=== block 1 ===
--- config.mk ---
export PLATFORM = sky130hd
export DESIGN_NAME = psc_trigger_rx
export DESIGN_NICKNAME = d
export VERILOG_FILES = /design/src/rtl/psc_trigger_rx.sv
export SDC_FILE = /design/constraint.sdc
export NUM_CORES = 1
export LEC_CHECK = 0
export CORE_MARGIN = 2
export CORE_UTILIZATION = 31
export DETAILED_ROUTE_END_ITERATION = 8
export GPL_TIMING_DRIVEN = 0
export PLACE_DENSITY = 0.6
export SLEW_MARGIN = 30
export SYNTH_ARGS = -nofsm -noshare
export SYNTH_HDL_FRONTEND = slang
export SYNTH_SLANG_ARGS = --single-unit
export TNS_END_PERCENT = 20
--- constraint.sdc ---
create_clock -name clk -period 2 [get_ports clk]
set_input_delay 0.2 -clock clk [delete_from_list [all_inputs] [get_ports clk]]
set_output_delay 0.2 -clock clk [all_outputs]
set_load 0.005 [all_outputs]
--- src/rtl/psc_trigger_rx.sv ---
// psc_trigger_rx: oversampling receiver for the PSC trigger serial link.
// Validates start/stop framing and pulses trigger_out when the byte matches TRIG_CODE.
module psc_trigger_rx #(
  parameter int          CLK_DIV   = 10,
  parameter logic [7:0]  TRIG_CODE = 8'hA5
) (
  input  logic       clk,
  input  logic       reset,
  input  logic       psc_input,
  output logic [7:0] rx_data,
  output logic       rx_valid,
  output logic       trigger_out,
  output logic       frame_error,
  output logic       busy
);
  localparam int CW = $clog2(CLK_DIV);
  localparam logic [CW-1:0] HALF = CW'(CLK_DIV / 2 - 1);
  localparam logic [CW-1:0] FULL = CW'(CLK_DIV - 1);

  typedef enum logic [2:0] {IDLE, START, DATA, STOP, BREAK} state_t;

  state_t        state_q;
  logic [2:0]    sync_q;
  logic [CW-1:0] cnt_q;
  logic [2:0]    idx_q;
  logic [7:0]    shift_q;
  logic [7:0]    rx_data_q;
  logic          stop_hit_q;
  logic          stop_bit_q;
  logic          rx_valid_q;
  logic          trigger_q;
  logic          frame_error_q;
  logic          line;
  logic          fall;
  logic          tick;

  assign line        = sync_q[1];
  assign fall        = ~sync_q[1] & sync_q[2];
  assign tick        = cnt_q == '0;
  assign rx_data     = rx_data_q;
  assign rx_valid    = rx_valid_q;
  assign trigger_out = trigger_q;
  assign frame_error = frame_error_q;
  assign busy        = state_q != IDLE;

  always_ff @(posedge clk or negedge reset) begin
    if (!reset) begin
      state_q       <= IDLE;
      sync_q        <= 3'b111;
      cnt_q         <= '0;
      idx_q         <= '0;
      shift_q       <= '0;
      rx_data_q     <= '0;
      stop_hit_q    <= 1'b0;
      stop_bit_q    <= 1'b1;
      rx_valid_q    <= 1'b0;
      trigger_q     <= 1'b0;
      frame_error_q <= 1'b0;
    end else begin
      sync_q        <= {sync_q[1:0], psc_input};
      rx_valid_q    <= 1'b0;
      trigger_q     <= 1'b0;
      frame_error_q <= 1'b0;
      cnt_q         <= tick ? cnt_q : cnt_q - CW'(1);
      case (state_q)
        IDLE: if (fall) begin
          state_q <= START;
          cnt_q   <= HALF;
        end
        START: if (tick) begin
          state_q <= line ? IDLE : DATA;
          idx_q   <= '0;
          cnt_q   <= FULL;
        end
        DATA: if (tick) begin
          shift_q[idx_q] <= line;
          idx_q          <= idx_q + 3'd1;
          cnt_q          <= FULL;
          if (idx_q == 3'd7) state_q <= STOP;
        end
        // The stop sample is registered first; outputs and the exit follow one cycle later.
        STOP: if (stop_hit_q) begin
          stop_hit_q <= 1'b0;
          if (stop_bit_q) begin
            rx_data_q  <= shift_q;
            rx_valid_q <= 1'b1;
            trigger_q  <= shift_q == TRIG_CODE;
            state_q    <= IDLE;
          end else begin
            frame_error_q <= 1'b1;
            state_q       <= BREAK;
          end
        end else if (tick) begin
          stop_hit_q <= 1'b1;
          stop_bit_q <= line;
        end
        BREAK: if (line) state_q <= IDLE;
        default: state_q <= IDLE;
      endcase
    end
  end
endmodule

=== block 2 ===
`config.mk`:
```
export PLATFORM = sky130hd
export DESIGN_NAME = vga_text_typer_flat
export DESIGN_NICKNAME = d
export VERILOG_FILES = /design/src/rtl/vga_text_typer_if.sv /design/src/rtl/vga_text_typer.sv /design/src/flat_wrapper.sv
export SDC_FILE = /design/constraint.sdc
export NUM_CORES = 1
export LEC_CHECK = 0
export CORE_ASPECT_RATIO = 1.2
export CORE_MARGIN = 1
export CORE_UTILIZATION = 50
export DETAILED_ROUTE_END_ITERATION = 10
export PLACE_DENSITY = 0.75
export SLEW_MARGIN = 5
export SYNTH_ARGS = -nofsm -noshare
export SYNTH_HDL_FRONTEND = slang
export SYNTH_SLANG_ARGS = --single-unit
export TNS_END_PERCENT = 50
```
`constraint.sdc`:
```
create_clock -name clk -period 1.7 [get_ports clk]
set_clock_uncertainty 0.1 [all_clocks]
set_input_delay 0.17 -clock clk [delete_from_list [all_inputs] [get_ports clk]]
set_output_delay 0.17 -clock clk [all_outputs]
set_load 0.02 [all_outputs]
```
`src/rtl/vga_text_typer_if.sv`:
```
// Port bundle between the pixel pipeline/controller and the typewriter letter feeder.
// The master drives pacing, message selection and slot index; the slave returns the letter code and status.
interface vga_text_typer_if;
  logic       frame_tick;
  logic       start;
  logic [1:0] msg_sel;
  logic [2:0] slot;
  logic [4:0] letter;
  logic       busy;
  logic       done;

  modport master (
    output frame_tick,
    output start,
    output msg_sel,
    output slot,
    input  letter,
    input  busy,
    input  done
  );

  modport slave (
    input  frame_tick,
    input  start,
    input  msg_sel,
    input  slot,
    output letter,
    output busy,
    output done
  );
endinterface

```
`src/rtl/vga_text_typer.sv`:
```
// Typewriter-style letter feeder: reveals one of four fixed messages one letter per
// FRAMES_PER_CHAR frame ticks, holds it for HOLD_FRAMES ticks, then pulses done.
module vga_text_typer #(
  parameter int unsigned FRAMES_PER_CHAR = 8,
  parameter int unsigned HOLD_FRAMES     = 60
) (
  input  logic           clk,
  input  logic           rst,
  vga_text_typer_if.slave bus
);

  localparam logic [4:0] BLANK     = 5'd31;
  localparam logic [7:0] FPC_LAST  = 8'(FRAMES_PER_CHAR - 1);
  localparam logic [7:0] HOLD_LAST = 8'(HOLD_FRAMES - 1);

  typedef enum logic [1:0] {
    IDLE = 2'd0,
    TYPE = 2'd1,
    HOLD = 2'd2,
    DONE = 2'd3
  } state_t;

  state_t     state;
  logic [1:0] msg_q;
  logic [3:0] reveal_cnt;
  logic [7:0] frame_cnt;
  logic [3:0] len_q;
  logic [4:0] letter;
  logic       done;

  // Message ROM: START, CLEAR, SCORE, BLOCKS; unused slots are blank.
  function automatic logic [4:0] rom_letter(input logic [1:0] msg, input logic [2:0] idx);
    logic [4:0] code;
    code = BLANK;
    case (msg)
      2'd0: begin
        case (idx)
          3'd0:    code = 5'd18;
          3'd1:    code = 5'd19;
          3'd2:    code = 5'd0;
          3'd3:    code = 5'd17;
          3'd4:    code = 5'd19;
          default: code = BLANK;
        endcase
      end
      2'd1: begin
        case (idx)
          3'd0:    code = 5'd2;
          3'd1:    code = 5'd11;
          3'd2:    code = 5'd4;
          3'd3:    code = 5'd0;
          3'd4:    code = 5'd17;
          default: code = BLANK;
        endcase
      end
      2'd2: begin
        case (idx)
          3'd0:    code = 5'd18;
          3'd1:    code = 5'd2;
          3'd2:    code = 5'd14;
          3'd3:    code = 5'd17;
          3'd4:    code = 5'd4;
          default: code = BLANK;
        endcase
      end
      2'd3: begin
        case (idx)
          3'd0:    code = 5'd1;
          3'd1:    code = 5'd11;
          3'd2:    code = 5'd14;
          3'd3:    code = 5'd2;
          3'd4:    code = 5'd10;
          3'd5:    code = 5'd18;
          default: code = BLANK;
        endcase
      end
      default: code = BLANK;
    endcase
    return code;
  endfunction

  function automatic logic [3:0] rom_len(input logic [1:0] msg);
    logic [3:0] len;
    case (msg)
      2'd3:    len = 4'd6;
      default: len = 4'd5;
    endcase
    return len;
  endfunction

  // Sequencer: start always wins over a coincident frame tick, which is then dropped.
  always_ff @(posedge clk or posedge rst) begin
    if (rst) begin
      state      <= IDLE;
      msg_q      <= 2'd0;
      reveal_cnt <= 4'd0;
      frame_cnt  <= 8'd0;
      len_q      <= 4'd0;
      done       <= 1'b0;
    end else begin
      done <= 1'b0;
      if (bus.start) begin
        msg_q      <= bus.msg_sel;
        len_q      <= rom_len(bus.msg_sel);
        reveal_cnt <= 4'd0;
        frame_cnt  <= 8'd0;
        state      <= TYPE;
      end else if (bus.frame_tick) begin
        case (state)
          TYPE: begin
            if (frame_cnt == FPC_LAST) begin
              frame_cnt  <= 8'd0;
              reveal_cnt <= reveal_cnt + 4'd1;
              if ((reveal_cnt + 4'd1) == len_q) begin
                state <= HOLD;
              end else begin
                state <= TYPE;
              end
            end else begin
              frame_cnt <= frame_cnt + 8'd1;
            end
          end
          HOLD: begin
            if (frame_cnt == HOLD_LAST) begin
              frame_cnt <= 8'd0;
              done      <= 1'b1;
              state     <= DONE;
            end else begin
              frame_cnt <= frame_cnt + 8'd1;
            end
          end
          default: state <= state;
        endcase
      end else begin
        state <= state;
      end
    end
  end

  // Letter lookup uses the reveal count as it stood before this edge's update.
  always_ff @(posedge clk or posedge rst) begin
    if (rst) begin
      letter <= BLANK;
    end else if ((state != IDLE) && ({1'b0, bus.slot} < reveal_cnt)) begin
      letter <= rom_letter(msg_q, bus.slot);
    end else begin
      letter <= BLANK;
    end
  end

  assign bus.letter = letter;
  assign bus.done   = done;
  assign bus.busy   = (state == TYPE) || (state == HOLD);

endmodule

```
`src/flat_wrapper.sv`:
```
// flat-port wrapper written by rule: the top's interface ports become plain ports
module vga_text_typer_flat 
#(
  parameter int unsigned FRAMES_PER_CHAR = 8,
  parameter int unsigned HOLD_FRAMES     = 60
)
  (clk, rst, bus_frame_tick, bus_start, bus_msg_sel, bus_slot, bus_letter, bus_busy, bus_done);
  vga_text_typer_if bus_i ();
  input  logic clk;
  input  logic rst;
  input wire logic [$bits(bus_i.frame_tick)-1:0] bus_frame_tick;
  input wire logic [$bits(bus_i.start)-1:0] bus_start;
  input wire logic [$bits(bus_i.msg_sel)-1:0] bus_msg_sel;
  input wire logic [$bits(bus_i.slot)-1:0] bus_slot;
  output wire logic [$bits(bus_i.letter)-1:0] bus_letter;
  output wire logic [$bits(bus_i.busy)-1:0] bus_busy;
  output wire logic [$bits(bus_i.done)-1:0] bus_done;
  assign bus_i.frame_tick = bus_frame_tick;
  assign bus_i.start = bus_start;
  assign bus_i.msg_sel = bus_msg_sel;
  assign bus_i.slot = bus_slot;
  assign bus_letter = bus_i.letter;
  assign bus_busy = bus_i.busy;
  assign bus_done = bus_i.done;
  vga_text_typer #(.FRAMES_PER_CHAR(FRAMES_PER_CHAR), .HOLD_FRAMES(HOLD_FRAMES)) u_core (.clk(clk), .rst(rst), .bus(bus_i));
endmodule
```
=== block 3 ===
## src/rtl/execute_stage.sv

```systemverilog
// execute_stage: EX pipeline stage of the 64-bit LEGv8-style CPU.
// Registers the ALU result, branch target, zero flag and pass-through
// controls into the EX/MEM boundary. MUL runs on an iterative radix-2^R
// multiplier and holds decode via stall until the product registers.
module execute_stage #(
  parameter int MUL_RADIX_BITS = 2
) (
  input  logic        clk,
  input  logic        reset,
  input  logic        validI,
  input  logic [31:0] InstructionI,
  input  logic [63:0] PCI,
  input  logic [63:0] Data1I,
  input  logic [63:0] Data2I,
  input  logic [63:0] ImmI,
  input  logic        ALUSrcI,
  input  logic [3:0]  ALUOpI,
  input  logic        BI,
  input  logic        BZI,
  input  logic        BNZI,
  input  logic        MemReadI,
  input  logic        MemWriteI,
  input  logic        MemToRegI,
  input  logic        RegWriteI,
  input  logic        flush,
  output logic        stall,
  output logic        validO,
  output logic [31:0] InstructionO,
  output logic [63:0] branchAddressO,
  output logic [63:0] ResultsO,
  output logic [63:0] Data2O,
  output logic        zeroO,
  output logic        BO,
  output logic        BZO,
  output logic        BNZO,
  output logic        MemReadO,
  output logic        MemWriteO,
  output logic        MemToRegO,
  output logic        RegWriteO
);

  localparam int R  = MUL_RADIX_BITS;
  localparam int N  = 64 / R;
  localparam int CW = $clog2(N);
  localparam logic [CW-1:0] CNT_LAST = CW'(N - 1);
  localparam logic [3:0]    OP_MUL   = 4'd8;

  typedef enum logic {S_IDLE, S_MUL} state_t;

  state_t        state, state_nxt;
  logic [CW-1:0] cnt, cnt_nxt;
  logic [63:0]   ma, mb, acc;
  logic [63:0]   bop, alu_res, pp, acc_sum, res_d;
  logic          is_mul, load, mul_start, mul_step;

  assign bop    = ALUSrcI ? ImmI : Data2I;
  assign is_mul = (ALUOpI == OP_MUL);

  // Single-cycle ALU for every opcode except MUL.
  always_comb begin
    // NOTE: every combinational output gets a default first so no path
    // through the case leaves it unassigned, which would infer a latch.
    alu_res = '0;
    case (ALUOpI)
      4'd0: alu_res = Data1I & bop;
      4'd1: alu_res = Data1I | bop;
      4'd2: alu_res = Data1I + bop;
      4'd3: alu_res = Data1I - bop;
      4'd4: alu_res = Data1I ^ bop;
      4'd5: alu_res = Data1I << bop[5:0];
      4'd6: alu_res = Data1I >> bop[5:0];
      4'd7: alu_res = bop;
      default: alu_res = '0;
    endcase
  end

  // Partial product of the multiplicand with the low R multiplier bits.
  always_comb begin
    pp = '0;
    for (int j = 0; j < R; j++) begin
      if (mb[j]) pp = pp + (ma << j);
    end
  end

  assign acc_sum = acc + pp;
  assign res_d   = (state == S_MUL) ? acc_sum : alu_res;

  // Next-state logic: flush wins over accept and completion.
  always_comb begin
    state_nxt = state;
    cnt_nxt   = cnt;
    load      = 1'b0;
    mul_start = 1'b0;
    mul_step  = 1'b0;
    if (flush) begin
      state_nxt = S_IDLE;
      cnt_nxt   = '0;
    end else begin
      case (state)
        S_IDLE: begin
          if (validI) begin
            if (is_mul) begin
              mul_start = 1'b1;
              state_nxt = S_MUL;
              cnt_nxt   = '0;
            end else begin
              load = 1'b1;
            end
          end
        end
        S_MUL: begin
          mul_step = 1'b1;
          if (cnt == CNT_LAST) begin
            load      = 1'b1;
            state_nxt = S_IDLE;
            cnt_nxt   = '0;
          end else begin
            cnt_nxt = cnt + 1'b1;
          end
        end
        default: begin
          state_nxt = S_IDLE;
          cnt_nxt   = '0;
        end
      endcase
    end
  end

  // Decode holds while a multiply is being accepted or is still iterating;
  // it advances on the same edge the product registers.
  assign stall = !reset && !flush &&
                 ((state == S_IDLE && validI && is_mul) ||
                  (state == S_MUL && cnt != CNT_LAST));

  // State register and iteration counter.
  always_ff @(posedge clk) begin
    // NOTE: sequential state uses non-blocking assignments so every register
    // samples pre-edge values regardless of statement or process order.
    if (reset) begin
      state <= S_IDLE;
      cnt   <= '0;
    end else begin
      state <= state_nxt;
      cnt   <= cnt_nxt;
    end
  end

  // Multiplier datapath: latch operands on accept, shift-and-add per cycle.
  always_ff @(posedge clk) begin
    if (reset) begin
      ma  <= '0;
      mb  <= '0;
      acc <= '0;
    end else if (mul_start) begin
      ma  <= Data1I;
      mb  <= bop;
      acc <= '0;
    end else if (mul_step) begin
      ma  <= ma << R;
      mb  <= mb >> R;
      acc <= acc_sum;
    end
  end

  // EX/MEM register: load a finished instruction or emit a bubble, where a
  // bubble clears valid and controls but leaves the data fields untouched.
  always_ff @(posedge clk) begin
    if (reset) begin
      validO         <= 1'b0;
      InstructionO   <= '0;
      branchAddressO <= '0;
      ResultsO       <= '0;
      Data2O         <= '0;
      zeroO          <= 1'b0;
      BO             <= 1'b0;
      BZO            <= 1'b0;
      BNZO           <= 1'b0;
      MemReadO       <= 1'b0;
      MemWriteO      <= 1'b0;
      MemToRegO      <= 1'b0;
      RegWriteO      <= 1'b0;
    end else if (load) begin
      validO         <= 1'b1;
      InstructionO   <= InstructionI;
      branchAddressO <= PCI + (ImmI << 2);
      ResultsO       <= res_d;
      Data2O         <= Data2I;
      zeroO          <= (res_d == 64'd0);
      BO             <= BI;
      BZO            <= BZI;
      BNZO           <= BNZI;
      MemReadO       <= MemReadI;
      MemWriteO      <= MemWriteI;
      MemToRegO      <= MemToRegI;
      RegWriteO      <= RegWriteI;
    end else begin
      validO    <= 1'b0;
      BO        <= 1'b0;
      BZO       <= 1'b0;
      BNZO      <= 1'b0;
      MemReadO  <= 1'b0;
      MemWriteO <= 1'b0;
      MemToRegO <= 1'b0;
      RegWriteO <= 1'b0;
    end
  end

endmodule

```

## config.mk

```make
export PLATFORM = sky130hd
export DESIGN_NAME = execute_stage
export DESIGN_NICKNAME = d
export VERILOG_FILES = /design/src/rtl/execute_stage.sv
export SDC_FILE = /design/constraint.sdc
export NUM_CORES = 2
export LEC_CHECK = 0
export ABC_CLOCK_PERIOD_IN_PS = 24600
export CORE_MARGIN = 2
export CORE_UTILIZATION = 50
export DETAILED_ROUTE_END_ITERATION = 12
export PLACE_DENSITY = 0.69
export SYNTH_ARGS = -nofsm -noshare
export SYNTH_HDL_FRONTEND = slang
export SYNTH_SLANG_ARGS = --single-unit
```

## constraint.sdc

```tcl
create_clock -name clk -period 24.6 [get_ports clk]
set_input_delay 2.46 -clock clk [delete_from_list [all_inputs] [get_ports clk]]
set_output_delay 2.46 -clock clk [all_outputs]
set_load 0.03 [all_outputs]
```

=== block 4 ===
## config.mk

```make
export PLATFORM = sky130hd
export DESIGN_NAME = serial_adder
export DESIGN_NICKNAME = d
export VERILOG_FILES = /design/src/rtl/serial_adder.sv
export SDC_FILE = /design/constraint.sdc
export NUM_CORES = 1
export LEC_CHECK = 0
export CAP_MARGIN = 15
export CORE_ASPECT_RATIO = 1.4
export CORE_MARGIN = 2
export CORE_UTILIZATION = 55
export CTS_CLUSTER_DIAMETER = 100
export DETAILED_ROUTE_END_ITERATION = 12
export PLACE_DENSITY_LB_ADDON = 0.05
export SKIP_CTS_REPAIR_TIMING = 1
export SLEW_MARGIN = 0
export SYNTH_ARGS = -nofsm -noshare
export SYNTH_HDL_FRONTEND = slang
export SYNTH_SLANG_ARGS = --single-unit
```

## constraint.sdc

```tcl
create_clock -name clk -period 2.1 [get_ports clk]
set_input_delay 0.315 -clock clk [delete_from_list [all_inputs] [get_ports clk]]
set_output_delay 0.315 -clock clk [all_outputs]
set_load 0.01 [all_outputs]
```

## src/rtl/serial_adder.sv

```systemverilog
// rtl/serial_adder.sv - bit-serial add/subtract unit, one full-adder stage, LSB first
//
// Ports:
//   clk       system clock, all state changes on the rising edge
//   reset     synchronous active-high reset
//   start     request a new operation (accepted in IDLE or DONE)
//   sub       0 = A + B + Cin, 1 = A - B - Cin (captured with start)
//   A, B      operands (captured with start)
//   Cin       carry-in / borrow-in (captured with start)
//   S         result of the last completed operation
//   Cout      raw adder carry of the last completed operation (1 = no borrow on subtract)
//   overflow  two's-complement overflow of the last completed operation
//   busy      high while bits are being processed
//   done      one-cycle pulse when S/Cout/overflow are updated
module serial_adder #(
    parameter int WIDTH = 8
) (
    input  logic             clk,
    input  logic             reset,
    input  logic             start,
    input  logic             sub,
    input  logic [WIDTH-1:0] A,
    input  logic [WIDTH-1:0] B,
    input  logic             Cin,
    output logic [WIDTH-1:0] S,
    output logic             Cout,
    output logic             overflow,
    output logic             busy,
    output logic             done
);

    localparam int CW = (WIDTH > 1) ? $clog2(WIDTH) : 1;
    localparam logic [CW-1:0] LAST_BIT = CW'(WIDTH - 1);

    typedef enum logic [1:0] {
        S_IDLE = 2'd0,
        S_RUN  = 2'd1,
        S_DONE = 2'd2
    } state_t;

    state_t           r_state;
    logic [WIDTH-1:0] r_a;
    logic [WIDTH-1:0] r_b;
    logic [WIDTH-1:0] r_sum;
    logic [CW-1:0]    r_cnt;
    logic             r_carry;
    logic [WIDTH-1:0] r_s;
    logic             r_cout;
    logic             r_ovf;
    logic             r_busy;
    logic             r_done;

    logic w_a_bit;
    logic w_b_bit;
    logic w_sum_bit;
    logic w_carry_out;

    // Operand registers shift right, so the bit under work is always at [0].
    assign w_a_bit     = r_a[0];
    assign w_b_bit     = r_b[0];
    assign w_sum_bit   = w_a_bit ^ w_b_bit ^ r_carry;
    assign w_carry_out = (w_a_bit & w_b_bit) | (r_carry & (w_a_bit ^ w_b_bit));

    always_ff @(posedge clk) begin
        if (reset) begin
            r_state <= S_IDLE;
            r_a     <= '0;
            r_b     <= '0;
            r_sum   <= '0;
            r_cnt   <= '0;
            r_carry <= 1'b0;
            r_s     <= '0;
            r_cout  <= 1'b0;
            r_ovf   <= 1'b0;
            r_busy  <= 1'b0;
            r_done  <= 1'b0;
        end else begin
            r_done <= 1'b0;
            case (r_state)
                S_IDLE, S_DONE: begin
                    if (start) begin
                        // Subtraction is A + ~B + 1 with Cin acting as a borrow,
                        // so the initial carry is Cin inverted when sub=1.
                        r_a     <= A;
                        r_b     <= sub ? ~B : B;
                        r_carry <= Cin ^ sub;
                        r_sum   <= '0;
                        r_cnt   <= '0;
                        r_busy  <= 1'b1;
                        r_state <= S_RUN;
                    end else begin
                        r_state <= S_IDLE;
                    end
                end
                S_RUN: begin
                    // Sum bits enter at the MSB end; after WIDTH shifts bit 0 sits at [0].
                    r_sum   <= {w_sum_bit, r_sum[WIDTH-1:1]};
                    r_a     <= r_a >> 1;
                    r_b     <= r_b >> 1;
                    r_carry <= w_carry_out;
                    r_cnt   <= r_cnt + 1'b1;
                    if (r_cnt == LAST_BIT) begin
                        r_s     <= {w_sum_bit, r_sum[WIDTH-1:1]};
                        r_cout  <= w_carry_out;
                        // r_carry here is the carry into the MSB.
                        r_ovf   <= r_carry ^ w_carry_out;
                        r_busy  <= 1'b0;
                        r_done  <= 1'b1;
                        r_state <= S_DONE;
                    end
                end
                default: begin
                    r_busy  <= 1'b0;
                    r_state <= S_IDLE;
                end
            endcase
        end
    end

    assign S        = r_s;
    assign Cout     = r_cout;
    assign overflow = r_ovf;
    assign busy     = r_busy;
    assign done     = r_done;

endmodule

```

=== block 5 ===
File: src/rtl/ahb_sram_bridge.sv
// rtl/ahb_sram_bridge.sv - AHB-Lite slave bridging beats to a synchronous single-port SRAM
//
// Purpose: decodes AHB-Lite transfers inside a DEPTH*BYTES byte window at
// BASE_ADDR. Writes are posted through a one-entry buffer and complete with no
// wait states. Reads stall for RD_LAT cycles, plus one more when a posted write
// must drain first. Out-of-window, oversize and misaligned transfers are errors
// and never touch the SRAM.
// Optional: define AHB_SRAM_ERR_RESP_EN to give errored transfers the
// two-cycle ERROR response. Without it they complete OKAY with no wait states.
//
// Ports:
//   hclk, hrst                  clock, async active-high reset
//   hsel, htrans, hburst, hsize AHB address-phase control (hburst ignored)
//   hwrite, haddr, hwdata       direction, byte address, write data
//   hready_in                   bus ready
//   hready_out, hresp, hrdata   slave response
//   sram_cs, sram_we, sram_be   SRAM strobes and byte enables
//   sram_addr, sram_wdata       SRAM word address and write data
//   sram_rdata                  SRAM read data, RD_LAT cycles after a read strobe
module ahb_sram_bridge #(
  parameter int          DATA_W    = 32,
  parameter int          DEPTH     = 4096,
  parameter logic [31:0] BASE_ADDR = 32'h1000_0000,
  parameter int          RD_LAT    = 1,
  localparam int         BYTES     = DATA_W / 8,
  localparam int         AW        = $clog2(DEPTH)
) (
  input  logic              hclk,
  input  logic              hrst,
  input  logic              hsel,
  input  logic [1:0]        htrans,
  input  logic [2:0]        hburst,
  input  logic [2:0]        hsize,
  input  logic              hwrite,
  input  logic [31:0]       haddr,
  input  logic [DATA_W-1:0] hwdata,
  input  logic              hready_in,
  output logic              hready_out,
  output logic [1:0]        hresp,
  output logic [DATA_W-1:0] hrdata,
  output logic              sram_cs,
  output logic              sram_we,
  output logic [BYTES-1:0]  sram_be,
  output logic [AW-1:0]     sram_addr,
  output logic [DATA_W-1:0] sram_wdata,
  input  logic [DATA_W-1:0] sram_rdata
);

  localparam int         BL       = $clog2(BYTES);
  localparam logic [32:0] WIN     = 33'(DEPTH) * 33'(BYTES);
  localparam logic [1:0] CNT_INIT = 2'(RD_LAT - 1);

  typedef enum logic [2:0] {
    IDLE,
    RD_ISS,
    RD_WAIT
`ifdef AHB_SRAM_ERR_RESP_EN
    , ERR1,
    ERR2
`endif
  } state_t;

  state_t             state, state_n, acc_state;
  logic [1:0]         cnt;
  logic               wr_dp;     // write data phase in progress
  logic [AW-1:0]      ap_addr;   // word index of the last accepted transfer
  logic [BYTES-1:0]   ap_be;
  logic               buf_valid;
  logic [AW-1:0]      buf_addr;
  logic [BYTES-1:0]   buf_be;
  logic [DATA_W-1:0]  buf_data;

  logic [31:0]        off;
  logic [7:0]         size_mask;
  logic               addr_err, take, rd_strobe, read_done;
  logic [BYTES-1:0]   lane_be;
  logic               unused_bits;

  assign unused_bits = ^{hburst, htrans[0]};

  // Address-phase decode. BASE_ADDR is window aligned, so alignment of haddr
  // equals alignment of the window offset.
  assign off       = haddr - BASE_ADDR;
  assign size_mask = (8'd1 << hsize) - 8'd1;
  assign addr_err  = !((haddr >= BASE_ADDR) && ({1'b0, off} < WIN))
                   || (hsize > 3'(BL))
                   || (|(haddr[7:0] & size_mask));

  always_comb begin
    lane_be = '0;
    for (int i = 0; i < BYTES; i++) begin
      if (i >= int'(haddr[BL-1:0]) && i < int'(haddr[BL-1:0]) + (1 << hsize))
        lane_be[i] = 1'b1;
    end
  end

  assign read_done = (state == RD_WAIT) && (cnt == 2'd0);

`ifdef AHB_SRAM_ERR_RESP_EN
  assign hready_out = (state == IDLE) || read_done || (state == ERR2);
  assign hresp      = ((state == ERR1) || (state == ERR2)) ? 2'b01 : 2'b00;
`else
  assign hready_out = (state == IDLE) || read_done;
  assign hresp      = 2'b00;
`endif

  // Only address phases seen while this slave is ready can be accepted.
  assign take = hsel && hready_in && htrans[1] && hready_out;

  always_comb begin
    acc_state = IDLE;
    if (take) begin
      if (addr_err) begin
`ifdef AHB_SRAM_ERR_RESP_EN
        acc_state = ERR1;
`else
        acc_state = IDLE;
`endif
      end else if (!hwrite) begin
        acc_state = RD_ISS;
      end
    end
  end

  always_comb begin
    state_n = state;
    case (state)
      IDLE:    state_n = acc_state;
      RD_ISS:  if (!buf_valid) state_n = RD_WAIT;  // posted write drains first
      RD_WAIT: if (cnt == 2'd0) state_n = acc_state;
`ifdef AHB_SRAM_ERR_RESP_EN
      ERR1:    state_n = ERR2;
      ERR2:    state_n = acc_state;
`endif
      default: state_n = IDLE;
    endcase
  end

  always_ff @(posedge hclk or posedge hrst) begin
    if (hrst) begin
      state     <= IDLE;
      cnt       <= 2'd0;
      wr_dp     <= 1'b0;
      ap_addr   <= '0;
      ap_be     <= '0;
      buf_valid <= 1'b0;
      buf_addr  <= '0;
      buf_be    <= '0;
      buf_data  <= '0;
    end else begin
      state <= state_n;
      wr_dp <= take && hwrite && !addr_err;
      if (take && !addr_err) begin
        ap_addr <= off[AW+BL-1:BL];
        ap_be   <= lane_be;
      end
      // A load in the drain cycle simply replaces the entry being written out.
      if (wr_dp) begin
        buf_valid <= 1'b1;
        buf_addr  <= ap_addr;
        buf_be    <= ap_be;
        buf_data  <= hwdata;
      end else begin
        buf_valid <= 1'b0;
      end
      if (state == RD_ISS && !buf_valid)
        cnt <= CNT_INIT;
      else if (state == RD_WAIT && cnt != 2'd0)
        cnt <= cnt - 2'd1;
    end
  end

  assign rd_strobe  = (state == RD_ISS) && !buf_valid;
  assign hrdata     = read_done ? sram_rdata : '0;
  assign sram_cs    = buf_valid || rd_strobe;
  assign sram_we    = buf_valid;
  assign sram_be    = buf_valid ? buf_be   : (rd_strobe ? '1 : '0);
  assign sram_addr  = buf_valid ? buf_addr : (rd_strobe ? ap_addr : '0);
  assign sram_wdata = buf_valid ? buf_data : '0;

endmodule

File: config.mk
export PLATFORM = sky130hd
export DESIGN_NAME = ahb_sram_bridge
export DESIGN_NICKNAME = d
export VERILOG_FILES = /design/src/rtl/ahb_sram_bridge.sv
export SDC_FILE = /design/constraint.sdc
export NUM_CORES = 1
export LEC_CHECK = 0
export CAP_MARGIN = 15
export CORE_UTILIZATION = 39
export CTS_CLUSTER_DIAMETER = 150
export DETAILED_ROUTE_END_ITERATION = 8
export PLACE_DENSITY = 0.81
export SETUP_SLACK_MARGIN = 0.15
export SKIP_LAST_GASP = 1
export SYNTH_ARGS = -nofsm -noshare
export SYNTH_HDL_FRONTEND = slang
export SYNTH_SLANG_ARGS = --single-unit
export TNS_END_PERCENT = 100
File: constraint.sdc
create_clock -name hclk -period 3.3 [get_ports hclk]
set_input_delay 0.825 -clock hclk [delete_from_list [all_inputs] [get_ports hclk]]
set_output_delay 0.825 -clock hclk [all_outputs]
set_load 0.02 [all_outputs]
**Block 4: clock wires, drivers and flops**

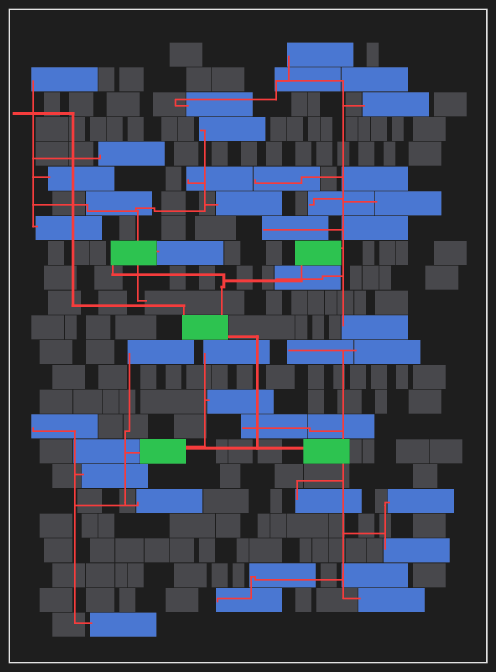
[blue] flip-flops | count: 41
[red] clock wires | length: 430 um
[green] clock drivers | count: 5
routed clock nets: 6

**Block 4: placed cells, one color a class**

Scale bar: 20 um.
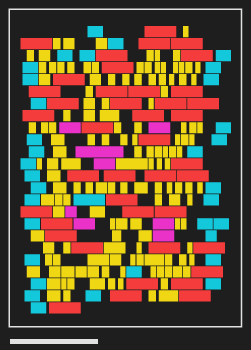
| color | class | cells |
|---|---|---|
| cyan | other buffers and delay cells | 34 |
| magenta | clock drivers and dummy loads | 8 |
| red | flops | 41 |
| yellow | combinational and other logic | 138 |

==> Changelog: implementation, block 4 <==
### Implementation results

- Status: complete, no violations
- Comb area: a little over 800 um2
- Flip-flops: 41
- Hold worst-path end: S[7]$_SDFFE_PP0P_
- Pwr per Cell Area: 781.8 nW/um2
- First-pass GRT wire length: 5.768 mm
- Init Core Util: 0.5737
- Maximum VDD drop: about 0.67 mV
- Number of synthesized flops with an enable pin: 0
- Max-area cell share: 0.4581
- Hold Slack: 0.4546 ns
- Design Area, Final: 2150 um2
- Flop pwr share: 0.496
- Most used cell, CP: ha_1
- Synth Warn #: 0
- CLK BUF: 6
- Routed Antenna Nets: 0
- Core Region: 3123 um2
- DRC Markers: 0
- Clock skew: ~0.0051 ns
- Top Layout Cells: dfxtp_1 (41), a21oi_1 (35), clkdlybuf4s50_1 (32), nand2_1 (30), nand3_1 (26)
- Final Core Density: 0.6883
- Flops after synth: between 40 and 50
- Post-DP Area: 2029 um2
- Syn Nets: roughly 220
- FILL cells: 294
- Slowest-stage cell, CP: and3b_1
- Clk pwr: 0.000650 W
- Initial antenna violation count: 0
**Block 2: the clock network**

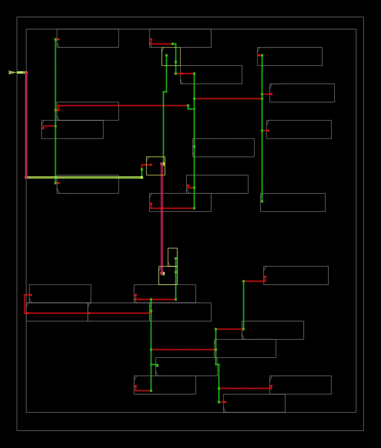
Clock Sinks: 25
CLK BUF: 4
CTS Buf Count: 3
clk pwr: 0.000264 W
flip-flops: 25

==> Changelog: implementation, block 2 <==
### Implementation results

- Crit-path max cell delay: around 0.54 ns
- WL met1: 1.333 mm
- Worst path bufs/invs: 0
- Number of global-route vias before repair: 1,358
- Vias: 1,310
- Adder share: 0.06582
- Switching Fraction: 0.2778
- Final WS setup: -0.1876 ns
- Grt total ovfl: 0
- Max-slew violations: 0
- Area grow syn2layout: 31.56%
- Regs by FF count: u_core.frame_cnt x8, u_core.bus.letter x5, u_core.reveal_cnt x4
- Max reg flops: 8
- Synth Instances: 156
- Hold Slack: 0.04479 ns
- Clock transition at the registers of the reported paths: 0.14 ns
- Failing checks: negative setup slack
- Status: complete, but fails checks
- Io pins: 16
- Pwr Total: 0.001173 W
- Logic share of the area: 0.4208
- Post-CTS Repair Setup Buffers: 3
- Async set-or-reset flop fraction in the synthesized netlist: 1.000
- Avg WL per Cell: 14.17 um
- Ratio of cells with drive above 1 in the final layout: 0.2736
- Finish-stage setup viols: 13
- Tap cells: 34
- DRC Markers: 0
- Min Clock Period, post-route: between 1.5 and 2 ns
- Switching power: between 0.0003 and 0.0004 W
- Final hold vios: 0
- RSZ-0062 raised after global routing: true
- Slowest-stage cell, CP: or4b_4
- Dpl cells: 228
- Simple share: 0.1781
**Block 1: placed cells, one color a class**

Scale bar: 20 um.
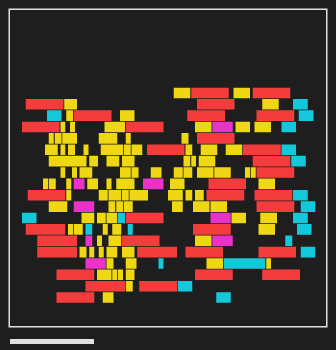
| color | class | cells |
|---|---|---|
| magenta | clock drivers and dummy loads | 8 |
| red | flops | 34 |
| cyan | other buffers and delay cells | 20 |
| yellow | combinational and other logic | 98 |

==> Changelog: implementation, block 1 <==
### Implementation results

- MUX share of area: 0.1323
- Pre-CTS WS: -0.07949 ns
- Comb area: 703.2 um2
- Max frequency: 501.5 MHz
- DRC Markers: 0
- Flop pwr share: 0.441
- Worst path bufs/invs: 1
- Clk network pwr share: 0.225
- Ratio of cells with drive above 1 in the final layout: 0.2563
- Critical-path cell list: inv_2, ha_4, or4b_4, or4_4, mux2_1
- Die Span Y: between 70 and 80 um
- Met2 WL: 1.480 mm
- Post-Syn Area: 1589 um2
- Post-route insts no fill: 230
- Chip Area, Yosys: approximately 1600 um2
- Buffers on Ports: 14
- Pwr per Cell Area: 1197 nW/um2
- Crit path from: cnt_q[1]$_DFF_PN0_
- Nets@finish: 166
- Status: complete, no violations
- FF-to-FF Start: cnt_q[1]$_DFF_PN0_
- Crit-path max cell delay: about 0.5 ns
- RD Place Congestion: between 0.8 and 0.9
- Synth Instances: 137
- GR Util met3: 0.03968
- Met1 Use GR: 0.1600
- R2R Setup Slk: 0.006 ns
- Clock transition at the registers of the reported paths: 0.07 ns
- Clk latency of the worst-skew pair: 0.28 ns
**Block 5: clock wires, drivers and flops**

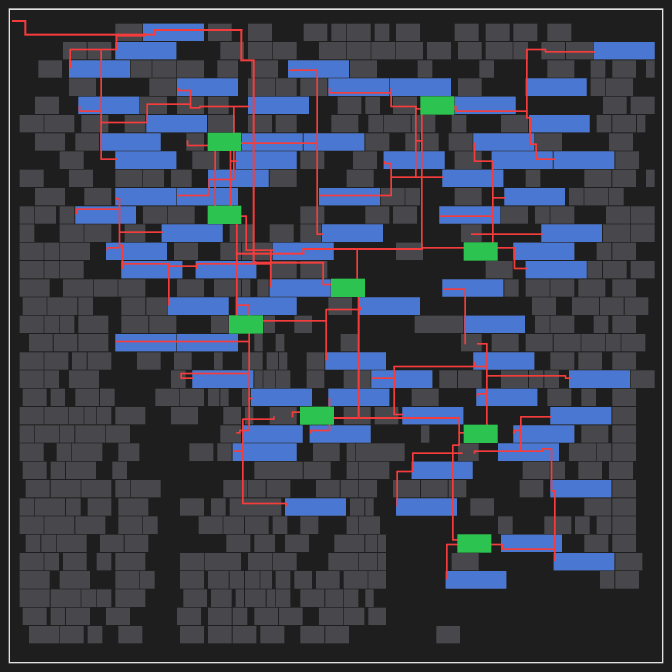
[red] clock wires | length: 887 um
[blue] flip-flops | count: 70
[green] clock drivers | count: 9
routed clock nets: 10

==> Changelog: implementation, block 5 <==
### Implementation results

- Avg WL per Cell: 16.38 um
- Post-route insts no fill: 601
- CP max FO: 16
- Worst Hold Launch: ap_be[0]$_DFFE_PP0P_
- Hold depth: 1
- DRC Markers: 0
- Adder share: 0.01983
- Routed Antenna Nets: 0
- Final Core Density: 0.6645
- Io pins: about 190
- Ratio of cells with drive above 1 in the final layout: 0.1947
- Crit-path max cell delay: 0.61 ns
- Flop pwr share: 0.510
- Combinational power share: 0.105
- Hold worst-path end: buf_be[0]$_DFFE_PP0P_
- Final WS setup: 0.2421 ns
- Nets@finish: 602
- CTS Buf Count: 9
- Biggest consumer: sequential cells
- Seq/Total Area, Yosys: 0.4958
- Yosys cell count: slightly below 300
- Inverter count: 9
- Synth Warn #: 0
- Comb gates: 201
- Diodes inserted: 0
- Status: complete, no violations
- Leak Pwr: 3.143 nW
- Worst Hold Class: flop to flop
- Sequential cell area share: 0.3010
- Max frequency: ~330 MHz
- Signal buffers: 197
- Switching power: 0.0004141 W
- First-pass detailed-route iteration total: 6
- First-pass GRT wire length: around 16 mm
- Final Cycle Share: 0.9266
- CTS-repair resized insts: 3
- R2R cell count: 6
- Met2 WL: 5.192 mm
- Clock Sinks: 70
- Crit path from: cnt[0]$_DFFE_PP0P_
- Logic share of the area: 0.2873
**Block 3: cells by drive strength**

Scale bar: 100 um.
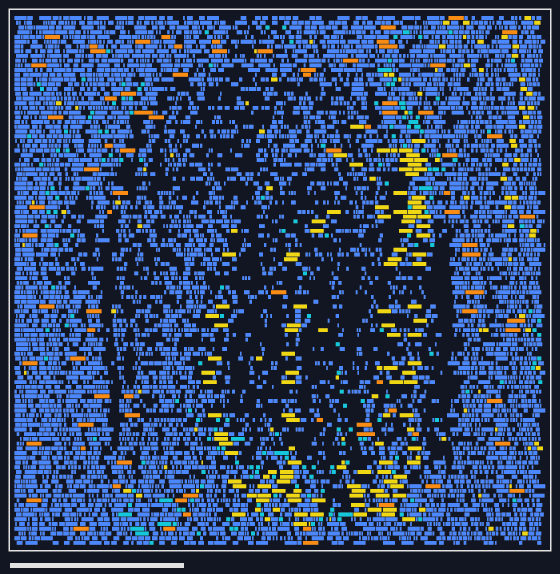
| color | size | cells | share | most used |
|---|---|---|---|---|
| orange | _6 and larger | 81 | 1.2% | clkbuf_16 |
| yellow | _2 cells | 212 | 3.1% | mux4_2 |
| cyan | _3 and _4 cells | 186 | 2.7% | buf_4 |
| blue | _0 and _1 cells | 6,341 | 93% | nand2_1 |

==> Changelog: implementation, block 3 <==
### Implementation results

- Max-Cap Viols: 3
- Simple share: 0.2133
- Status: complete, but fails checks
- CP Capture Type: flop
- End of the critical path: zeroO$_SDFFE_PP0P_
- Worst Hold Launch: mb[28]$_SDFFE_PP0P_
- Count leader, synth: nand2_1
- Synth Instances: 6,508
- Xor/xnor share: 0.05458
- CTS tree: done
- Top Layout Cells: nand2_1 (1,134), a21oi_1 (766), clkdlybuf4s50_1 (535), nor2_1 (481), dfxtp_1 (428)
- Ratio of cells with drive above 1 in the final layout: 0.07023
- Tap cells: roughly 1,300
- CTS-repair resized insts: 0
- Routed Antenna Nets: 0
- Failing checks: max-capacitance violations, max-slew violations
- Max-slew violations: 8
- Dominant kind of cell: multi-input combinational cells
- Most used cell, CP: or4_1
- Worst r2r dst: zeroO$_SDFFE_PP0P_
- Die width: 310.6 um
- Flip-flops: 431
- DRT iter0 DRCs: 7,881
- Clk network pwr share: 0.314

=== block 6 ===
<file path="src/rtl/pipeline_pkg.sv">
// Shared types and widths for the in-order pipeline registers (IF/ID and successors).
// The packet struct and its NOP value define what a bubble looks like downstream.
package pipeline_pkg;

    localparam int INST_W = 32;
    localparam int PC_W   = 32;
    localparam int NUM_W  = 4;
    localparam int TYPE_W = 4;

    localparam logic [INST_W-1:0] NOP_INST = 32'h0000_0000;
    localparam logic [TYPE_W-1:0] NOP_TYPE = 4'h0;

    typedef struct packed {
        logic [INST_W-1:0] inst;
        logic [PC_W-1:0]   newpc;
        logic [NUM_W-1:0]  instnum;
        logic [TYPE_W-1:0] insttype;
    } ifid_pkt_t;

    localparam ifid_pkt_t IFID_NOP_PKT = '{
        inst:     NOP_INST,
        newpc:    {PC_W{1'b0}},
        instnum:  {NUM_W{1'b0}},
        insttype: NOP_TYPE
    };

endpackage

</file>
<file path="src/rtl/pipe_slot.sv">
// One pipeline storage slot: a valid bit plus a packet register.
// Clear wins over load so a flush can never be overridden by an incoming beat.
module pipe_slot
    import pipeline_pkg::*;
#(
    parameter type  pkt_t   = ifid_pkt_t,
    parameter pkt_t NOP_PKT = IFID_NOP_PKT
) (
    input  logic clock,
    input  logic reset,
    input  logic load,
    input  logic clear,
    input  pkt_t din,
    output logic valid_q,
    output pkt_t pkt_q
);

    logic valid_d;
    pkt_t pkt_d;

    // Next-state select for the slot: clear to NOP, load, or hold.
    always_comb begin
        valid_d = valid_q;
        pkt_d   = pkt_q;
        if (clear) begin
            valid_d = 1'b0;
            pkt_d   = NOP_PKT;
        end else if (load) begin
            valid_d = 1'b1;
            pkt_d   = din;
        end else begin
            valid_d = valid_q;
            pkt_d   = pkt_q;
        end
    end

    // Slot state register with asynchronous reset to an empty NOP slot.
    always_ff @(posedge clock or posedge reset) begin
        if (reset) begin
            valid_q <= 1'b0;
            pkt_q   <= NOP_PKT;
        end else begin
            valid_q <= valid_d;
            pkt_q   <= pkt_d;
        end
    end

endmodule

</file>
<file path="src/rtl/pipeline_reg_ifid_skid.sv">
// IF->ID pipeline register with a main slot (M) feeding ID and a skid slot (S)
// that absorbs the in-flight beat when ID stalls, so if_ready is purely registered.
module pipeline_reg_ifid_skid #(
    parameter int                 INST_W   = pipeline_pkg::INST_W,
    parameter int                 PC_W     = pipeline_pkg::PC_W,
    parameter int                 NUM_W    = pipeline_pkg::NUM_W,
    parameter int                 TYPE_W   = pipeline_pkg::TYPE_W,
    parameter logic [INST_W-1:0]  NOP_INST = pipeline_pkg::NOP_INST,
    parameter logic [TYPE_W-1:0]  NOP_TYPE = pipeline_pkg::NOP_TYPE,
    parameter int                 CNT_W    = 16
) (
    input  logic              clock,
    input  logic              reset,
    input  logic              flush,
    input  logic              if_valid,
    output logic              if_ready,
    input  logic [INST_W-1:0] if_inst,
    input  logic [PC_W-1:0]   if_newpc,
    input  logic [NUM_W-1:0]  if_instnum,
    input  logic [TYPE_W-1:0] if_insttype,
    output logic              id_valid,
    input  logic              id_ready,
    output logic [INST_W-1:0] id_inst,
    output logic [PC_W-1:0]   id_newpc,
    output logic [NUM_W-1:0]  id_instnum,
    output logic [TYPE_W-1:0] id_insttype,
    output logic [CNT_W-1:0]  bubble_count
);

    import pipeline_pkg::*;

    typedef struct packed {
        logic [INST_W-1:0] inst;
        logic [PC_W-1:0]   newpc;
        logic [NUM_W-1:0]  instnum;
        logic [TYPE_W-1:0] insttype;
    } slot_pkt_t;

    localparam slot_pkt_t SLOT_NOP = slot_pkt_t'({NOP_INST, {PC_W{1'b0}}, {NUM_W{1'b0}}, NOP_TYPE});

    logic       accept_s;
    logic       consume_s;
    slot_pkt_t  if_pkt_s;

    logic       m_valid_q, s_valid_q;
    slot_pkt_t  m_pkt_q, s_pkt_q;
    logic       m_load_s, m_clear_s, s_load_s, s_clear_s;
    slot_pkt_t  m_din_s;
    logic       m_valid_d, s_valid_d;

    logic             if_ready_q, if_ready_d;
    logic [CNT_W-1:0] bubble_q, bubble_d;

    assign accept_s  = if_valid & if_ready_q;
    assign consume_s = m_valid_q & id_ready;
    assign if_pkt_s  = slot_pkt_t'({if_inst, if_newpc, if_instnum, if_insttype});

    // Slot steering: flush kills everything, otherwise S drains into M ahead of new beats.
    always_comb begin
        m_load_s  = 1'b0;
        m_clear_s = 1'b0;
        s_load_s  = 1'b0;
        s_clear_s = 1'b0;
        m_din_s   = if_pkt_s;
        m_valid_d = m_valid_q;
        s_valid_d = s_valid_q;
        if (flush) begin
            m_clear_s = 1'b1;
            s_clear_s = 1'b1;
            m_valid_d = 1'b0;
            s_valid_d = 1'b0;
        end else if (!m_valid_q || consume_s) begin
            if (s_valid_q) begin
                m_load_s  = 1'b1;
                m_din_s   = s_pkt_q;
                m_valid_d = 1'b1;
                if (accept_s) begin
                    s_load_s  = 1'b1;
                    s_valid_d = 1'b1;
                end else begin
                    s_clear_s = 1'b1;
                    s_valid_d = 1'b0;
                end
            end else begin
                s_valid_d = 1'b0;
                if (accept_s) begin
                    m_load_s  = 1'b1;
                    m_valid_d = 1'b1;
                end else begin
                    m_clear_s = 1'b1;
                    m_valid_d = 1'b0;
                end
            end
        end else begin
            // M is held; if_ready guarantees S is empty whenever accept is high.
            m_valid_d = 1'b1;
            if (accept_s) begin
                s_load_s  = 1'b1;
                s_valid_d = 1'b1;
            end else begin
                s_valid_d = s_valid_q;
            end
        end
    end

    // Ready and saturating bubble counter, both judged on the post-edge slot state.
    always_comb begin
        if_ready_d = !s_valid_d;
        bubble_d   = bubble_q;
        if (!m_valid_d) begin
            if (&bubble_q) begin
                bubble_d = bubble_q;
            end else begin
                bubble_d = bubble_q + CNT_W'(1);
            end
        end else begin
            bubble_d = bubble_q;
        end
    end

    // Registered ready and bubble counter.
    always_ff @(posedge clock or posedge reset) begin
        if (reset) begin
            if_ready_q <= 1'b1;
            bubble_q   <= {CNT_W{1'b0}};
        end else begin
            if_ready_q <= if_ready_d;
            bubble_q   <= bubble_d;
        end
    end

    pipe_slot #(
        .pkt_t   (slot_pkt_t),
        .NOP_PKT (SLOT_NOP)
    ) u_slot_m (
        .clock   (clock),
        .reset   (reset),
        .load    (m_load_s),
        .clear   (m_clear_s),
        .din     (m_din_s),
        .valid_q (m_valid_q),
        .pkt_q   (m_pkt_q)
    );

    pipe_slot #(
        .pkt_t   (slot_pkt_t),
        .NOP_PKT (SLOT_NOP)
    ) u_slot_s (
        .clock   (clock),
        .reset   (reset),
        .load    (s_load_s),
        .clear   (s_clear_s),
        .din     (if_pkt_s),
        .valid_q (s_valid_q),
        .pkt_q   (s_pkt_q)
    );

    assign if_ready     = if_ready_q;
    assign id_valid     = m_valid_q;
    assign id_inst      = m_pkt_q.inst;
    assign id_newpc     = m_pkt_q.newpc;
    assign id_instnum   = m_pkt_q.instnum;
    assign id_insttype  = m_pkt_q.insttype;
    assign bubble_count = bubble_q;

endmodule

</file>
<file path="config.mk">
export PLATFORM = sky130hd
export DESIGN_NAME = pipeline_reg_ifid_skid
export DESIGN_NICKNAME = d
export VERILOG_FILES = /design/src/rtl/pipeline_pkg.sv /design/src/rtl/pipe_slot.sv /design/src/rtl/pipeline_reg_ifid_skid.sv
export SDC_FILE = /design/constraint.sdc
export NUM_CORES = 1
export LEC_CHECK = 0
export ABC_AREA = 1
export CORE_AREA = 2 2 124 126
export CTS_CLUSTER_DIAMETER = 30
export DETAILED_ROUTE_END_ITERATION = 8
export DIE_AREA = 0 0 126 128
export PLACE_DENSITY = 0.82
export SLEW_MARGIN = 20
export SYNTH_ARGS = -nofsm -noshare
export SYNTH_HDL_FRONTEND = slang
export SYNTH_SLANG_ARGS = --single-unit
</file>
<file path="constraint.sdc">
create_clock -name clock -period 7.78 [get_ports clock]
set_input_delay 1.556 -clock clock [delete_from_list [all_inputs] [get_ports clock]]
set_output_delay 1.556 -clock clock [all_outputs]
set_load 0.005 [all_outputs]
</file>
=== block 7 ===
--- src/rtl/sqrt_dispatch.sv ---
// Operand FIFO plus a one-at-a-time launcher for the sqrt32 core.
// Each result is returned on a valid/ready stream together with the operand that produced it.
module sqrt_dispatch #(
    parameter int DEPTH        = 4,
    parameter int START_CYCLES = 2,
    parameter int TIMEOUT      = 64
) (
    input  logic                     clk,
    input  logic                     reset,
    // Both streams: a beat transfers on the rising edge where valid and ready are both 1.
    // valid never waits on ready, and a held beat keeps its data stable until it transfers.
    input  logic                     in_valid,
    output logic                     in_ready,
    input  logic [31:0]              in_data,
    output logic                     sq_start,
    output logic [31:0]              sq_x,
    input  logic                     sq_rdy,
    input  logic [15:0]              sq_y,
    output logic                     out_valid,
    input  logic                     out_ready,
    output logic [15:0]              out_y,
    output logic [31:0]              out_x,
    output logic                     out_err,
    output logic [$clog2(DEPTH):0]   level,
    output logic [1:0]               dbg_state
);

    localparam int AW   = $clog2(DEPTH);
    localparam int MAXC = (TIMEOUT > START_CYCLES) ? TIMEOUT : START_CYCLES;
    localparam int CW   = $clog2(MAXC + 1);

    localparam logic [CW-1:0] START_LAST = CW'(START_CYCLES - 1);
    localparam logic [CW-1:0] TO_LAST    = CW'(TIMEOUT - 1);
    localparam logic [AW:0]   FULL_LEVEL = (AW + 1)'(DEPTH);

    typedef enum logic [1:0] {
        S_IDLE = 2'd0,
        S_LOAD = 2'd1,
        S_WAIT = 2'd2,
        S_HOLD = 2'd3
    } state_t;

    state_t          state_q, state_d;
    logic [AW-1:0]   wr_ptr_q, wr_ptr_d;
    logic [AW-1:0]   rd_ptr_q, rd_ptr_d;
    logic [AW:0]     level_q, level_d;
    logic [31:0]     mem_q [DEPTH];
    logic [CW-1:0]   cnt_q, cnt_d;
    logic            sq_start_q, sq_start_d;
    logic [31:0]     sq_x_q, sq_x_d;
    logic            out_valid_q, out_valid_d;
    logic [15:0]     out_y_q, out_y_d;
    logic [31:0]     out_x_q, out_x_d;
    logic            out_err_q, out_err_d;

    logic push;
    logic launch;
    logic load_done;
    logic rdy_hit;
    logic timed_out;

    // in_ready is gated by reset so nothing is accepted while the block is held in reset.
    assign in_ready  = reset && (level_q != FULL_LEVEL);
    assign push      = in_valid && in_ready;
    assign launch    = (state_q == S_IDLE) && (level_q != '0) && !out_valid_q;
    assign load_done = (state_q == S_LOAD) && (cnt_q == START_LAST);
    // The first WAIT cycle may still see rdy left over from the previous operation.
    assign rdy_hit   = (state_q == S_WAIT) && (cnt_q != '0) && sq_rdy;
    assign timed_out = (state_q == S_WAIT) && !rdy_hit && (cnt_q == TO_LAST);

    always_ff @(posedge clk or negedge reset) begin
        if (!reset) begin
            state_q     <= S_IDLE;
            wr_ptr_q    <= '0;
            rd_ptr_q    <= '0;
            level_q     <= '0;
            cnt_q       <= '0;
            sq_start_q  <= 1'b0;
            sq_x_q      <= '0;
            out_valid_q <= 1'b0;
            out_y_q     <= '0;
            out_x_q     <= '0;
            out_err_q   <= 1'b0;
        end else begin
            state_q     <= state_d;
            wr_ptr_q    <= wr_ptr_d;
            rd_ptr_q    <= rd_ptr_d;
            level_q     <= level_d;
            cnt_q       <= cnt_d;
            sq_start_q  <= sq_start_d;
            sq_x_q      <= sq_x_d;
            out_valid_q <= out_valid_d;
            out_y_q     <= out_y_d;
            out_x_q     <= out_x_d;
            out_err_q   <= out_err_d;
        end
    end

    // Storage needs no reset: an entry is only read after it has been written.
    always_ff @(posedge clk) begin
        if (push) begin
            mem_q[wr_ptr_q] <= in_data;
        end
    end

    always_comb begin
        state_d = state_q;
        case (state_q)
            S_IDLE: if (launch)                 state_d = S_LOAD;
            S_LOAD: if (load_done)              state_d = S_WAIT;
            S_WAIT: if (rdy_hit || timed_out)   state_d = S_HOLD;
            S_HOLD: if (out_ready)              state_d = S_IDLE;
            default:                            state_d = S_IDLE;
        endcase
    end

    always_comb begin
        wr_ptr_d    = wr_ptr_q;
        rd_ptr_d    = rd_ptr_q;
        level_d     = level_q;
        cnt_d       = cnt_q;
        sq_start_d  = sq_start_q;
        sq_x_d      = sq_x_q;
        out_valid_d = out_valid_q;
        out_y_d     = out_y_q;
        out_x_d     = out_x_q;
        out_err_d   = out_err_q;

        if (push) begin
            wr_ptr_d = wr_ptr_q + 1'b1;
        end
        if (launch) begin
            rd_ptr_d = rd_ptr_q + 1'b1;
        end
        case ({push, launch})
            2'b10:   level_d = level_q + 1'b1;
            2'b01:   level_d = level_q - 1'b1;
            default: level_d = level_q;
        endcase

        case (state_q)
            S_IDLE: begin
                if (launch) begin
                    sq_x_d     = mem_q[rd_ptr_q];
                    sq_start_d = 1'b1;
                    cnt_d      = '0;
                end
            end
            S_LOAD: begin
                if (load_done) begin
                    sq_start_d = 1'b0;
                    cnt_d      = '0;
                end else begin
                    cnt_d = cnt_q + 1'b1;
                end
            end
            S_WAIT: begin
                if (rdy_hit) begin
                    out_y_d     = sq_y;
                    out_x_d     = sq_x_q;
                    out_err_d   = 1'b0;
                    out_valid_d = 1'b1;
                end else if (timed_out) begin
                    out_y_d     = '0;
                    out_x_d     = sq_x_q;
                    out_err_d   = 1'b1;
                    out_valid_d = 1'b1;
                end else begin
                    cnt_d = cnt_q + 1'b1;
                end
            end
            S_HOLD: begin
                if (out_ready) begin
                    out_valid_d = 1'b0;
                end
            end
            default: begin
                sq_start_d = 1'b0;
            end
        endcase
    end

    assign sq_start  = sq_start_q;
    assign sq_x      = sq_x_q;
    assign out_valid = out_valid_q;
    assign out_y     = out_y_q;
    assign out_x     = out_x_q;
    assign out_err   = out_err_q;
    assign level     = level_q;
    assign dbg_state = state_q;

endmodule

--- config.mk ---
export PLATFORM = sky130hd
export DESIGN_NAME = sqrt_dispatch
export DESIGN_NICKNAME = d
export VERILOG_FILES = /design/src/rtl/sqrt_dispatch.sv
export SDC_FILE = /design/constraint.sdc
export NUM_CORES = 1
export LEC_CHECK = 0
export CORE_ASPECT_RATIO = 0.9
export CORE_MARGIN = 8
export CORE_UTILIZATION = 40
export DETAILED_ROUTE_END_ITERATION = 16
export PLACE_DENSITY = 0.63
export SYNTH_ARGS = -nofsm -noshare
export SYNTH_HDL_FRONTEND = slang
export SYNTH_SLANG_ARGS = --single-unit
--- constraint.sdc ---
create_clock -name clk -period 6.7 [get_ports clk]
set_clock_uncertainty 0.1 [all_clocks]
set_input_delay 1.34 -clock clk [delete_from_list [all_inputs] [get_ports clk]]
set_output_delay 1.34 -clock clk [all_outputs]
set_load 0.005 [all_outputs]
=== block 8 ===
File: src/rtl/pipeline_controller.sv
// pipeline_controller: boot sequencing, buffer write-enable gating,
// load-use bubbles, jump flushes, memory-busy freeze and debug counters.
module pipeline_controller #(
  parameter int REG_ADDR_W = 3,
  parameter int CNT_W      = 16
) (
  input  logic                  clk,
  input  logic                  reset,
  input  logic [REG_ADDR_W-1:0] rs1_d,
  input  logic [REG_ADDR_W-1:0] rs2_d,
  input  logic                  rs1_used_d,
  input  logic                  rs2_used_d,
  input  logic [REG_ADDR_W-1:0] dest_ex,
  input  logic                  mem_read_ex,
  input  logic                  wb_ex,
  input  logic                  jump_occured,
  input  logic                  mem_busy,
  output logic                  boot_active,
  output logic                  boot_word,
  output logic                  pc_load_hi,
  output logic                  pc_load_lo,
  output logic                  pc_write_en,
  output logic                  pc_sel_jump,
  output logic                  fd_write_en,
  output logic                  de_write_en,
  output logic                  em_write_en,
  output logic                  mw_write_en,
  output logic                  fd_flush,
  output logic                  de_flush,
  output logic [CNT_W-1:0]      stall_count,
  output logic [CNT_W-1:0]      flush_count
);

  typedef enum logic [1:0] {BOOT0, BOOT1, RUN} state_t;

  state_t           r_state, w_next;
  logic [CNT_W-1:0] r_stall_cnt, r_flush_cnt;
  logic             w_hazard, w_stall_inc, w_flush_inc;

  // r0 is deliberately not excluded: a load to r0 still stalls its consumer.
  assign w_hazard = mem_read_ex & wb_ex &
                    ((rs1_used_d & (rs1_d == dest_ex)) |
                     (rs2_used_d & (rs2_d == dest_ex)));

  // State register; boot always restarts from BOOT0.
  always_ff @(posedge clk or negedge reset) begin
    if (!reset) r_state <= BOOT0;
    else        r_state <= w_next;
  end

  // Next state and all control outputs; RUN priority is freeze > jump > hazard > normal.
  always_comb begin
    w_next      = r_state;
    boot_active = 1'b0;
    boot_word   = 1'b0;
    pc_load_hi  = 1'b0;
    pc_load_lo  = 1'b0;
    pc_write_en = 1'b0;
    pc_sel_jump = 1'b0;
    fd_write_en = 1'b0;
    de_write_en = 1'b0;
    em_write_en = 1'b0;
    mw_write_en = 1'b0;
    fd_flush    = 1'b0;
    de_flush    = 1'b0;
    w_stall_inc = 1'b0;
    w_flush_inc = 1'b0;
    case (r_state)
      BOOT0: begin
        boot_active = 1'b1;
        pc_load_hi  = 1'b1;
        fd_flush    = 1'b1;
        de_flush    = 1'b1;
        w_next      = BOOT1;
      end
      BOOT1: begin
        boot_active = 1'b1;
        boot_word   = 1'b1;
        pc_load_lo  = 1'b1;
        fd_flush    = 1'b1;
        de_flush    = 1'b1;
        w_next      = RUN;
      end
      RUN: begin
        if (mem_busy) begin
          // Freeze: everything holds; a pending jump is taken once busy drops.
        end else if (jump_occured) begin
          // Jump beats a hazard since the decode instruction is squashed anyway.
          pc_write_en = 1'b1;
          pc_sel_jump = 1'b1;
          fd_write_en = 1'b1;
          de_write_en = 1'b1;
          em_write_en = 1'b1;
          mw_write_en = 1'b1;
          fd_flush    = 1'b1;
          de_flush    = 1'b1;
          w_flush_inc = 1'b1;
        end else if (w_hazard) begin
          // Hold PC and fetch/decode buffer, push a bubble into ALU stage.
          de_write_en = 1'b1;
          em_write_en = 1'b1;
          mw_write_en = 1'b1;
          de_flush    = 1'b1;
          w_stall_inc = 1'b1;
        end else begin
          pc_write_en = 1'b1;
          fd_write_en = 1'b1;
          de_write_en = 1'b1;
          em_write_en = 1'b1;
          mw_write_en = 1'b1;
        end
      end
      default: w_next = BOOT0;
    endcase
  end

  // Saturating event counters for debug.
  always_ff @(posedge clk or negedge reset) begin
    if (!reset) begin
      r_stall_cnt <= '0;
      r_flush_cnt <= '0;
    end else begin
      if (w_stall_inc && (r_stall_cnt != {CNT_W{1'b1}})) r_stall_cnt <= r_stall_cnt + 1'b1;
      if (w_flush_inc && (r_flush_cnt != {CNT_W{1'b1}})) r_flush_cnt <= r_flush_cnt + 1'b1;
    end
  end

  assign stall_count = r_stall_cnt;
  assign flush_count = r_flush_cnt;

endmodule

File: config.mk
export PLATFORM = sky130hd
export DESIGN_NAME = pipeline_controller
export DESIGN_NICKNAME = d
export VERILOG_FILES = /design/src/rtl/pipeline_controller.sv
export SDC_FILE = /design/constraint.sdc
export NUM_CORES = 1
export LEC_CHECK = 0
export CORE_ASPECT_RATIO = 2
export CORE_MARGIN = 3
export CORE_UTILIZATION = 48
export DETAILED_ROUTE_END_ITERATION = 16
export GPL_ROUTABILITY_DRIVEN = 0
export PLACE_DENSITY = 0.84
export SKIP_LAST_GASP = 1
export SLEW_MARGIN = 25
export SYNTH_ARGS = -nofsm -noshare
export SYNTH_HDL_FRONTEND = slang
export SYNTH_SLANG_ARGS = --single-unit
File: constraint.sdc
create_clock -name clk -period 4.9 [get_ports clk]
set_input_delay 0.98 -clock clk [delete_from_list [all_inputs] [get_ports clk]]
set_output_delay 0.98 -clock clk [all_outputs]
set_load 0.01 [all_outputs]
=== block 9 ===
## config.mk

```make
export PLATFORM = sky130hd
export DESIGN_NAME = wb_mem_arbiter
export DESIGN_NICKNAME = d
export VERILOG_FILES = /design/src/rtl/wb_arb_pkg.sv /design/src/rtl/rr_arb2.sv /design/src/rtl/wb_mem_arbiter.sv
export SDC_FILE = /design/constraint.sdc
export NUM_CORES = 1
export LEC_CHECK = 0
export CORE_UTILIZATION = 41
export CTS_CLUSTER_DIAMETER = 100
export DETAILED_ROUTE_END_ITERATION = 8
export PLACE_DENSITY_LB_ADDON = 0.25
export SKIP_CTS_REPAIR_TIMING = 1
export SYNTH_ARGS = -nofsm -noshare
export SYNTH_HDL_FRONTEND = slang
export SYNTH_SLANG_ARGS = --single-unit
```

## constraint.sdc

```tcl
create_clock -name clk -period 2.4 [get_ports clk]
set_clock_uncertainty 0.05 [all_clocks]
set_input_delay 0.24 -clock clk [delete_from_list [all_inputs] [get_ports clk]]
set_output_delay 0.24 -clock clk [all_outputs]
set_load 0.01 [all_outputs]
```

## src/rtl/wb_arb_pkg.sv

```systemverilog
// -----------------------------------------------------------------------------
// wb_arb_pkg
// Shared definitions for the instruction/data Wishbone memory arbiter:
//   - FSM state encoding (IDLE, BUS, RESP)
//   - requester/owner identifiers (OWN_IF = 0, OWN_D = 1)
//   - default bus timeout and Wishbone width constants
// -----------------------------------------------------------------------------
package wb_arb_pkg;

  typedef enum logic [1:0] {
    ST_IDLE = 2'd0,
    ST_BUS  = 2'd1,
    ST_RESP = 2'd2
  } state_e;

  // The owner ID doubles as the bit index into the {d_req, if_req} vector.
  typedef enum logic {
    OWN_IF = 1'b0,
    OWN_D  = 1'b1
  } owner_e;

  localparam int TIMEOUT_DEF = 255;
  localparam int CNT_W       = 16;   // covers the full 1..65535 timeout range
  localparam int WB_AW       = 32;
  localparam int WB_DW       = 32;

endpackage : wb_arb_pkg

```

## src/rtl/rr_arb2.sv

```systemverilog
// -----------------------------------------------------------------------------
// rr_arb2
// Two-way round-robin grant logic, purely combinational.
//   req      in   [1:0]  request vector, bit index = owner ID
//   last_gnt in   owner  owner of the previous grant
//   gnt      out  [1:0]  one-hot grant (all zero when nobody requests)
//   gnt_id   out  owner  encoded grant; only meaningful when |gnt
// -----------------------------------------------------------------------------
module rr_arb2
  import wb_arb_pkg::*;
(
  input  logic [1:0] req,
  input  owner_e     last_gnt,
  output logic [1:0] gnt,
  output owner_e     gnt_id
);

  always_comb begin
    // NOTE: every output gets a default first so no path through the case
    // leaves a signal unassigned, which would otherwise infer a latch.
    gnt    = 2'b00;
    gnt_id = OWN_IF;
    unique case (req)
      2'b01: begin
        gnt    = 2'b01;
        gnt_id = OWN_IF;
      end
      2'b10: begin
        gnt    = 2'b10;
        gnt_id = OWN_D;
      end
      2'b11: begin
        // On a tie the requester that did not win last time goes first.
        gnt_id = (last_gnt == OWN_IF) ? OWN_D : OWN_IF;
        gnt    = (last_gnt == OWN_IF) ? 2'b10 : 2'b01;
      end
      default: begin
        gnt    = 2'b00;
        gnt_id = OWN_IF;
      end
    endcase
  end

endmodule : rr_arb2

```

## src/rtl/wb_mem_arbiter.sv

```systemverilog
// -----------------------------------------------------------------------------
// wb_mem_arbiter
// Shares one classic Wishbone master port between the instruction-fetch unit
// (IF, read-only) and the load/store unit (D, read/write). One Wishbone cycle
// is run per grant; the owner gets a one-cycle done/err pulse afterwards.
//
// Ports
//   clk, reset                 clock, synchronous active-high reset
//   if_req/if_addr             IF request (held until if_done/if_err)
//   if_rdata/if_done/if_err    IF read data and termination pulses
//   d_req/d_we/d_addr/d_wdata/d_sel   D request and write payload
//   d_rdata/d_done/d_err       D read data and termination pulses
//   wb_cyc_o/wb_stb_o/wb_we_o/wb_adr_o/wb_dat_o/wb_sel_o   Wishbone master
//   wb_dat_i/wb_ack_i/wb_err_i                             Wishbone slave side
//
// Flow: IDLE (arbitrate, latch request) -> BUS (cyc/stb until ack, err or
// timeout) -> RESP (done/err pulse) -> IDLE. All outputs are registered.
// -----------------------------------------------------------------------------
module wb_mem_arbiter
  import wb_arb_pkg::*;
#(
  parameter int AW      = WB_AW,
  parameter int DW      = WB_DW,
  parameter int TIMEOUT = TIMEOUT_DEF
) (
  input  logic            clk,
  input  logic            reset,
  // instruction fetch
  input  logic            if_req,
  input  logic [AW-1:0]   if_addr,
  output logic [DW-1:0]   if_rdata,
  output logic            if_done,
  output logic            if_err,
  // load/store
  input  logic            d_req,
  input  logic            d_we,
  input  logic [AW-1:0]   d_addr,
  input  logic [DW-1:0]   d_wdata,
  input  logic [DW/8-1:0] d_sel,
  output logic [DW-1:0]   d_rdata,
  output logic            d_done,
  output logic            d_err,
  // Wishbone master
  output logic            wb_cyc_o,
  output logic            wb_stb_o,
  output logic            wb_we_o,
  output logic [AW-1:0]   wb_adr_o,
  output logic [DW-1:0]   wb_dat_o,
  output logic [DW/8-1:0] wb_sel_o,
  input  logic [DW-1:0]   wb_dat_i,
  input  logic            wb_ack_i,
  input  logic            wb_err_i
);

  localparam logic [CNT_W-1:0] CNT_LAST = CNT_W'(TIMEOUT - 1);

  // FSM and latched request
  state_e            state_q,    state_d;
  owner_e            owner_q,    owner_d;
  owner_e            last_gnt_q, last_gnt_d;
  logic [CNT_W-1:0]  cnt_q,      cnt_d;
  logic [AW-1:0]     adr_q,      adr_d;
  logic              we_q,       we_d;
  logic [DW-1:0]     dat_q,      dat_d;
  logic [DW/8-1:0]   sel_q,      sel_d;

  // registered outputs
  logic              cyc_q,      cyc_d;
  logic [DW-1:0]     if_rdata_q, if_rdata_d;
  logic [DW-1:0]     d_rdata_q,  d_rdata_d;
  logic              if_done_q,  if_done_d;
  logic              if_err_q,   if_err_d;
  logic              d_done_q,   d_done_d;
  logic              d_err_q,    d_err_d;

  // arbitration
  logic [1:0]        gnt;
  owner_e            gnt_id;
  logic              grant;
  logic              bus_end;

  rr_arb2 u_rr_arb2 (
    .req      ({d_req, if_req}),
    .last_gnt (last_gnt_q),
    .gnt      (gnt),
    .gnt_id   (gnt_id)
  );

  assign grant = (state_q == ST_IDLE) && (gnt != 2'b00);

  // Any termination source ends the bus cycle; ack/err priority is resolved
  // in the output logic.
  assign bus_end = (state_q == ST_BUS) &&
                   (wb_ack_i || wb_err_i || (cnt_q == CNT_LAST));

  // ---------------------------------------------------------------------------
  // State register (also holds the latched request and the output registers)
  // ---------------------------------------------------------------------------
  always_ff @(posedge clk) begin
    // NOTE: sequential state is updated with non-blocking assignments so every
    // register samples the pre-edge values regardless of statement order.
    if (reset) begin
      state_q    <= ST_IDLE;
      owner_q    <= OWN_IF;
      last_gnt_q <= OWN_D;     // IF wins the first tie after reset
      cnt_q      <= '0;
      adr_q      <= '0;
      we_q       <= 1'b0;
      dat_q      <= '0;
      sel_q      <= '0;
      cyc_q      <= 1'b0;
      if_rdata_q <= '0;
      d_rdata_q  <= '0;
      if_done_q  <= 1'b0;
      if_err_q   <= 1'b0;
      d_done_q   <= 1'b0;
      d_err_q    <= 1'b0;
    end else begin
      state_q    <= state_d;
      owner_q    <= owner_d;
      last_gnt_q <= last_gnt_d;
      cnt_q      <= cnt_d;
      adr_q      <= adr_d;
      we_q       <= we_d;
      dat_q      <= dat_d;
      sel_q      <= sel_d;
      cyc_q      <= cyc_d;
      if_rdata_q <= if_rdata_d;
      d_rdata_q  <= d_rdata_d;
      if_done_q  <= if_done_d;
      if_err_q   <= if_err_d;
      d_done_q   <= d_done_d;
      d_err_q    <= d_err_d;
    end
  end

  // ---------------------------------------------------------------------------
  // Next-state logic: transitions, request latching, timeout counter
  // ---------------------------------------------------------------------------
  always_comb begin
    state_d    = state_q;
    owner_d    = owner_q;
    last_gnt_d = last_gnt_q;
    cnt_d      = cnt_q;
    adr_d      = adr_q;
    we_d       = we_q;
    dat_d      = dat_q;
    sel_d      = sel_q;

    unique case (state_q)
      ST_IDLE: begin
        if (grant) begin
          state_d    = ST_BUS;
          owner_d    = gnt_id;
          last_gnt_d = gnt_id;
          cnt_d      = '0;
          if (gnt_id == OWN_D) begin
            adr_d = d_addr;
            we_d  = d_we;
            dat_d = d_wdata;
            sel_d = d_sel;
          end else begin
            // Fetches are always full-word reads.
            adr_d = if_addr;
            we_d  = 1'b0;
            dat_d = '0;
            sel_d = '1;
          end
        end
      end
      ST_BUS: begin
        if (bus_end) state_d = ST_RESP;
        else         cnt_d   = cnt_q + 1'b1;
      end
      ST_RESP: begin
        // Requests are ignored here; the requester drops req at the end of
        // this cycle, so a still-high req in IDLE is a new request.
        state_d = ST_IDLE;
      end
      default: state_d = ST_IDLE;
    endcase
  end

  // ---------------------------------------------------------------------------
  // Output logic: next values of the registered outputs
  // ---------------------------------------------------------------------------
  always_comb begin
    cyc_d      = 1'b0;
    if_done_d  = 1'b0;
    if_err_d   = 1'b0;
    d_done_d   = 1'b0;
    d_err_d    = 1'b0;
    if_rdata_d = if_rdata_q;
    d_rdata_d  = d_rdata_q;

    if (grant) begin
      cyc_d = 1'b1;
    end else if (state_q == ST_BUS) begin
      cyc_d = !bus_end;
      if (bus_end) begin
        if (wb_ack_i) begin
          // Ack wins over a simultaneous err. Writes leave rdata untouched.
          if (owner_q == OWN_D) begin
            d_done_d = 1'b1;
            if (!we_q) d_rdata_d = wb_dat_i;
          end else begin
            if_done_d  = 1'b1;
            if_rdata_d = wb_dat_i;
          end
        end else begin
          // Bus error or timeout.
          if (owner_q == OWN_D) d_err_d  = 1'b1;
          else                  if_err_d = 1'b1;
        end
      end
    end
  end

  assign wb_cyc_o = cyc_q;
  assign wb_stb_o = cyc_q;
  assign wb_we_o  = we_q;
  assign wb_adr_o = adr_q;
  assign wb_dat_o = dat_q;
  assign wb_sel_o = sel_q;
  assign if_rdata = if_rdata_q;
  assign d_rdata  = d_rdata_q;
  assign if_done  = if_done_q;
  assign if_err   = if_err_q;
  assign d_done   = d_done_q;
  assign d_err    = d_err_q;

endmodule : wb_mem_arbiter

```

**Block 9: ports around the boundary**

Pins as bars across the die edge, other pins in gray.
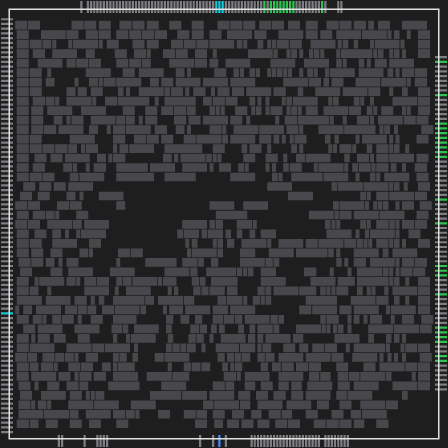
| color | port | pins | direction | edge |
|---|---|---|---|---|
| cyan | d_sel | 4 | input | 3 top, 1 left |
| green | wb_dat_i | 32 | input | 22 right, 10 top |
| blue | wb_err_i | 1 | input | bottom |
all pins by edge: 88 left, 78 top, 71 right, 41 bottom

==> Changelog: implementation, block 9 <==
### Implementation results

- Status: complete, no violations
- Hold worst-path end: wb_dat_o[6]$_SDFFE_PP0P_
- Clk pwr: 0.00263 W
- Worst Hold Class: input pin to flop
- Async set-or-reset flop fraction in the synthesized netlist: 0
- Tap cells: 180
- Min Clock Period, post-route: 1.956 ns
- Met1 Use GR: 0.2580
- Non-Clock Buffer Area Fraction: 0.3045
- Pwr Total: 0.006515 W
- Max-area cell share: 0.5299
- Post-route insts no fill: roughly 1,100
- Tool Warnings: 27
- Flop pwr share: 0.436
- CTS max path bufs: 2
- Vias: 5,630
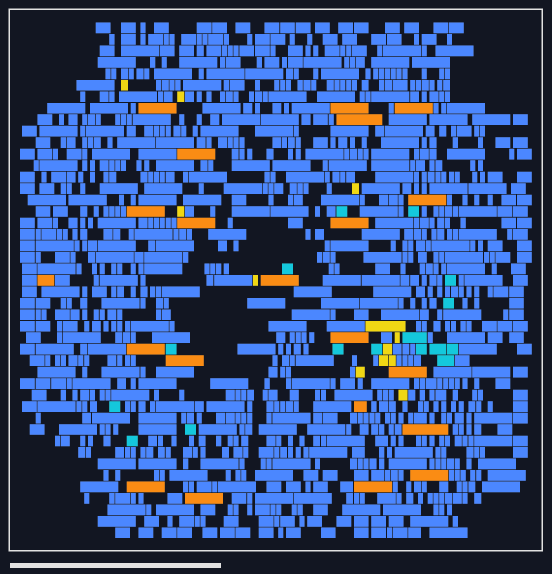
**Above:** block 6 (cells by drive strength).
Scale bar: 50 um.
| color | size | cells | share | most used |
|---|---|---|---|---|
| cyan | _3 and _4 cells | 16 | 1.5% | buf_4 |
| yellow | _2 cells | 12 | 1.1% | clkinv_2 |
| orange | _6 and larger | 21 | 1.9% | clkbuf_16 |
| blue | _0 and _1 cells | 1,043 | 96% | nand2_1 |

**Block 6: clock wires, drivers and flops**

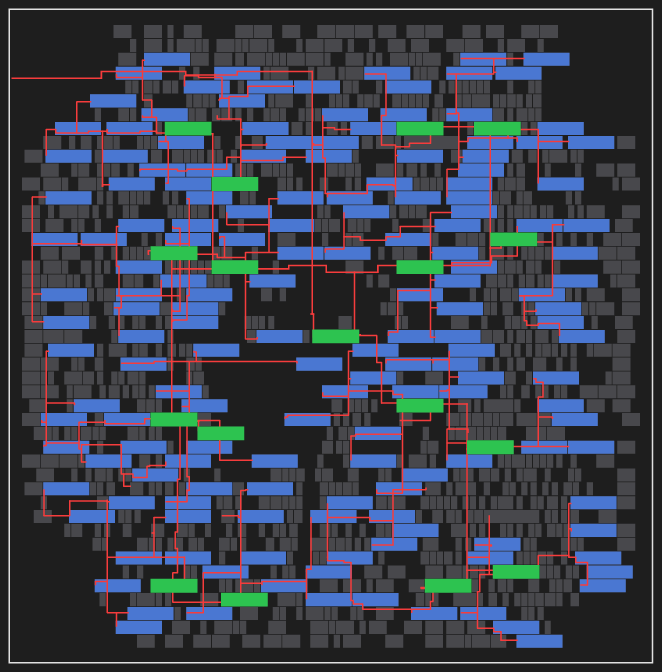
[blue] flip-flops | count: 163
[green] clock drivers | count: 17
[red] clock wires | length: 1,920 um
routed clock nets: 18

==> Changelog: implementation, block 6 <==
### Implementation results

- Status: complete, no violations
- Combinational power share: 0.180
- Chip Area, Yosys: roughly 7400 um2
- Number of global-route vias before repair: between 5,000 and 6,000
- Post-DP Area: approximately 9000 um2
- Uppermost routed layer: met4
- Max frequency: about 260 MHz
- Min Clock Period, post-route: 3.819 ns
- CLK BUF: 18
- Slew headroom: 0.4455
- Leak Pwr: 4.833 nW
- Die width: between 100 and 150 um
- TNS Setup: 0 ns
- H-tree depth: 4
- First-pass GRT wire length: 29.26 mm
- Flops after synth: around 160
- Met1 Use GR: 0.3175
- Largest net degree at the start of global routing: 120
**Block 8: met4 routing**

Scale bar: 10 um.
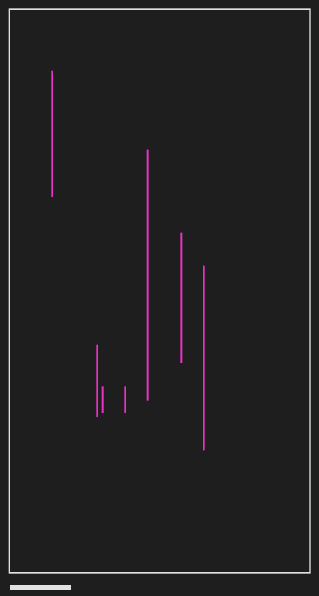
longest straight run: 40.8 um
wire length on this layer: 132 um
main direction: vertical
nets with wire on the layer: 7

**Block 8: clock wires, drivers and flops**

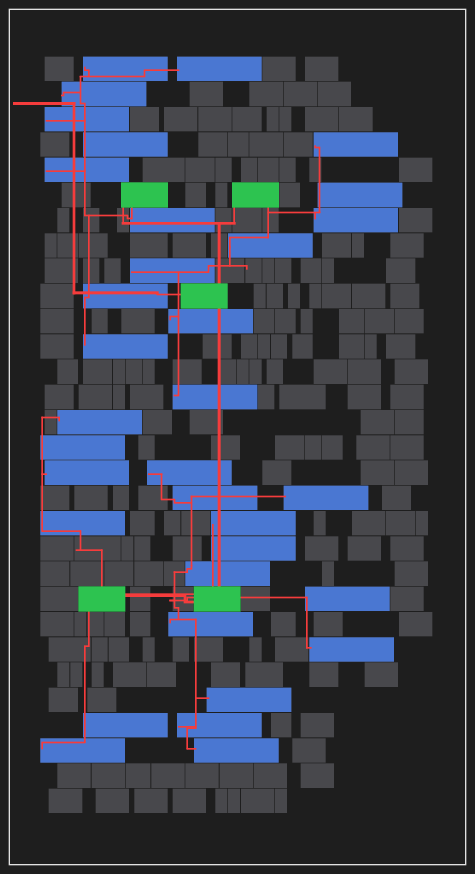
[red] clock wires | length: 379 um
[blue] flip-flops | count: 34
[green] clock drivers | count: 5
routed clock nets: 6

==> Changelog: implementation, block 8 <==
### Implementation results

- Status: complete, no violations
- Max frequency: 258.2 MHz
- Largest net degree at the start of global routing: 35
- Sequential power: roughly 0.00035 W
- Pwr Total: 0.0007098 W
- CP max FO: 13
- Pint: 0.0005125 W
- Finish-stage setup viols: 0
- Xor/xnor share: 0.1825
- Synth unique cells: 31
- GRT Max-Usage Layer: met2
- Final hold vios: 0
- First-pass GRT wire length: 7.548 mm
- Signal buffers: 61
- Met2 WL: ~2.4 mm
- Syn Nets: 194
- Comb area leader: simple AND/OR/NAND/NOR gates
**Block 7: cells by drive strength**

Scale bar: 50 um.
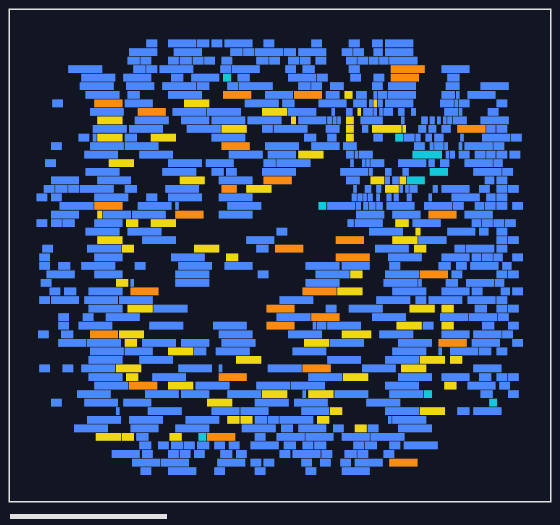
| color | size | cells | share | most used |
|---|---|---|---|---|
| blue | _0 and _1 cells | 528 | 83% | clkdlybuf4s50_1 |
| cyan | _3 and _4 cells | 9 | 1.4% | buf_4 |
| orange | _6 and larger | 29 | 4.6% | clkbuf_16 |
| yellow | _2 cells | 67 | 11% | mux4_2 |

**Block 7: met4 routing**

Scale bar: 50 um.
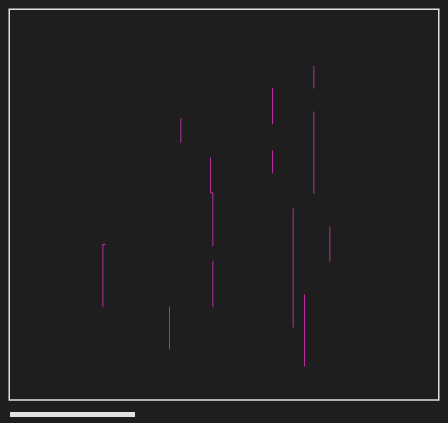
main direction: vertical
share of all routed wire: 1.5%
wire length on this layer: 262 um
longest straight run: 47.6 um

==> Changelog: implementation, block 7 <==
### Implementation results

- Inverter count: 16
- Grt total ovfl: 0
- DRC Markers: 0
- Yosys cell count: 463
- Largest Register: mem_q
- Finish-stage setup viols: 0
- Sequential cell area share: 0.5614
- Post-route insts no fill: around 920
- Most common flop cell mapped by yosys: edfxtp_1
- Layout clock area frac: 0.07076
- Clk network pwr share: 0.266
- Status: complete, no violations
- Dominant kind of cell: sequential cells
- Syn Area/Cell: 18.86 um2
- CP Capture Type: primary output
- Met2 WL: 8.930 mm

==> gallery <==
The clock network.
Plate I
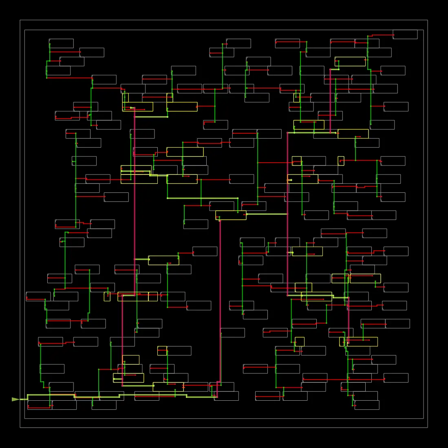
Plate II
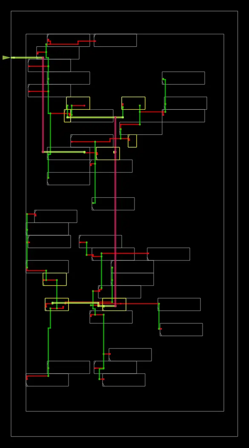
Plate III
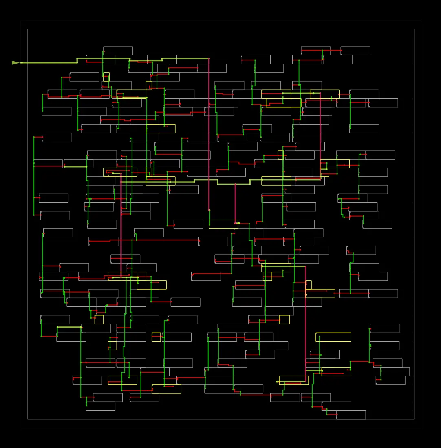
Plate IV
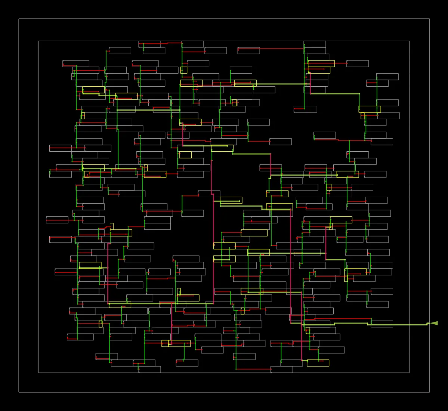
- fewest sequential cells: Plate II
- most clock buffers: Plate IV
block 7 -> Plate IV
block 9 -> Plate I
block 6 -> Plate III
block 8 -> Plate II


=== block 10 ===
**Block 10: ports around the boundary**

Pins as bars across the die edge, other pins in gray.
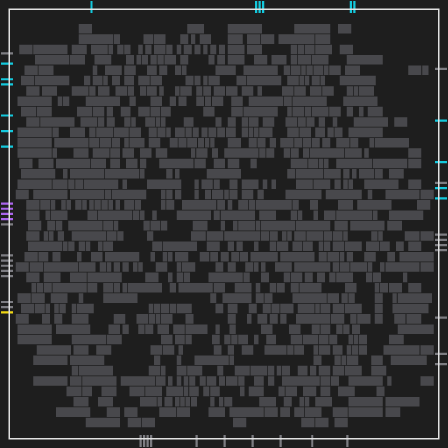

### src/rtl/sprite_motion_ctrl.sv
// ---------------------------------------------------------------------------
// sprite_motion_ctrl
// Moves a 64x64 sprite across an 800x480 visible area once per frame and
// reflects it off the edges. Runs entirely in the pixel clock domain.
//
// Optional feature macro: SPRITE_GRAVITY_EN
//   defined   : vy gains +1 (saturating at +MAX_SPEED) at every step before
//               the Y add, so a floor bounce produces a ballistic arc.
//   undefined : vy only changes sign on a Y bounce.
//
// Ports:
//   i_clk_pix   pixel clock (only clock)
//   i_reset     asynchronous active-high reset
//   i_frame_int frame marker; only its rising edge starts a step
//   i_pause     when 1, frame edges in IDLE are discarded
//   i_load      one-cycle strobe to load i_load_vx / i_load_vy (clamped)
//   o_offset_x  registered signed sprite X
//   o_offset_y  registered signed sprite Y
//   o_hit_x     one-cycle pulse in COMMIT when X bounced
//   o_hit_y     one-cycle pulse in COMMIT when Y bounced
//   o_busy      high in STEP_X, STEP_Y and COMMIT
//   o_overrun   sticky: a frame edge arrived while busy
// ---------------------------------------------------------------------------
module sprite_motion_ctrl #(
  parameter int SCREEN_W  = 800,
  parameter int SCREEN_H  = 480,
  parameter int SPRITE_W  = 64,
  parameter int SPRITE_H  = 64,
  parameter int X0        = 100,
  parameter int Y0        = 50,
  parameter int DEF_VX    = 2,
  parameter int DEF_VY    = 1,
  parameter int MAX_SPEED = 7
) (
  input  logic               i_clk_pix,
  input  logic               i_reset,
  input  logic               i_frame_int,
  input  logic               i_pause,
  input  logic               i_load,
  input  logic signed [3:0]  i_load_vx,
  input  logic signed [3:0]  i_load_vy,
  output logic signed [15:0] o_offset_x,
  output logic signed [15:0] o_offset_y,
  output logic               o_hit_x,
  output logic               o_hit_y,
  output logic               o_busy,
  output logic               o_overrun
);

  typedef enum logic [1:0] {
    IDLE   = 2'd0,
    STEP_X = 2'd1,
    STEP_Y = 2'd2,
    COMMIT = 2'd3
  } state_t;

  localparam logic signed [16:0] LP_XMAX  = 17'(SCREEN_W - SPRITE_W);
  localparam logic signed [16:0] LP_YMAX  = 17'(SCREEN_H - SPRITE_H);
  localparam logic signed [4:0]  LP_MAX5  = 5'(MAX_SPEED);
  localparam logic signed [4:0]  LP_NMAX5 = -5'(MAX_SPEED);

  // Clamp a loaded velocity into [-MAX_SPEED, +MAX_SPEED].
  function automatic logic signed [3:0] clamp_vel(input logic signed [3:0] v);
    logic signed [4:0] v5;
    v5 = 5'(v);
    if (v5 > LP_MAX5) begin
      clamp_vel = 4'(LP_MAX5);
    end else if (v5 < LP_NMAX5) begin
      clamp_vel = 4'(LP_NMAX5);
    end else begin
      clamp_vel = v;
    end
  endfunction

  // One axis step with mirror reflection; result is {hit, new_position}.
  // The sum is 17 bits so a negative overshoot is never lost to wrap.
  function automatic logic [16:0] reflect(input logic signed [15:0] pos,
                                          input logic signed [3:0]  vel,
                                          input logic signed [16:0] lim);
    logic signed [16:0] n;
    n = 17'(pos) + 17'(vel);
    if (n < 17'sd0) begin
      reflect = {1'b1, 16'(-n)};
    end else if (n > lim) begin
      reflect = {1'b1, 16'((lim <<< 1) - n)};
    end else begin
      reflect = {1'b0, 16'(n)};
    end
  endfunction

  state_t             r_state;
  state_t             w_state_n;
  logic               r_frame_d;
  logic signed [15:0] r_px;
  logic signed [15:0] r_py;
  logic signed [15:0] r_nx;
  logic signed [15:0] r_ny;
  logic signed [3:0]  r_vx;
  logic signed [3:0]  r_vy;
  logic               r_hx;
  logic               r_hit_x;
  logic               r_hit_y;
  logic               r_busy;
  logic               r_overrun;
  logic               r_pend_v;
  logic signed [3:0]  r_pend_vx;
  logic signed [3:0]  r_pend_vy;

  logic               w_edge;
  logic signed [3:0]  w_vy_eff;
  logic [16:0]        w_ref_x;
  logic [16:0]        w_ref_y;

  assign w_edge = i_frame_int & ~r_frame_d;

`ifdef SPRITE_GRAVITY_EN
  localparam logic signed [3:0] LP_MAX4 = 4'(MAX_SPEED);
  assign w_vy_eff = (r_vy >= LP_MAX4) ? r_vy : r_vy + 4'sd1;
`else
  assign w_vy_eff = r_vy;
`endif

  assign w_ref_x = reflect(r_px, r_vx, LP_XMAX);
  assign w_ref_y = reflect(r_py, w_vy_eff, LP_YMAX);

  // State register.
  always_ff @(posedge i_clk_pix or posedge i_reset) begin
    if (i_reset) begin
      r_state <= IDLE;
    end else begin
      r_state <= w_state_n;
    end
  end

  // Next-state logic.
  always_comb begin
    w_state_n = r_state;
    case (r_state)
      IDLE: begin
        if (w_edge && !i_pause) begin
          w_state_n = STEP_X;
        end else begin
          w_state_n = IDLE;
        end
      end
      STEP_X:  w_state_n = STEP_Y;
      STEP_Y:  w_state_n = COMMIT;
      COMMIT:  w_state_n = IDLE;
      default: w_state_n = IDLE;
    endcase
  end

  // Datapath: velocity, staged positions, pending load, flags.
  always_ff @(posedge i_clk_pix or posedge i_reset) begin
    if (i_reset) begin
      r_frame_d <= 1'b0;
      r_px      <= 16'(X0);
      r_py      <= 16'(Y0);
      r_nx      <= 16'(X0);
      r_ny      <= 16'(Y0);
      r_vx      <= 4'(DEF_VX);
      r_vy      <= 4'(DEF_VY);
      r_hx      <= 1'b0;
      r_hit_x   <= 1'b0;
      r_hit_y   <= 1'b0;
      r_busy    <= 1'b0;
      r_overrun <= 1'b0;
      r_pend_v  <= 1'b0;
      r_pend_vx <= 4'sd0;
      r_pend_vy <= 4'sd0;
    end else begin
      r_frame_d <= i_frame_int;
      r_busy    <= (w_state_n != IDLE);
      r_hit_x   <= 1'b0;
      r_hit_y   <= 1'b0;
      if (w_edge && (r_state != IDLE)) begin
        r_overrun <= 1'b1;
      end
      // Loads during a step are parked so the step in flight is untouched.
      if (i_load && (r_state != IDLE)) begin
        r_pend_v  <= 1'b1;
        r_pend_vx <= clamp_vel(i_load_vx);
        r_pend_vy <= clamp_vel(i_load_vy);
      end
      case (r_state)
        IDLE: begin
          // A fresh load is newer than anything pending, so it wins.
          if (i_load) begin
            r_vx     <= clamp_vel(i_load_vx);
            r_vy     <= clamp_vel(i_load_vy);
            r_pend_v <= 1'b0;
          end else if (r_pend_v) begin
            r_vx     <= r_pend_vx;
            r_vy     <= r_pend_vy;
            r_pend_v <= 1'b0;
          end
        end
        STEP_X: begin
          r_nx <= w_ref_x[15:0];
          r_hx <= w_ref_x[16];
          if (w_ref_x[16]) begin
            r_vx <= -r_vx;
          end
        end
        STEP_Y: begin
          r_ny    <= w_ref_y[15:0];
          r_vy    <= w_ref_y[16] ? -w_vy_eff : w_vy_eff;
          // Registered here so the pulses are high during the COMMIT cycle.
          r_hit_x <= r_hx;
          r_hit_y <= w_ref_y[16];
        end
        COMMIT: begin
          r_px <= r_nx;
          r_py <= r_ny;
        end
        default: begin
          r_px <= r_px;
        end
      endcase
    end
  end

  assign o_offset_x = r_px;
  assign o_offset_y = r_py;
  assign o_hit_x    = r_hit_x;
  assign o_hit_y    = r_hit_y;
  assign o_busy     = r_busy;
  assign o_overrun  = r_overrun;

endmodule

### config.mk
export PLATFORM = sky130hd
export DESIGN_NAME = sprite_motion_ctrl
export DESIGN_NICKNAME = d
export VERILOG_FILES = /design/src/rtl/sprite_motion_ctrl.sv
export SDC_FILE = /design/constraint.sdc
export NUM_CORES = 1
export LEC_CHECK = 0
export CORE_UTILIZATION = 55
export DETAILED_ROUTE_END_ITERATION = 10
export HOLD_SLACK_MARGIN = 0.15
export PLACE_DENSITY = 0.79
export SETUP_SLACK_MARGIN = 0.02
export SLEW_MARGIN = 20
export SYNTH_ARGS = -nofsm -noshare
export SYNTH_HDL_FRONTEND = slang
export SYNTH_SLANG_ARGS = --single-unit
### constraint.sdc
create_clock -name i_clk_pix -period 4.6 [get_ports i_clk_pix]
set_input_delay 0.69 -clock i_clk_pix [delete_from_list [all_inputs] [get_ports i_clk_pix]]
set_output_delay 0.69 -clock i_clk_pix [all_outputs]
set_load 0.05 [all_outputs]
=== block 11 ===
===== src/rtl/dispense_sequencer.sv =====
// Purpose: turns a Pi dispense request (level + amount code) into an exact,
//          counted burst of stepper pulses with DC-motor enable and a level
//          completion handshake.
// Latency: step_o rises 3 clocks after the first edge that samples candy_req=1;
//          a dispense lasts 2*HALF_PERIOD*steps clocks from first step to DONE.
// Backpressure: new requests are ignored while busy; DONE holds handshake until
//          the Pi drops candy_req.
// Ports: clk/rst (sync, active-high); candy_req, amount[1:0], dir_sel (async
//        Pi inputs); step_o, dir_o, dc_en (motor drive); busy, handshake, err,
//        step_count[15:0] (status).
module dispense_sequencer #(
    parameter int unsigned HALF_PERIOD = 2000,
    parameter int unsigned STEPS_SMALL = 200,
    parameter int unsigned STEPS_MED   = 400,
    parameter int unsigned STEPS_LARGE = 800
) (
    input  logic        clk,
    input  logic        rst,
    input  logic        candy_req,
    input  logic [1:0]  amount,
    input  logic        dir_sel,
    output logic        step_o,
    output logic        dir_o,
    output logic        dc_en,
    output logic        busy,
    output logic        handshake,
    output logic        err,
    output logic [15:0] step_count
);

    typedef enum logic [1:0] {
        IDLE    = 2'd0,
        STEP_HI = 2'd1,
        STEP_LO = 2'd2,
        DONE    = 2'd3
    } state_t;

    localparam logic [15:0] HP_M1   = 16'(HALF_PERIOD - 1);
    localparam logic [15:0] T_SMALL = 16'(STEPS_SMALL);
    localparam logic [15:0] T_MED   = 16'(STEPS_MED);
    localparam logic [15:0] T_LARGE = 16'(STEPS_LARGE);

    state_t      state;
    logic        req_s1, req_s2, req_d, req_rise;
    logic [1:0]  amt_s1, amt_s2;
    logic        dir_s1, dir_s2;
    logic [15:0] half_cnt;
    logic [15:0] target;
    logic [15:0] sel_target;

    // Two-flop synchronisers plus a registered rising-edge detect. The extra
    // register on req_rise is what places the first step_o rise at edge k+3.
    always_ff @(posedge clk) begin
        if (rst) begin
            req_s1   <= 1'b0;
            req_s2   <= 1'b0;
            req_d    <= 1'b0;
            req_rise <= 1'b0;
            amt_s1   <= 2'b00;
            amt_s2   <= 2'b00;
            dir_s1   <= 1'b0;
            dir_s2   <= 1'b0;
        end else begin
            req_s1   <= candy_req;
            req_s2   <= req_s1;
            req_d    <= req_s2;
            req_rise <= req_s2 & ~req_d;
            amt_s1   <= amount;
            amt_s2   <= amt_s1;
            dir_s1   <= dir_sel;
            dir_s2   <= dir_s1;
        end
    end

    always_comb begin
        sel_target = T_SMALL;
        case (amt_s2)
            2'b00:   sel_target = T_SMALL;
            2'b01:   sel_target = T_MED;
            2'b10:   sel_target = T_LARGE;
            default: sel_target = T_SMALL;
        endcase
    end

    // All outputs are registered and updated alongside the state transition,
    // so each output changes on the same edge the state does.
    always_ff @(posedge clk) begin
        if (rst) begin
            state      <= IDLE;
            half_cnt   <= 16'd0;
            target     <= 16'd0;
            step_o     <= 1'b0;
            dir_o      <= 1'b0;
            dc_en      <= 1'b0;
            busy       <= 1'b0;
            handshake  <= 1'b0;
            err        <= 1'b0;
            step_count <= 16'd0;
        end else begin
            err <= 1'b0;
            case (state)
                IDLE: begin
                    if (req_rise) begin
                        if (amt_s2 == 2'b11) begin
                            err <= 1'b1;
                        end else begin
                            target     <= sel_target;
                            dir_o      <= dir_s2;
                            step_count <= 16'd0;
                            half_cnt   <= HP_M1;
                            step_o     <= 1'b1;
                            dc_en      <= 1'b1;
                            busy       <= 1'b1;
                            state      <= STEP_HI;
                        end
                    end
                end
                STEP_HI: begin
                    if (half_cnt == 16'd0) begin
                        half_cnt   <= HP_M1;
                        step_count <= step_count + 16'd1;
                        step_o     <= 1'b0;
                        state      <= STEP_LO;
                    end else begin
                        half_cnt <= half_cnt - 16'd1;
                    end
                end
                STEP_LO: begin
                    if (half_cnt == 16'd0) begin
                        if (step_count == target) begin
                            dc_en     <= 1'b0;
                            handshake <= 1'b1;
                            state     <= DONE;
                        end else begin
                            half_cnt <= HP_M1;
                            step_o   <= 1'b1;
                            state    <= STEP_HI;
                        end
                    end else begin
                        half_cnt <= half_cnt - 16'd1;
                    end
                end
                DONE: begin
                    // Hold completion until the Pi releases its request; if it
                    // already has, DONE lasts a single cycle.
                    if (!req_s2) begin
                        handshake <= 1'b0;
                        busy      <= 1'b0;
                        state     <= IDLE;
                    end
                end
                default: state <= IDLE;
            endcase
        end
    end

endmodule

===== config.mk =====
export PLATFORM = sky130hd
export DESIGN_NAME = dispense_sequencer
export DESIGN_NICKNAME = d
export VERILOG_FILES = /design/src/rtl/dispense_sequencer.sv
export SDC_FILE = /design/constraint.sdc
export NUM_CORES = 1
export LEC_CHECK = 0
export CELL_PAD_IN_SITES_DETAIL_PLACEMENT = 1
export CELL_PAD_IN_SITES_GLOBAL_PLACEMENT = 2
export CORE_MARGIN = 4
export CORE_UTILIZATION = 36
export CTS_BUF_LIST = sky130_fd_sc_hd__clkbuf_8
export DETAILED_ROUTE_END_ITERATION = 8
export HOLD_SLACK_MARGIN = 0.15
export PLACE_DENSITY_LB_ADDON = 0.1
export SLEW_MARGIN = 20
export SYNTH_ARGS = -nofsm -noshare
export SYNTH_HDL_FRONTEND = slang
export SYNTH_SLANG_ARGS = --single-unit

===== constraint.sdc =====
create_clock -name clk -period 3.1 [get_ports clk]
set_input_delay 0.31 -clock clk [delete_from_list [all_inputs] [get_ports clk]]
set_output_delay 0.31 -clock clk [all_outputs]
set_load 0.02 [all_outputs]

=== block 12 ===
### src/rtl/spi_cfg_pkg.sv
// Shared types and defaults for the SPI configuration sequencer.
// One-hot FSM encoding follows the downstream shift engine's style.
package spi_cfg_pkg;

    localparam int DEF_DATA_WIDTH     = 32;
    localparam int DEF_NUM_WORDS      = 16;
    localparam int DEF_GAP_CYCLES     = 4;
    localparam int DEF_TIMEOUT_CYCLES = 255;

    localparam int ST_W = 8;

    typedef enum logic [ST_W-1:0] {
        ST_IDLE      = 8'b0000_0001,
        ST_LOAD      = 8'b0000_0010,
        ST_REQ       = 8'b0000_0100,
        ST_WAIT_BUSY = 8'b0000_1000,
        ST_WAIT_DONE = 8'b0001_0000,
        ST_GAP       = 8'b0010_0000,
        ST_DONE      = 8'b0100_0000,
        ST_ERR       = 8'b1000_0000
    } state_e;

endpackage

### src/rtl/spi_cfg_table.sv
// Command-word register file: one synchronous write port, one registered read port.
module spi_cfg_table
    import spi_cfg_pkg::*;
#(
    parameter int DATA_WIDTH = DEF_DATA_WIDTH,
    parameter int NUM_WORDS  = DEF_NUM_WORDS
) (
    input  logic                         clk_i,
    input  logic                         rst_n,
    input  logic                         wr_en_i,
    input  logic [$clog2(NUM_WORDS)-1:0] wr_addr_i,
    input  logic [DATA_WIDTH-1:0]        wr_data_i,
    input  logic                         rd_en_i,
    input  logic [$clog2(NUM_WORDS)-1:0] rd_addr_i,
    output logic [DATA_WIDTH-1:0]        rd_data_o
);

    logic [DATA_WIDTH-1:0] mem_q [NUM_WORDS];
    logic [DATA_WIDTH-1:0] rd_q;

    // Storage is intentionally not reset.
    always_ff @(posedge clk_i) begin
        if (wr_en_i) begin
            mem_q[wr_addr_i] <= wr_data_i;
        end
    end

    always_ff @(posedge clk_i or negedge rst_n) begin
        if (!rst_n) begin
            rd_q <= '0;
        end else if (rd_en_i) begin
            rd_q <= mem_q[rd_addr_i];
        end
    end

    assign rd_data_o = rd_q;

endmodule

### src/rtl/spi_cfg_sequencer.sv
// Streams a table of command words into the SPI engine with inter-frame gaps.
// Optional stalled-engine watchdog enabled by defining SPI_SEQ_TIMEOUT_EN.
module spi_cfg_sequencer
    import spi_cfg_pkg::*;
#(
    parameter int DATA_WIDTH     = DEF_DATA_WIDTH,
    parameter int NUM_WORDS      = DEF_NUM_WORDS,
    parameter int GAP_CYCLES     = DEF_GAP_CYCLES,
    parameter int TIMEOUT_CYCLES = DEF_TIMEOUT_CYCLES
) (
    input  logic                         clk_i,
    input  logic                         rst_n,
    input  logic                         cfg_wr_i,
    input  logic [$clog2(NUM_WORDS)-1:0] cfg_addr_i,
    input  logic [DATA_WIDTH-1:0]        cfg_data_i,
    input  logic [$clog2(NUM_WORDS):0]   len_i,
    input  logic                         start_i,
    input  logic                         abort_i,
    output logic [DATA_WIDTH-1:0]        sdo_data_o,
    output logic                         sdo_valid_o,
    input  logic                         sdo_ready_i,
    output logic                         busy_o,
    output logic                         done_o,
    output logic                         err_o,
    output logic [$clog2(NUM_WORDS)-1:0] word_idx_o
);

    localparam int AW = $clog2(NUM_WORDS);
    localparam int LW = AW + 1;
    localparam int GW = (GAP_CYCLES > 1) ? $clog2(GAP_CYCLES) : 1;
    localparam logic [GW-1:0] GAP_LAST = GW'((GAP_CYCLES > 0) ? GAP_CYCLES - 1 : 0);
    localparam logic [LW-1:0] LEN_MAX  = LW'(NUM_WORDS);

    state_e          state_q;
    logic [LW-1:0]   len_q;
    logic [LW-1:0]   len_d;
    logic [AW-1:0]   idx_q;
    logic [GW-1:0]   gap_q;
    logic            abort_q;
    logic            valid_q;
    logic            busy_q;
    logic            done_q;
    logic            last_w;

`ifdef SPI_SEQ_TIMEOUT_EN
    localparam int TW = $clog2(TIMEOUT_CYCLES + 1);
    localparam logic [TW-1:0] TO_LAST = TW'(TIMEOUT_CYCLES - 1);
    logic [TW-1:0] to_cnt_q;
    logic          err_q;
    logic          to_hit;
    assign to_hit = (to_cnt_q == TO_LAST);
`endif

    assign len_d  = (len_i > LEN_MAX) ? LEN_MAX : len_i;
    assign last_w = ({1'b0, idx_q} == (len_q - LW'(1)));

    always_ff @(posedge clk_i or negedge rst_n) begin
        if (!rst_n) begin
            state_q  <= ST_IDLE;
            len_q    <= '0;
            idx_q    <= '0;
            gap_q    <= '0;
            abort_q  <= 1'b0;
            valid_q  <= 1'b0;
            busy_q   <= 1'b0;
            done_q   <= 1'b0;
`ifdef SPI_SEQ_TIMEOUT_EN
            to_cnt_q <= '0;
            err_q    <= 1'b0;
`endif
        end else begin
            valid_q <= 1'b0;
            done_q  <= 1'b0;
`ifdef SPI_SEQ_TIMEOUT_EN
            to_cnt_q <= '0;
`endif
            unique case (state_q)
                ST_IDLE: begin
                    if (start_i) begin
                        len_q   <= len_d;
                        idx_q   <= '0;
                        abort_q <= 1'b0;
                        busy_q  <= 1'b1;
`ifdef SPI_SEQ_TIMEOUT_EN
                        err_q   <= 1'b0;
`endif
                        if (len_d == '0) begin
                            state_q <= ST_DONE;
                            done_q  <= 1'b1;
                        end else begin
                            state_q <= ST_LOAD;
                        end
                    end
                end
                ST_LOAD: begin
                    if (abort_i) begin
                        state_q <= ST_IDLE;
                        busy_q  <= 1'b0;
                    end else begin
                        state_q <= ST_REQ;
                        valid_q <= 1'b1;
                    end
                end
                ST_REQ: begin
                    abort_q <= abort_q | abort_i;
                    state_q <= ST_WAIT_BUSY;
                end
                ST_WAIT_BUSY: begin
                    abort_q <= abort_q | abort_i;
                    if (sdo_ready_i) begin
                        state_q <= ST_WAIT_DONE;
`ifdef SPI_SEQ_TIMEOUT_EN
                    end else if (to_hit) begin
                        state_q <= ST_ERR;
                        err_q   <= 1'b1;
                        busy_q  <= 1'b0;
                    end else begin
                        to_cnt_q <= to_cnt_q + TW'(1);
`endif
                    end
                end
                ST_WAIT_DONE: begin
                    abort_q <= abort_q | abort_i;
                    // A pending abort only takes effect once the frame has ended.
                    if (!sdo_ready_i) begin
                        if (abort_q || abort_i) begin
                            state_q <= ST_IDLE;
                            busy_q  <= 1'b0;
                        end else if (last_w) begin
                            state_q <= ST_DONE;
                            done_q  <= 1'b1;
                        end else begin
                            idx_q   <= idx_q + AW'(1);
                            gap_q   <= '0;
                            state_q <= (GAP_CYCLES == 0) ? ST_LOAD : ST_GAP;
                        end
`ifdef SPI_SEQ_TIMEOUT_EN
                    end else if (to_hit) begin
                        state_q <= ST_ERR;
                        err_q   <= 1'b1;
                        busy_q  <= 1'b0;
                    end else begin
                        to_cnt_q <= to_cnt_q + TW'(1);
`endif
                    end
                end
                ST_GAP: begin
                    if (abort_i) begin
                        state_q <= ST_IDLE;
                        busy_q  <= 1'b0;
                    end else if (gap_q == GAP_LAST) begin
                        state_q <= ST_LOAD;
                    end else begin
                        gap_q <= gap_q + GW'(1);
                    end
                end
                ST_DONE: begin
                    busy_q  <= 1'b0;
                    state_q <= ST_IDLE;
                end
`ifdef SPI_SEQ_TIMEOUT_EN
                ST_ERR: begin
                    state_q <= ST_IDLE;
                end
`endif
                default: begin
                    state_q <= ST_IDLE;
                    busy_q  <= 1'b0;
                end
            endcase
        end
    end

    spi_cfg_table #(
        .DATA_WIDTH (DATA_WIDTH),
        .NUM_WORDS  (NUM_WORDS)
    ) u_table (
        .clk_i     (clk_i),
        .rst_n     (rst_n),
        .wr_en_i   (cfg_wr_i & ~busy_q),
        .wr_addr_i (cfg_addr_i),
        .wr_data_i (cfg_data_i),
        .rd_en_i   (state_q == ST_LOAD),
        .rd_addr_i (idx_q),
        .rd_data_o (sdo_data_o)
    );

    assign sdo_valid_o = valid_q;
    assign busy_o      = busy_q;
    assign done_o      = done_q;
    assign word_idx_o  = idx_q;

`ifdef SPI_SEQ_TIMEOUT_EN
    assign err_o = err_q;
`else
    assign err_o = 1'b0;
`endif

endmodule

### config.mk
export PLATFORM = sky130hd
export DESIGN_NAME = spi_cfg_sequencer
export DESIGN_NICKNAME = d
export VERILOG_FILES = /design/src/rtl/spi_cfg_pkg.sv /design/src/rtl/spi_cfg_table.sv /design/src/rtl/spi_cfg_sequencer.sv
export SDC_FILE = /design/constraint.sdc
export NUM_CORES = 1
export LEC_CHECK = 0
export CELL_PAD_IN_SITES_DETAIL_PLACEMENT = 2
export CELL_PAD_IN_SITES_GLOBAL_PLACEMENT = 2
export CORE_ASPECT_RATIO = 1.2
export CORE_MARGIN = 2
export CORE_UTILIZATION = 43
export CTS_CLUSTER_DIAMETER = 30
export DETAILED_ROUTE_END_ITERATION = 8
export HOLD_SLACK_MARGIN = 0.15
export PLACE_DENSITY_LB_ADDON = 0.1
export SYNTH_ARGS = -nofsm -noshare
export SYNTH_HDL_FRONTEND = slang
export SYNTH_SLANG_ARGS = --single-unit
### constraint.sdc
create_clock -name clk_i -period 3.27 [get_ports clk_i]
set_clock_uncertainty 0.1 [all_clocks]
set_input_delay 0.981 -clock clk_i [delete_from_list [all_inputs] [get_ports clk_i]]
set_output_delay 0.981 -clock clk_i [all_outputs]
set_load 0.005 [all_outputs]
**Block 10: clock wires, drivers and flops**

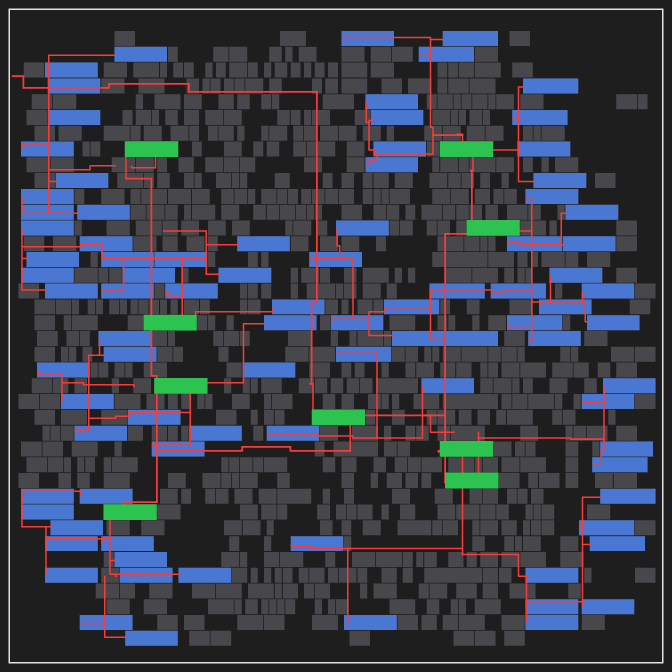
[blue] flip-flops | count: 89
[red] clock wires | length: 1,200 um
[green] clock drivers | count: 9
routed clock nets: 10
flops lie: widely spread

Notes on 'ports around the boundary' of block 10 above:
| color | port | pins | direction | edge |
|---|---|---|---|---|
| yellow | i_frame_int | 1 | input | left |
| purple | i_load_vy | 4 | input | left |
| cyan | o_offset_y | 16 | output | 6 left, 6 top, 4 right |
all pins by edge: 20 left, 13 right, 10 bottom, 6 top

==> Changelog: implementation, block 10 <==
### Implementation results

- Status: complete, no violations
- Placed wire-length estimate: 11.81 mm
- Clk latency of the worst-skew pair: 0.35 ns
- Tool Warnings: 30
- First-pass GRT wire length: 27.26 mm
- Init Core Util: 0.5744
- M2 GR Usage: 0.3996
- Post-DP Area: about 7300 um2
- Design Area, Final: 7570 um2
- R2R Setup Slk: 0.41 ns
- Diodes inserted: 0
- Largest net degree at the start of global routing: 54
- Vias: 5,822
- Seq/Total Area, Yosys: 0.3351
- Signal buffers: 53
- Crit path from: r_vx[1]$_DFFE_PP1P_
- Clock skew: a little over 0.008 ns
- Post-CTS Repair Setup Buffers: 0
- Met3 WL: 952 um
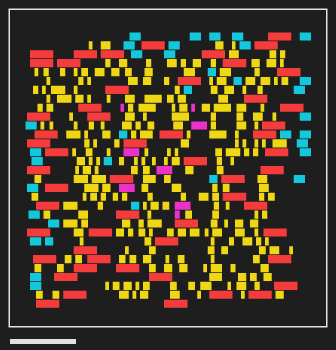
**Above:** block 11 (placed cells, one color a class).
Scale bar: 20 um.
| color | class | cells |
|---|---|---|
| cyan | other buffers and delay cells | 35 |
| yellow | combinational and other logic | 251 |
| magenta | clock drivers and dummy loads | 8 |
| red | flops | 55 |

==> Changelog: implementation, block 11 <==
### Implementation results

- Status: complete, no violations
- Flip-flops: roughly 55
- Max-area cell share: 0.3908
- Worst r2r dst: half_cnt[2]$_SDFFE_PP0P_
- Post-Syn Area: 2818 um2
- Layout clock area frac: 0.02508
- Diodes inserted: 0
- Nets@finish: 365
- Yosys cell count: 327
- Hold Slack: a little over 0.4 ns
- Regs by FF count: half_cnt x16, step_count x16, target x5
- Tap cells: around 99
- Flops after synth: between 50 and 60
- Comb area: between 1500 and 2000 um2
- Dominant logic cell type in the layout: dfxtp_1
- Synth Instances: 327
- End of the critical path: half_cnt[2]$_SDFFE_PP0P_
- CTS-repair resized insts: 0
- Dominant kind of cell: multi-input combinational cells
- Logic share of the area: 0.4780
- Met3 WL: between 200 and 250 um
- Vias: roughly 2,500
- Max-Cap Viols: 0
- CP Capture Type: flop
- Register area: approximately 1100 um2
- Ratio of cells with drive above 1 in the final layout: 0.08023
- Crit-path max cell delay: 0.66 ns
- RSZ-0062 raised after global routing: false
- WP depth: 7
- Top cells by count, synth: dfxtp_1 (55), nand2_1 (30), nor2_1 (25), a21oi_1 (20)
**Block 12: ports around the boundary**

Pins as bars across the die edge, other pins in gray.
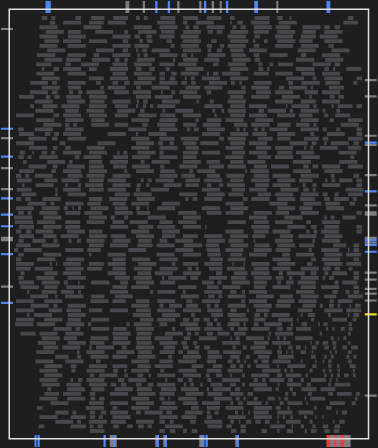
| color | port | pins | direction | edge |
|---|---|---|---|---|
| yellow | sdo_ready_i | 1 | input | right |
| blue | cfg_data_i | 32 | input | 11 top, 9 bottom, 7 left, 5 right |
| red | len_i | 5 | input | bottom |

**Block 12: clock wires, drivers and flops**

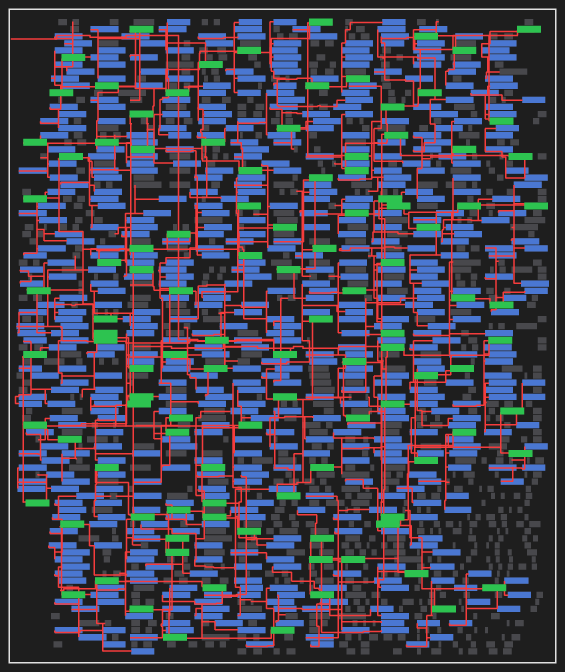
[green] clock drivers | count: 110
[red] clock wires | length: 9,270 um
[blue] flip-flops | count: 566
flops lie: widely spread

==> Changelog: implementation, block 12 <==
### Implementation results

- Inverter count: 9
- DRC Markers: 0
- Clk latency of the worst-skew pair: 0.65 ns
- Non-Clock Buffer Area Fraction: 0.05479
- Uppermost routed layer: met4
- Post-Syn Area: 21,830 um2
- Top delay family on crit path: flip-flops
- Final Cycle Share: 0.9763
- Seq/Total Area, Yosys: 0.7662
- Post-route insts no fill: 2,036
- Design Area, Final: 27,900 um2
- Max reg flops: 512
- Top Layout Cells: edfxtp_1 (512), clkbuf_16 (114), mux4_2 (96), clkdlybuf4s50_1 (84), mux2i_1 (66)
- Status: complete, no violations
- Critical-path cell list: clkdlybuf4s50_1
- Synth unique cells: 54
- Async set-or-reset flop fraction in the synthesized netlist: 0.09541
- Critical path class: flop to primary output
- Comb area leader: multiplexers
- Flops after synth: 566

## Gallery

Cells by drive strength.
panel A
Scale bar: 20 um.
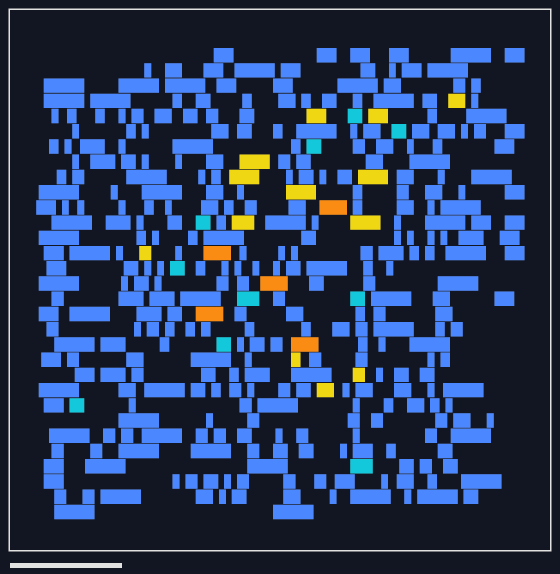
panel B
Scale bar: 50 um.
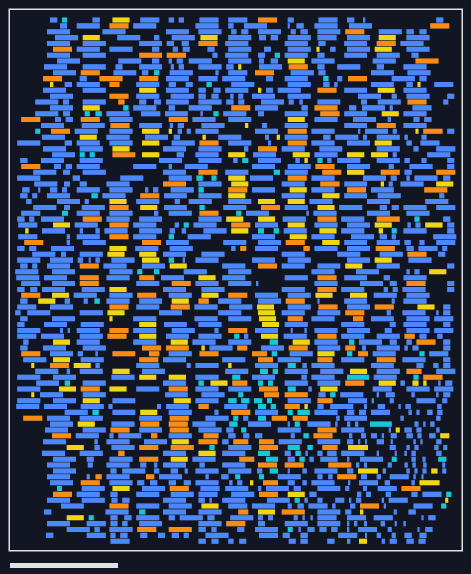
panel C
Scale bar: 20 um.
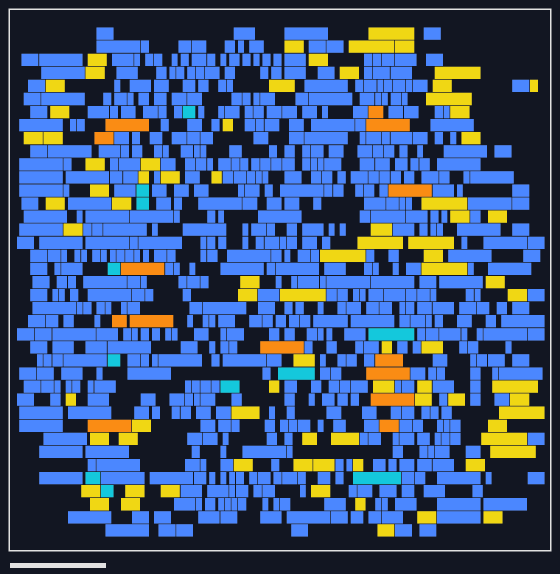
- most cells: panel B
- fewest cells: panel A
For block 10, see panel C.
For block 11, see panel A.
For block 12, see panel B.

Key to panel B:
| color | size | cells | share | most used |
|---|---|---|---|---|
| cyan | _3 and _4 cells | 86 | 6.2% | buf_4 |
| orange | _6 and larger | 164 | 12% | clkbuf_16 |
| yellow | _2 cells | 128 | 9.2% | mux4_2 |
| blue | _0 and _1 cells | 1,014 | 73% | edfxtp_1 |



==> screenshots <==
Ports around the boundary.
Pins as bars across the die edge, other pins in gray.
image #1
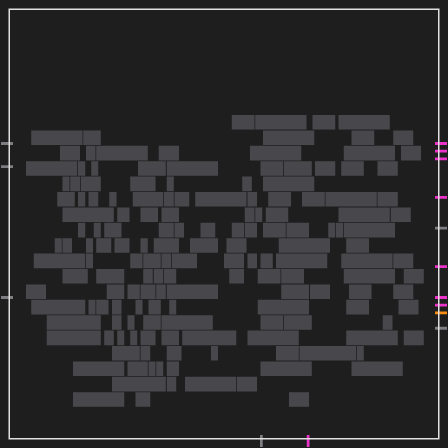
image #2
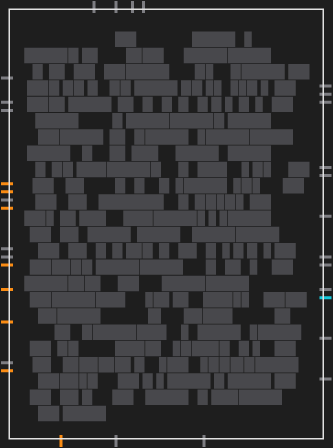
image #3
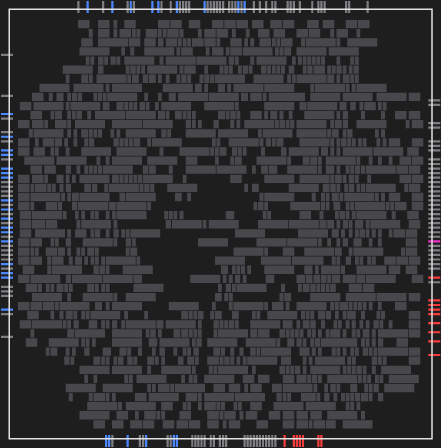
image #4
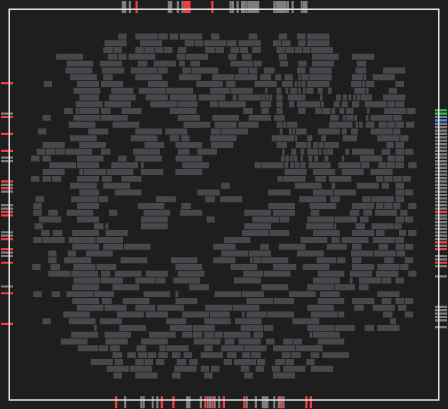
image #5
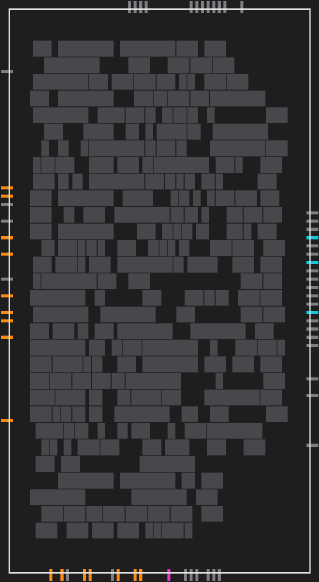
image #6
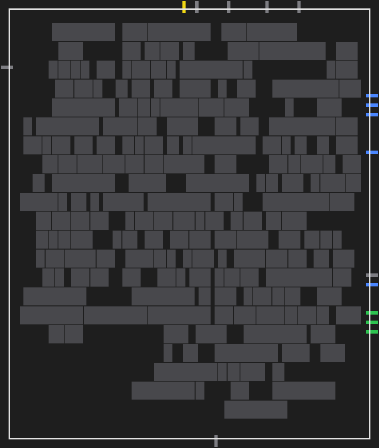
Image #1 comes from block 1.
Image #5 comes from block 8.
Image #3 comes from block 6.
Image #2 comes from block 4.
Image #4 comes from block 7.
Image #6 comes from block 2.
The one with the most pins is image #3.


==> screenshots <==
Clock wires, drivers and flops.
(a)
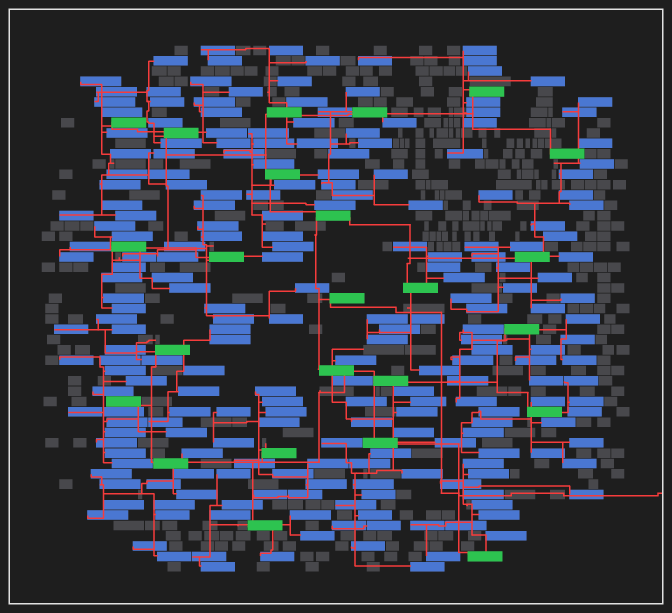
(b)
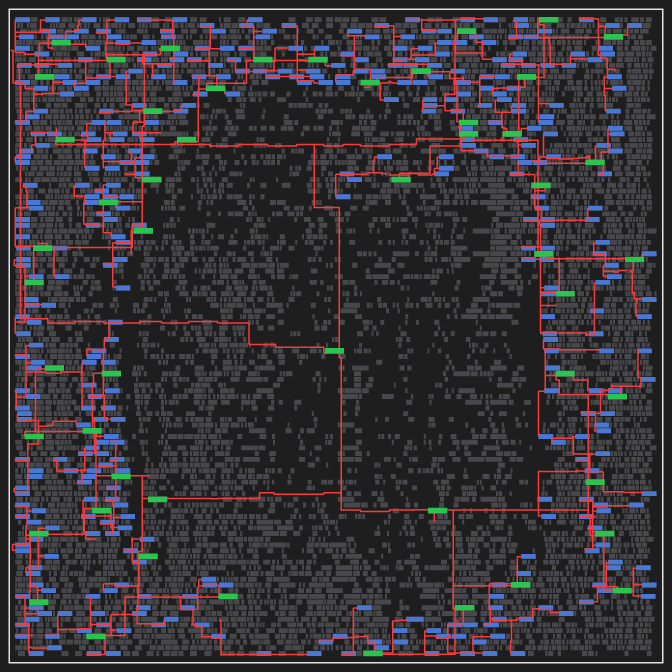
(c)
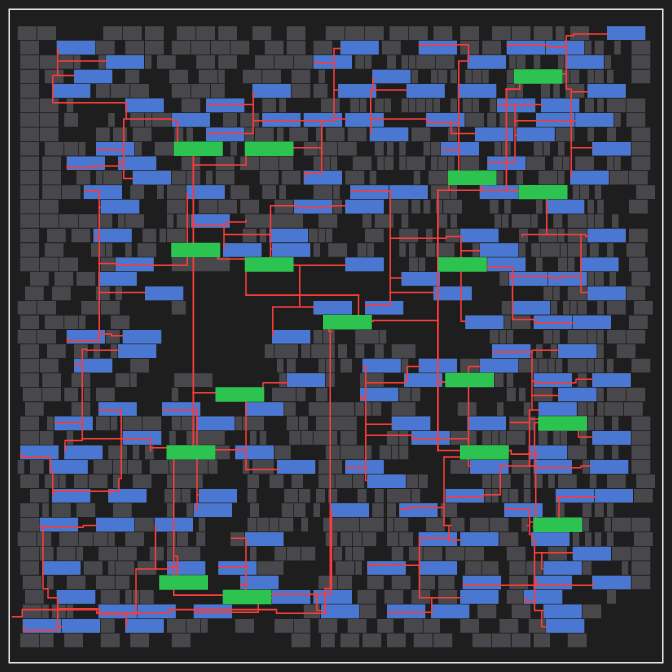
(d)
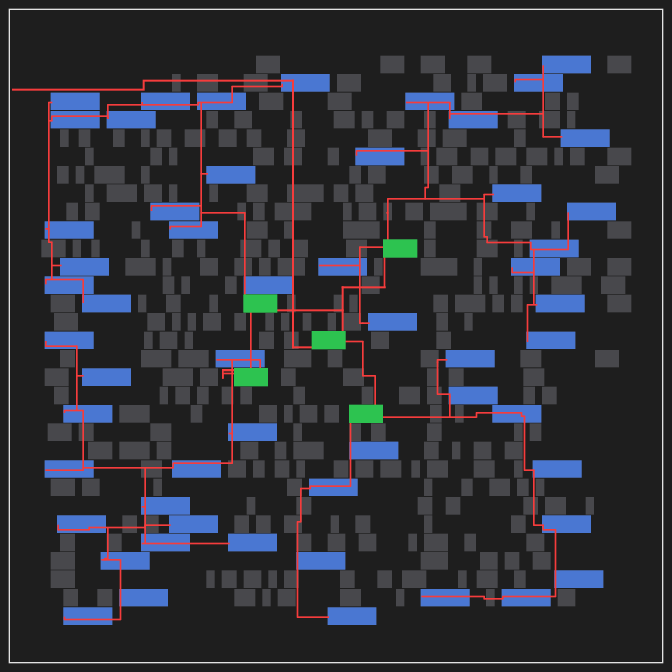
(e)
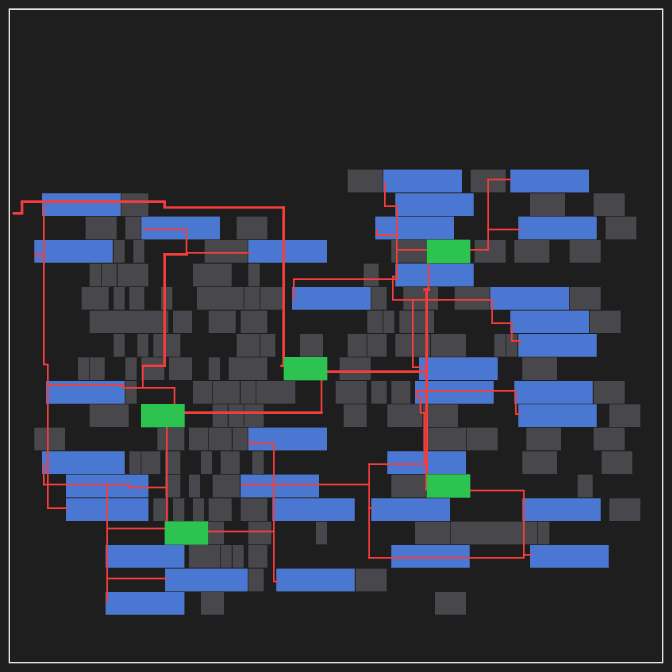
(f)
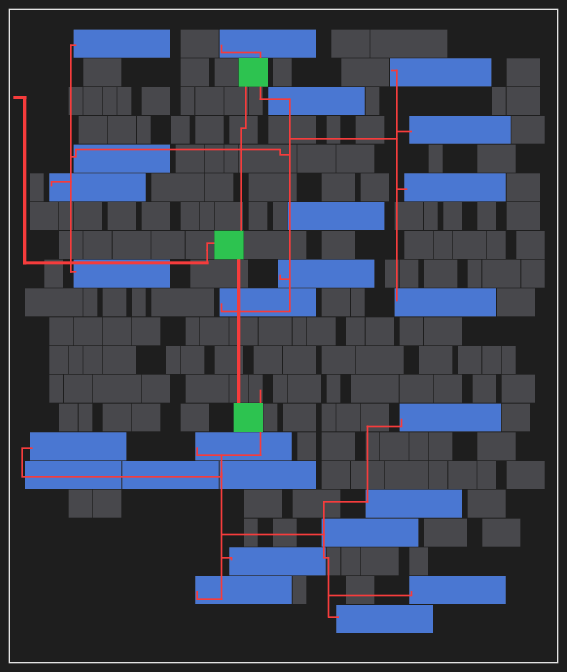
For block 9, see (c).
For block 3, see (b).
For block 7, see (a).
For block 2, see (f).
For block 1, see (e).
For block 11, see (d).
- fewest sequential cells: (f)
- most sequential cells: (b)

Key to (d):
[blue] flip-flops | count: 55
[red] clock wires | length: 734 um
[green] clock drivers | count: 5
routed clock nets: 6

Power is estimated from default activity; no workload was simulated.
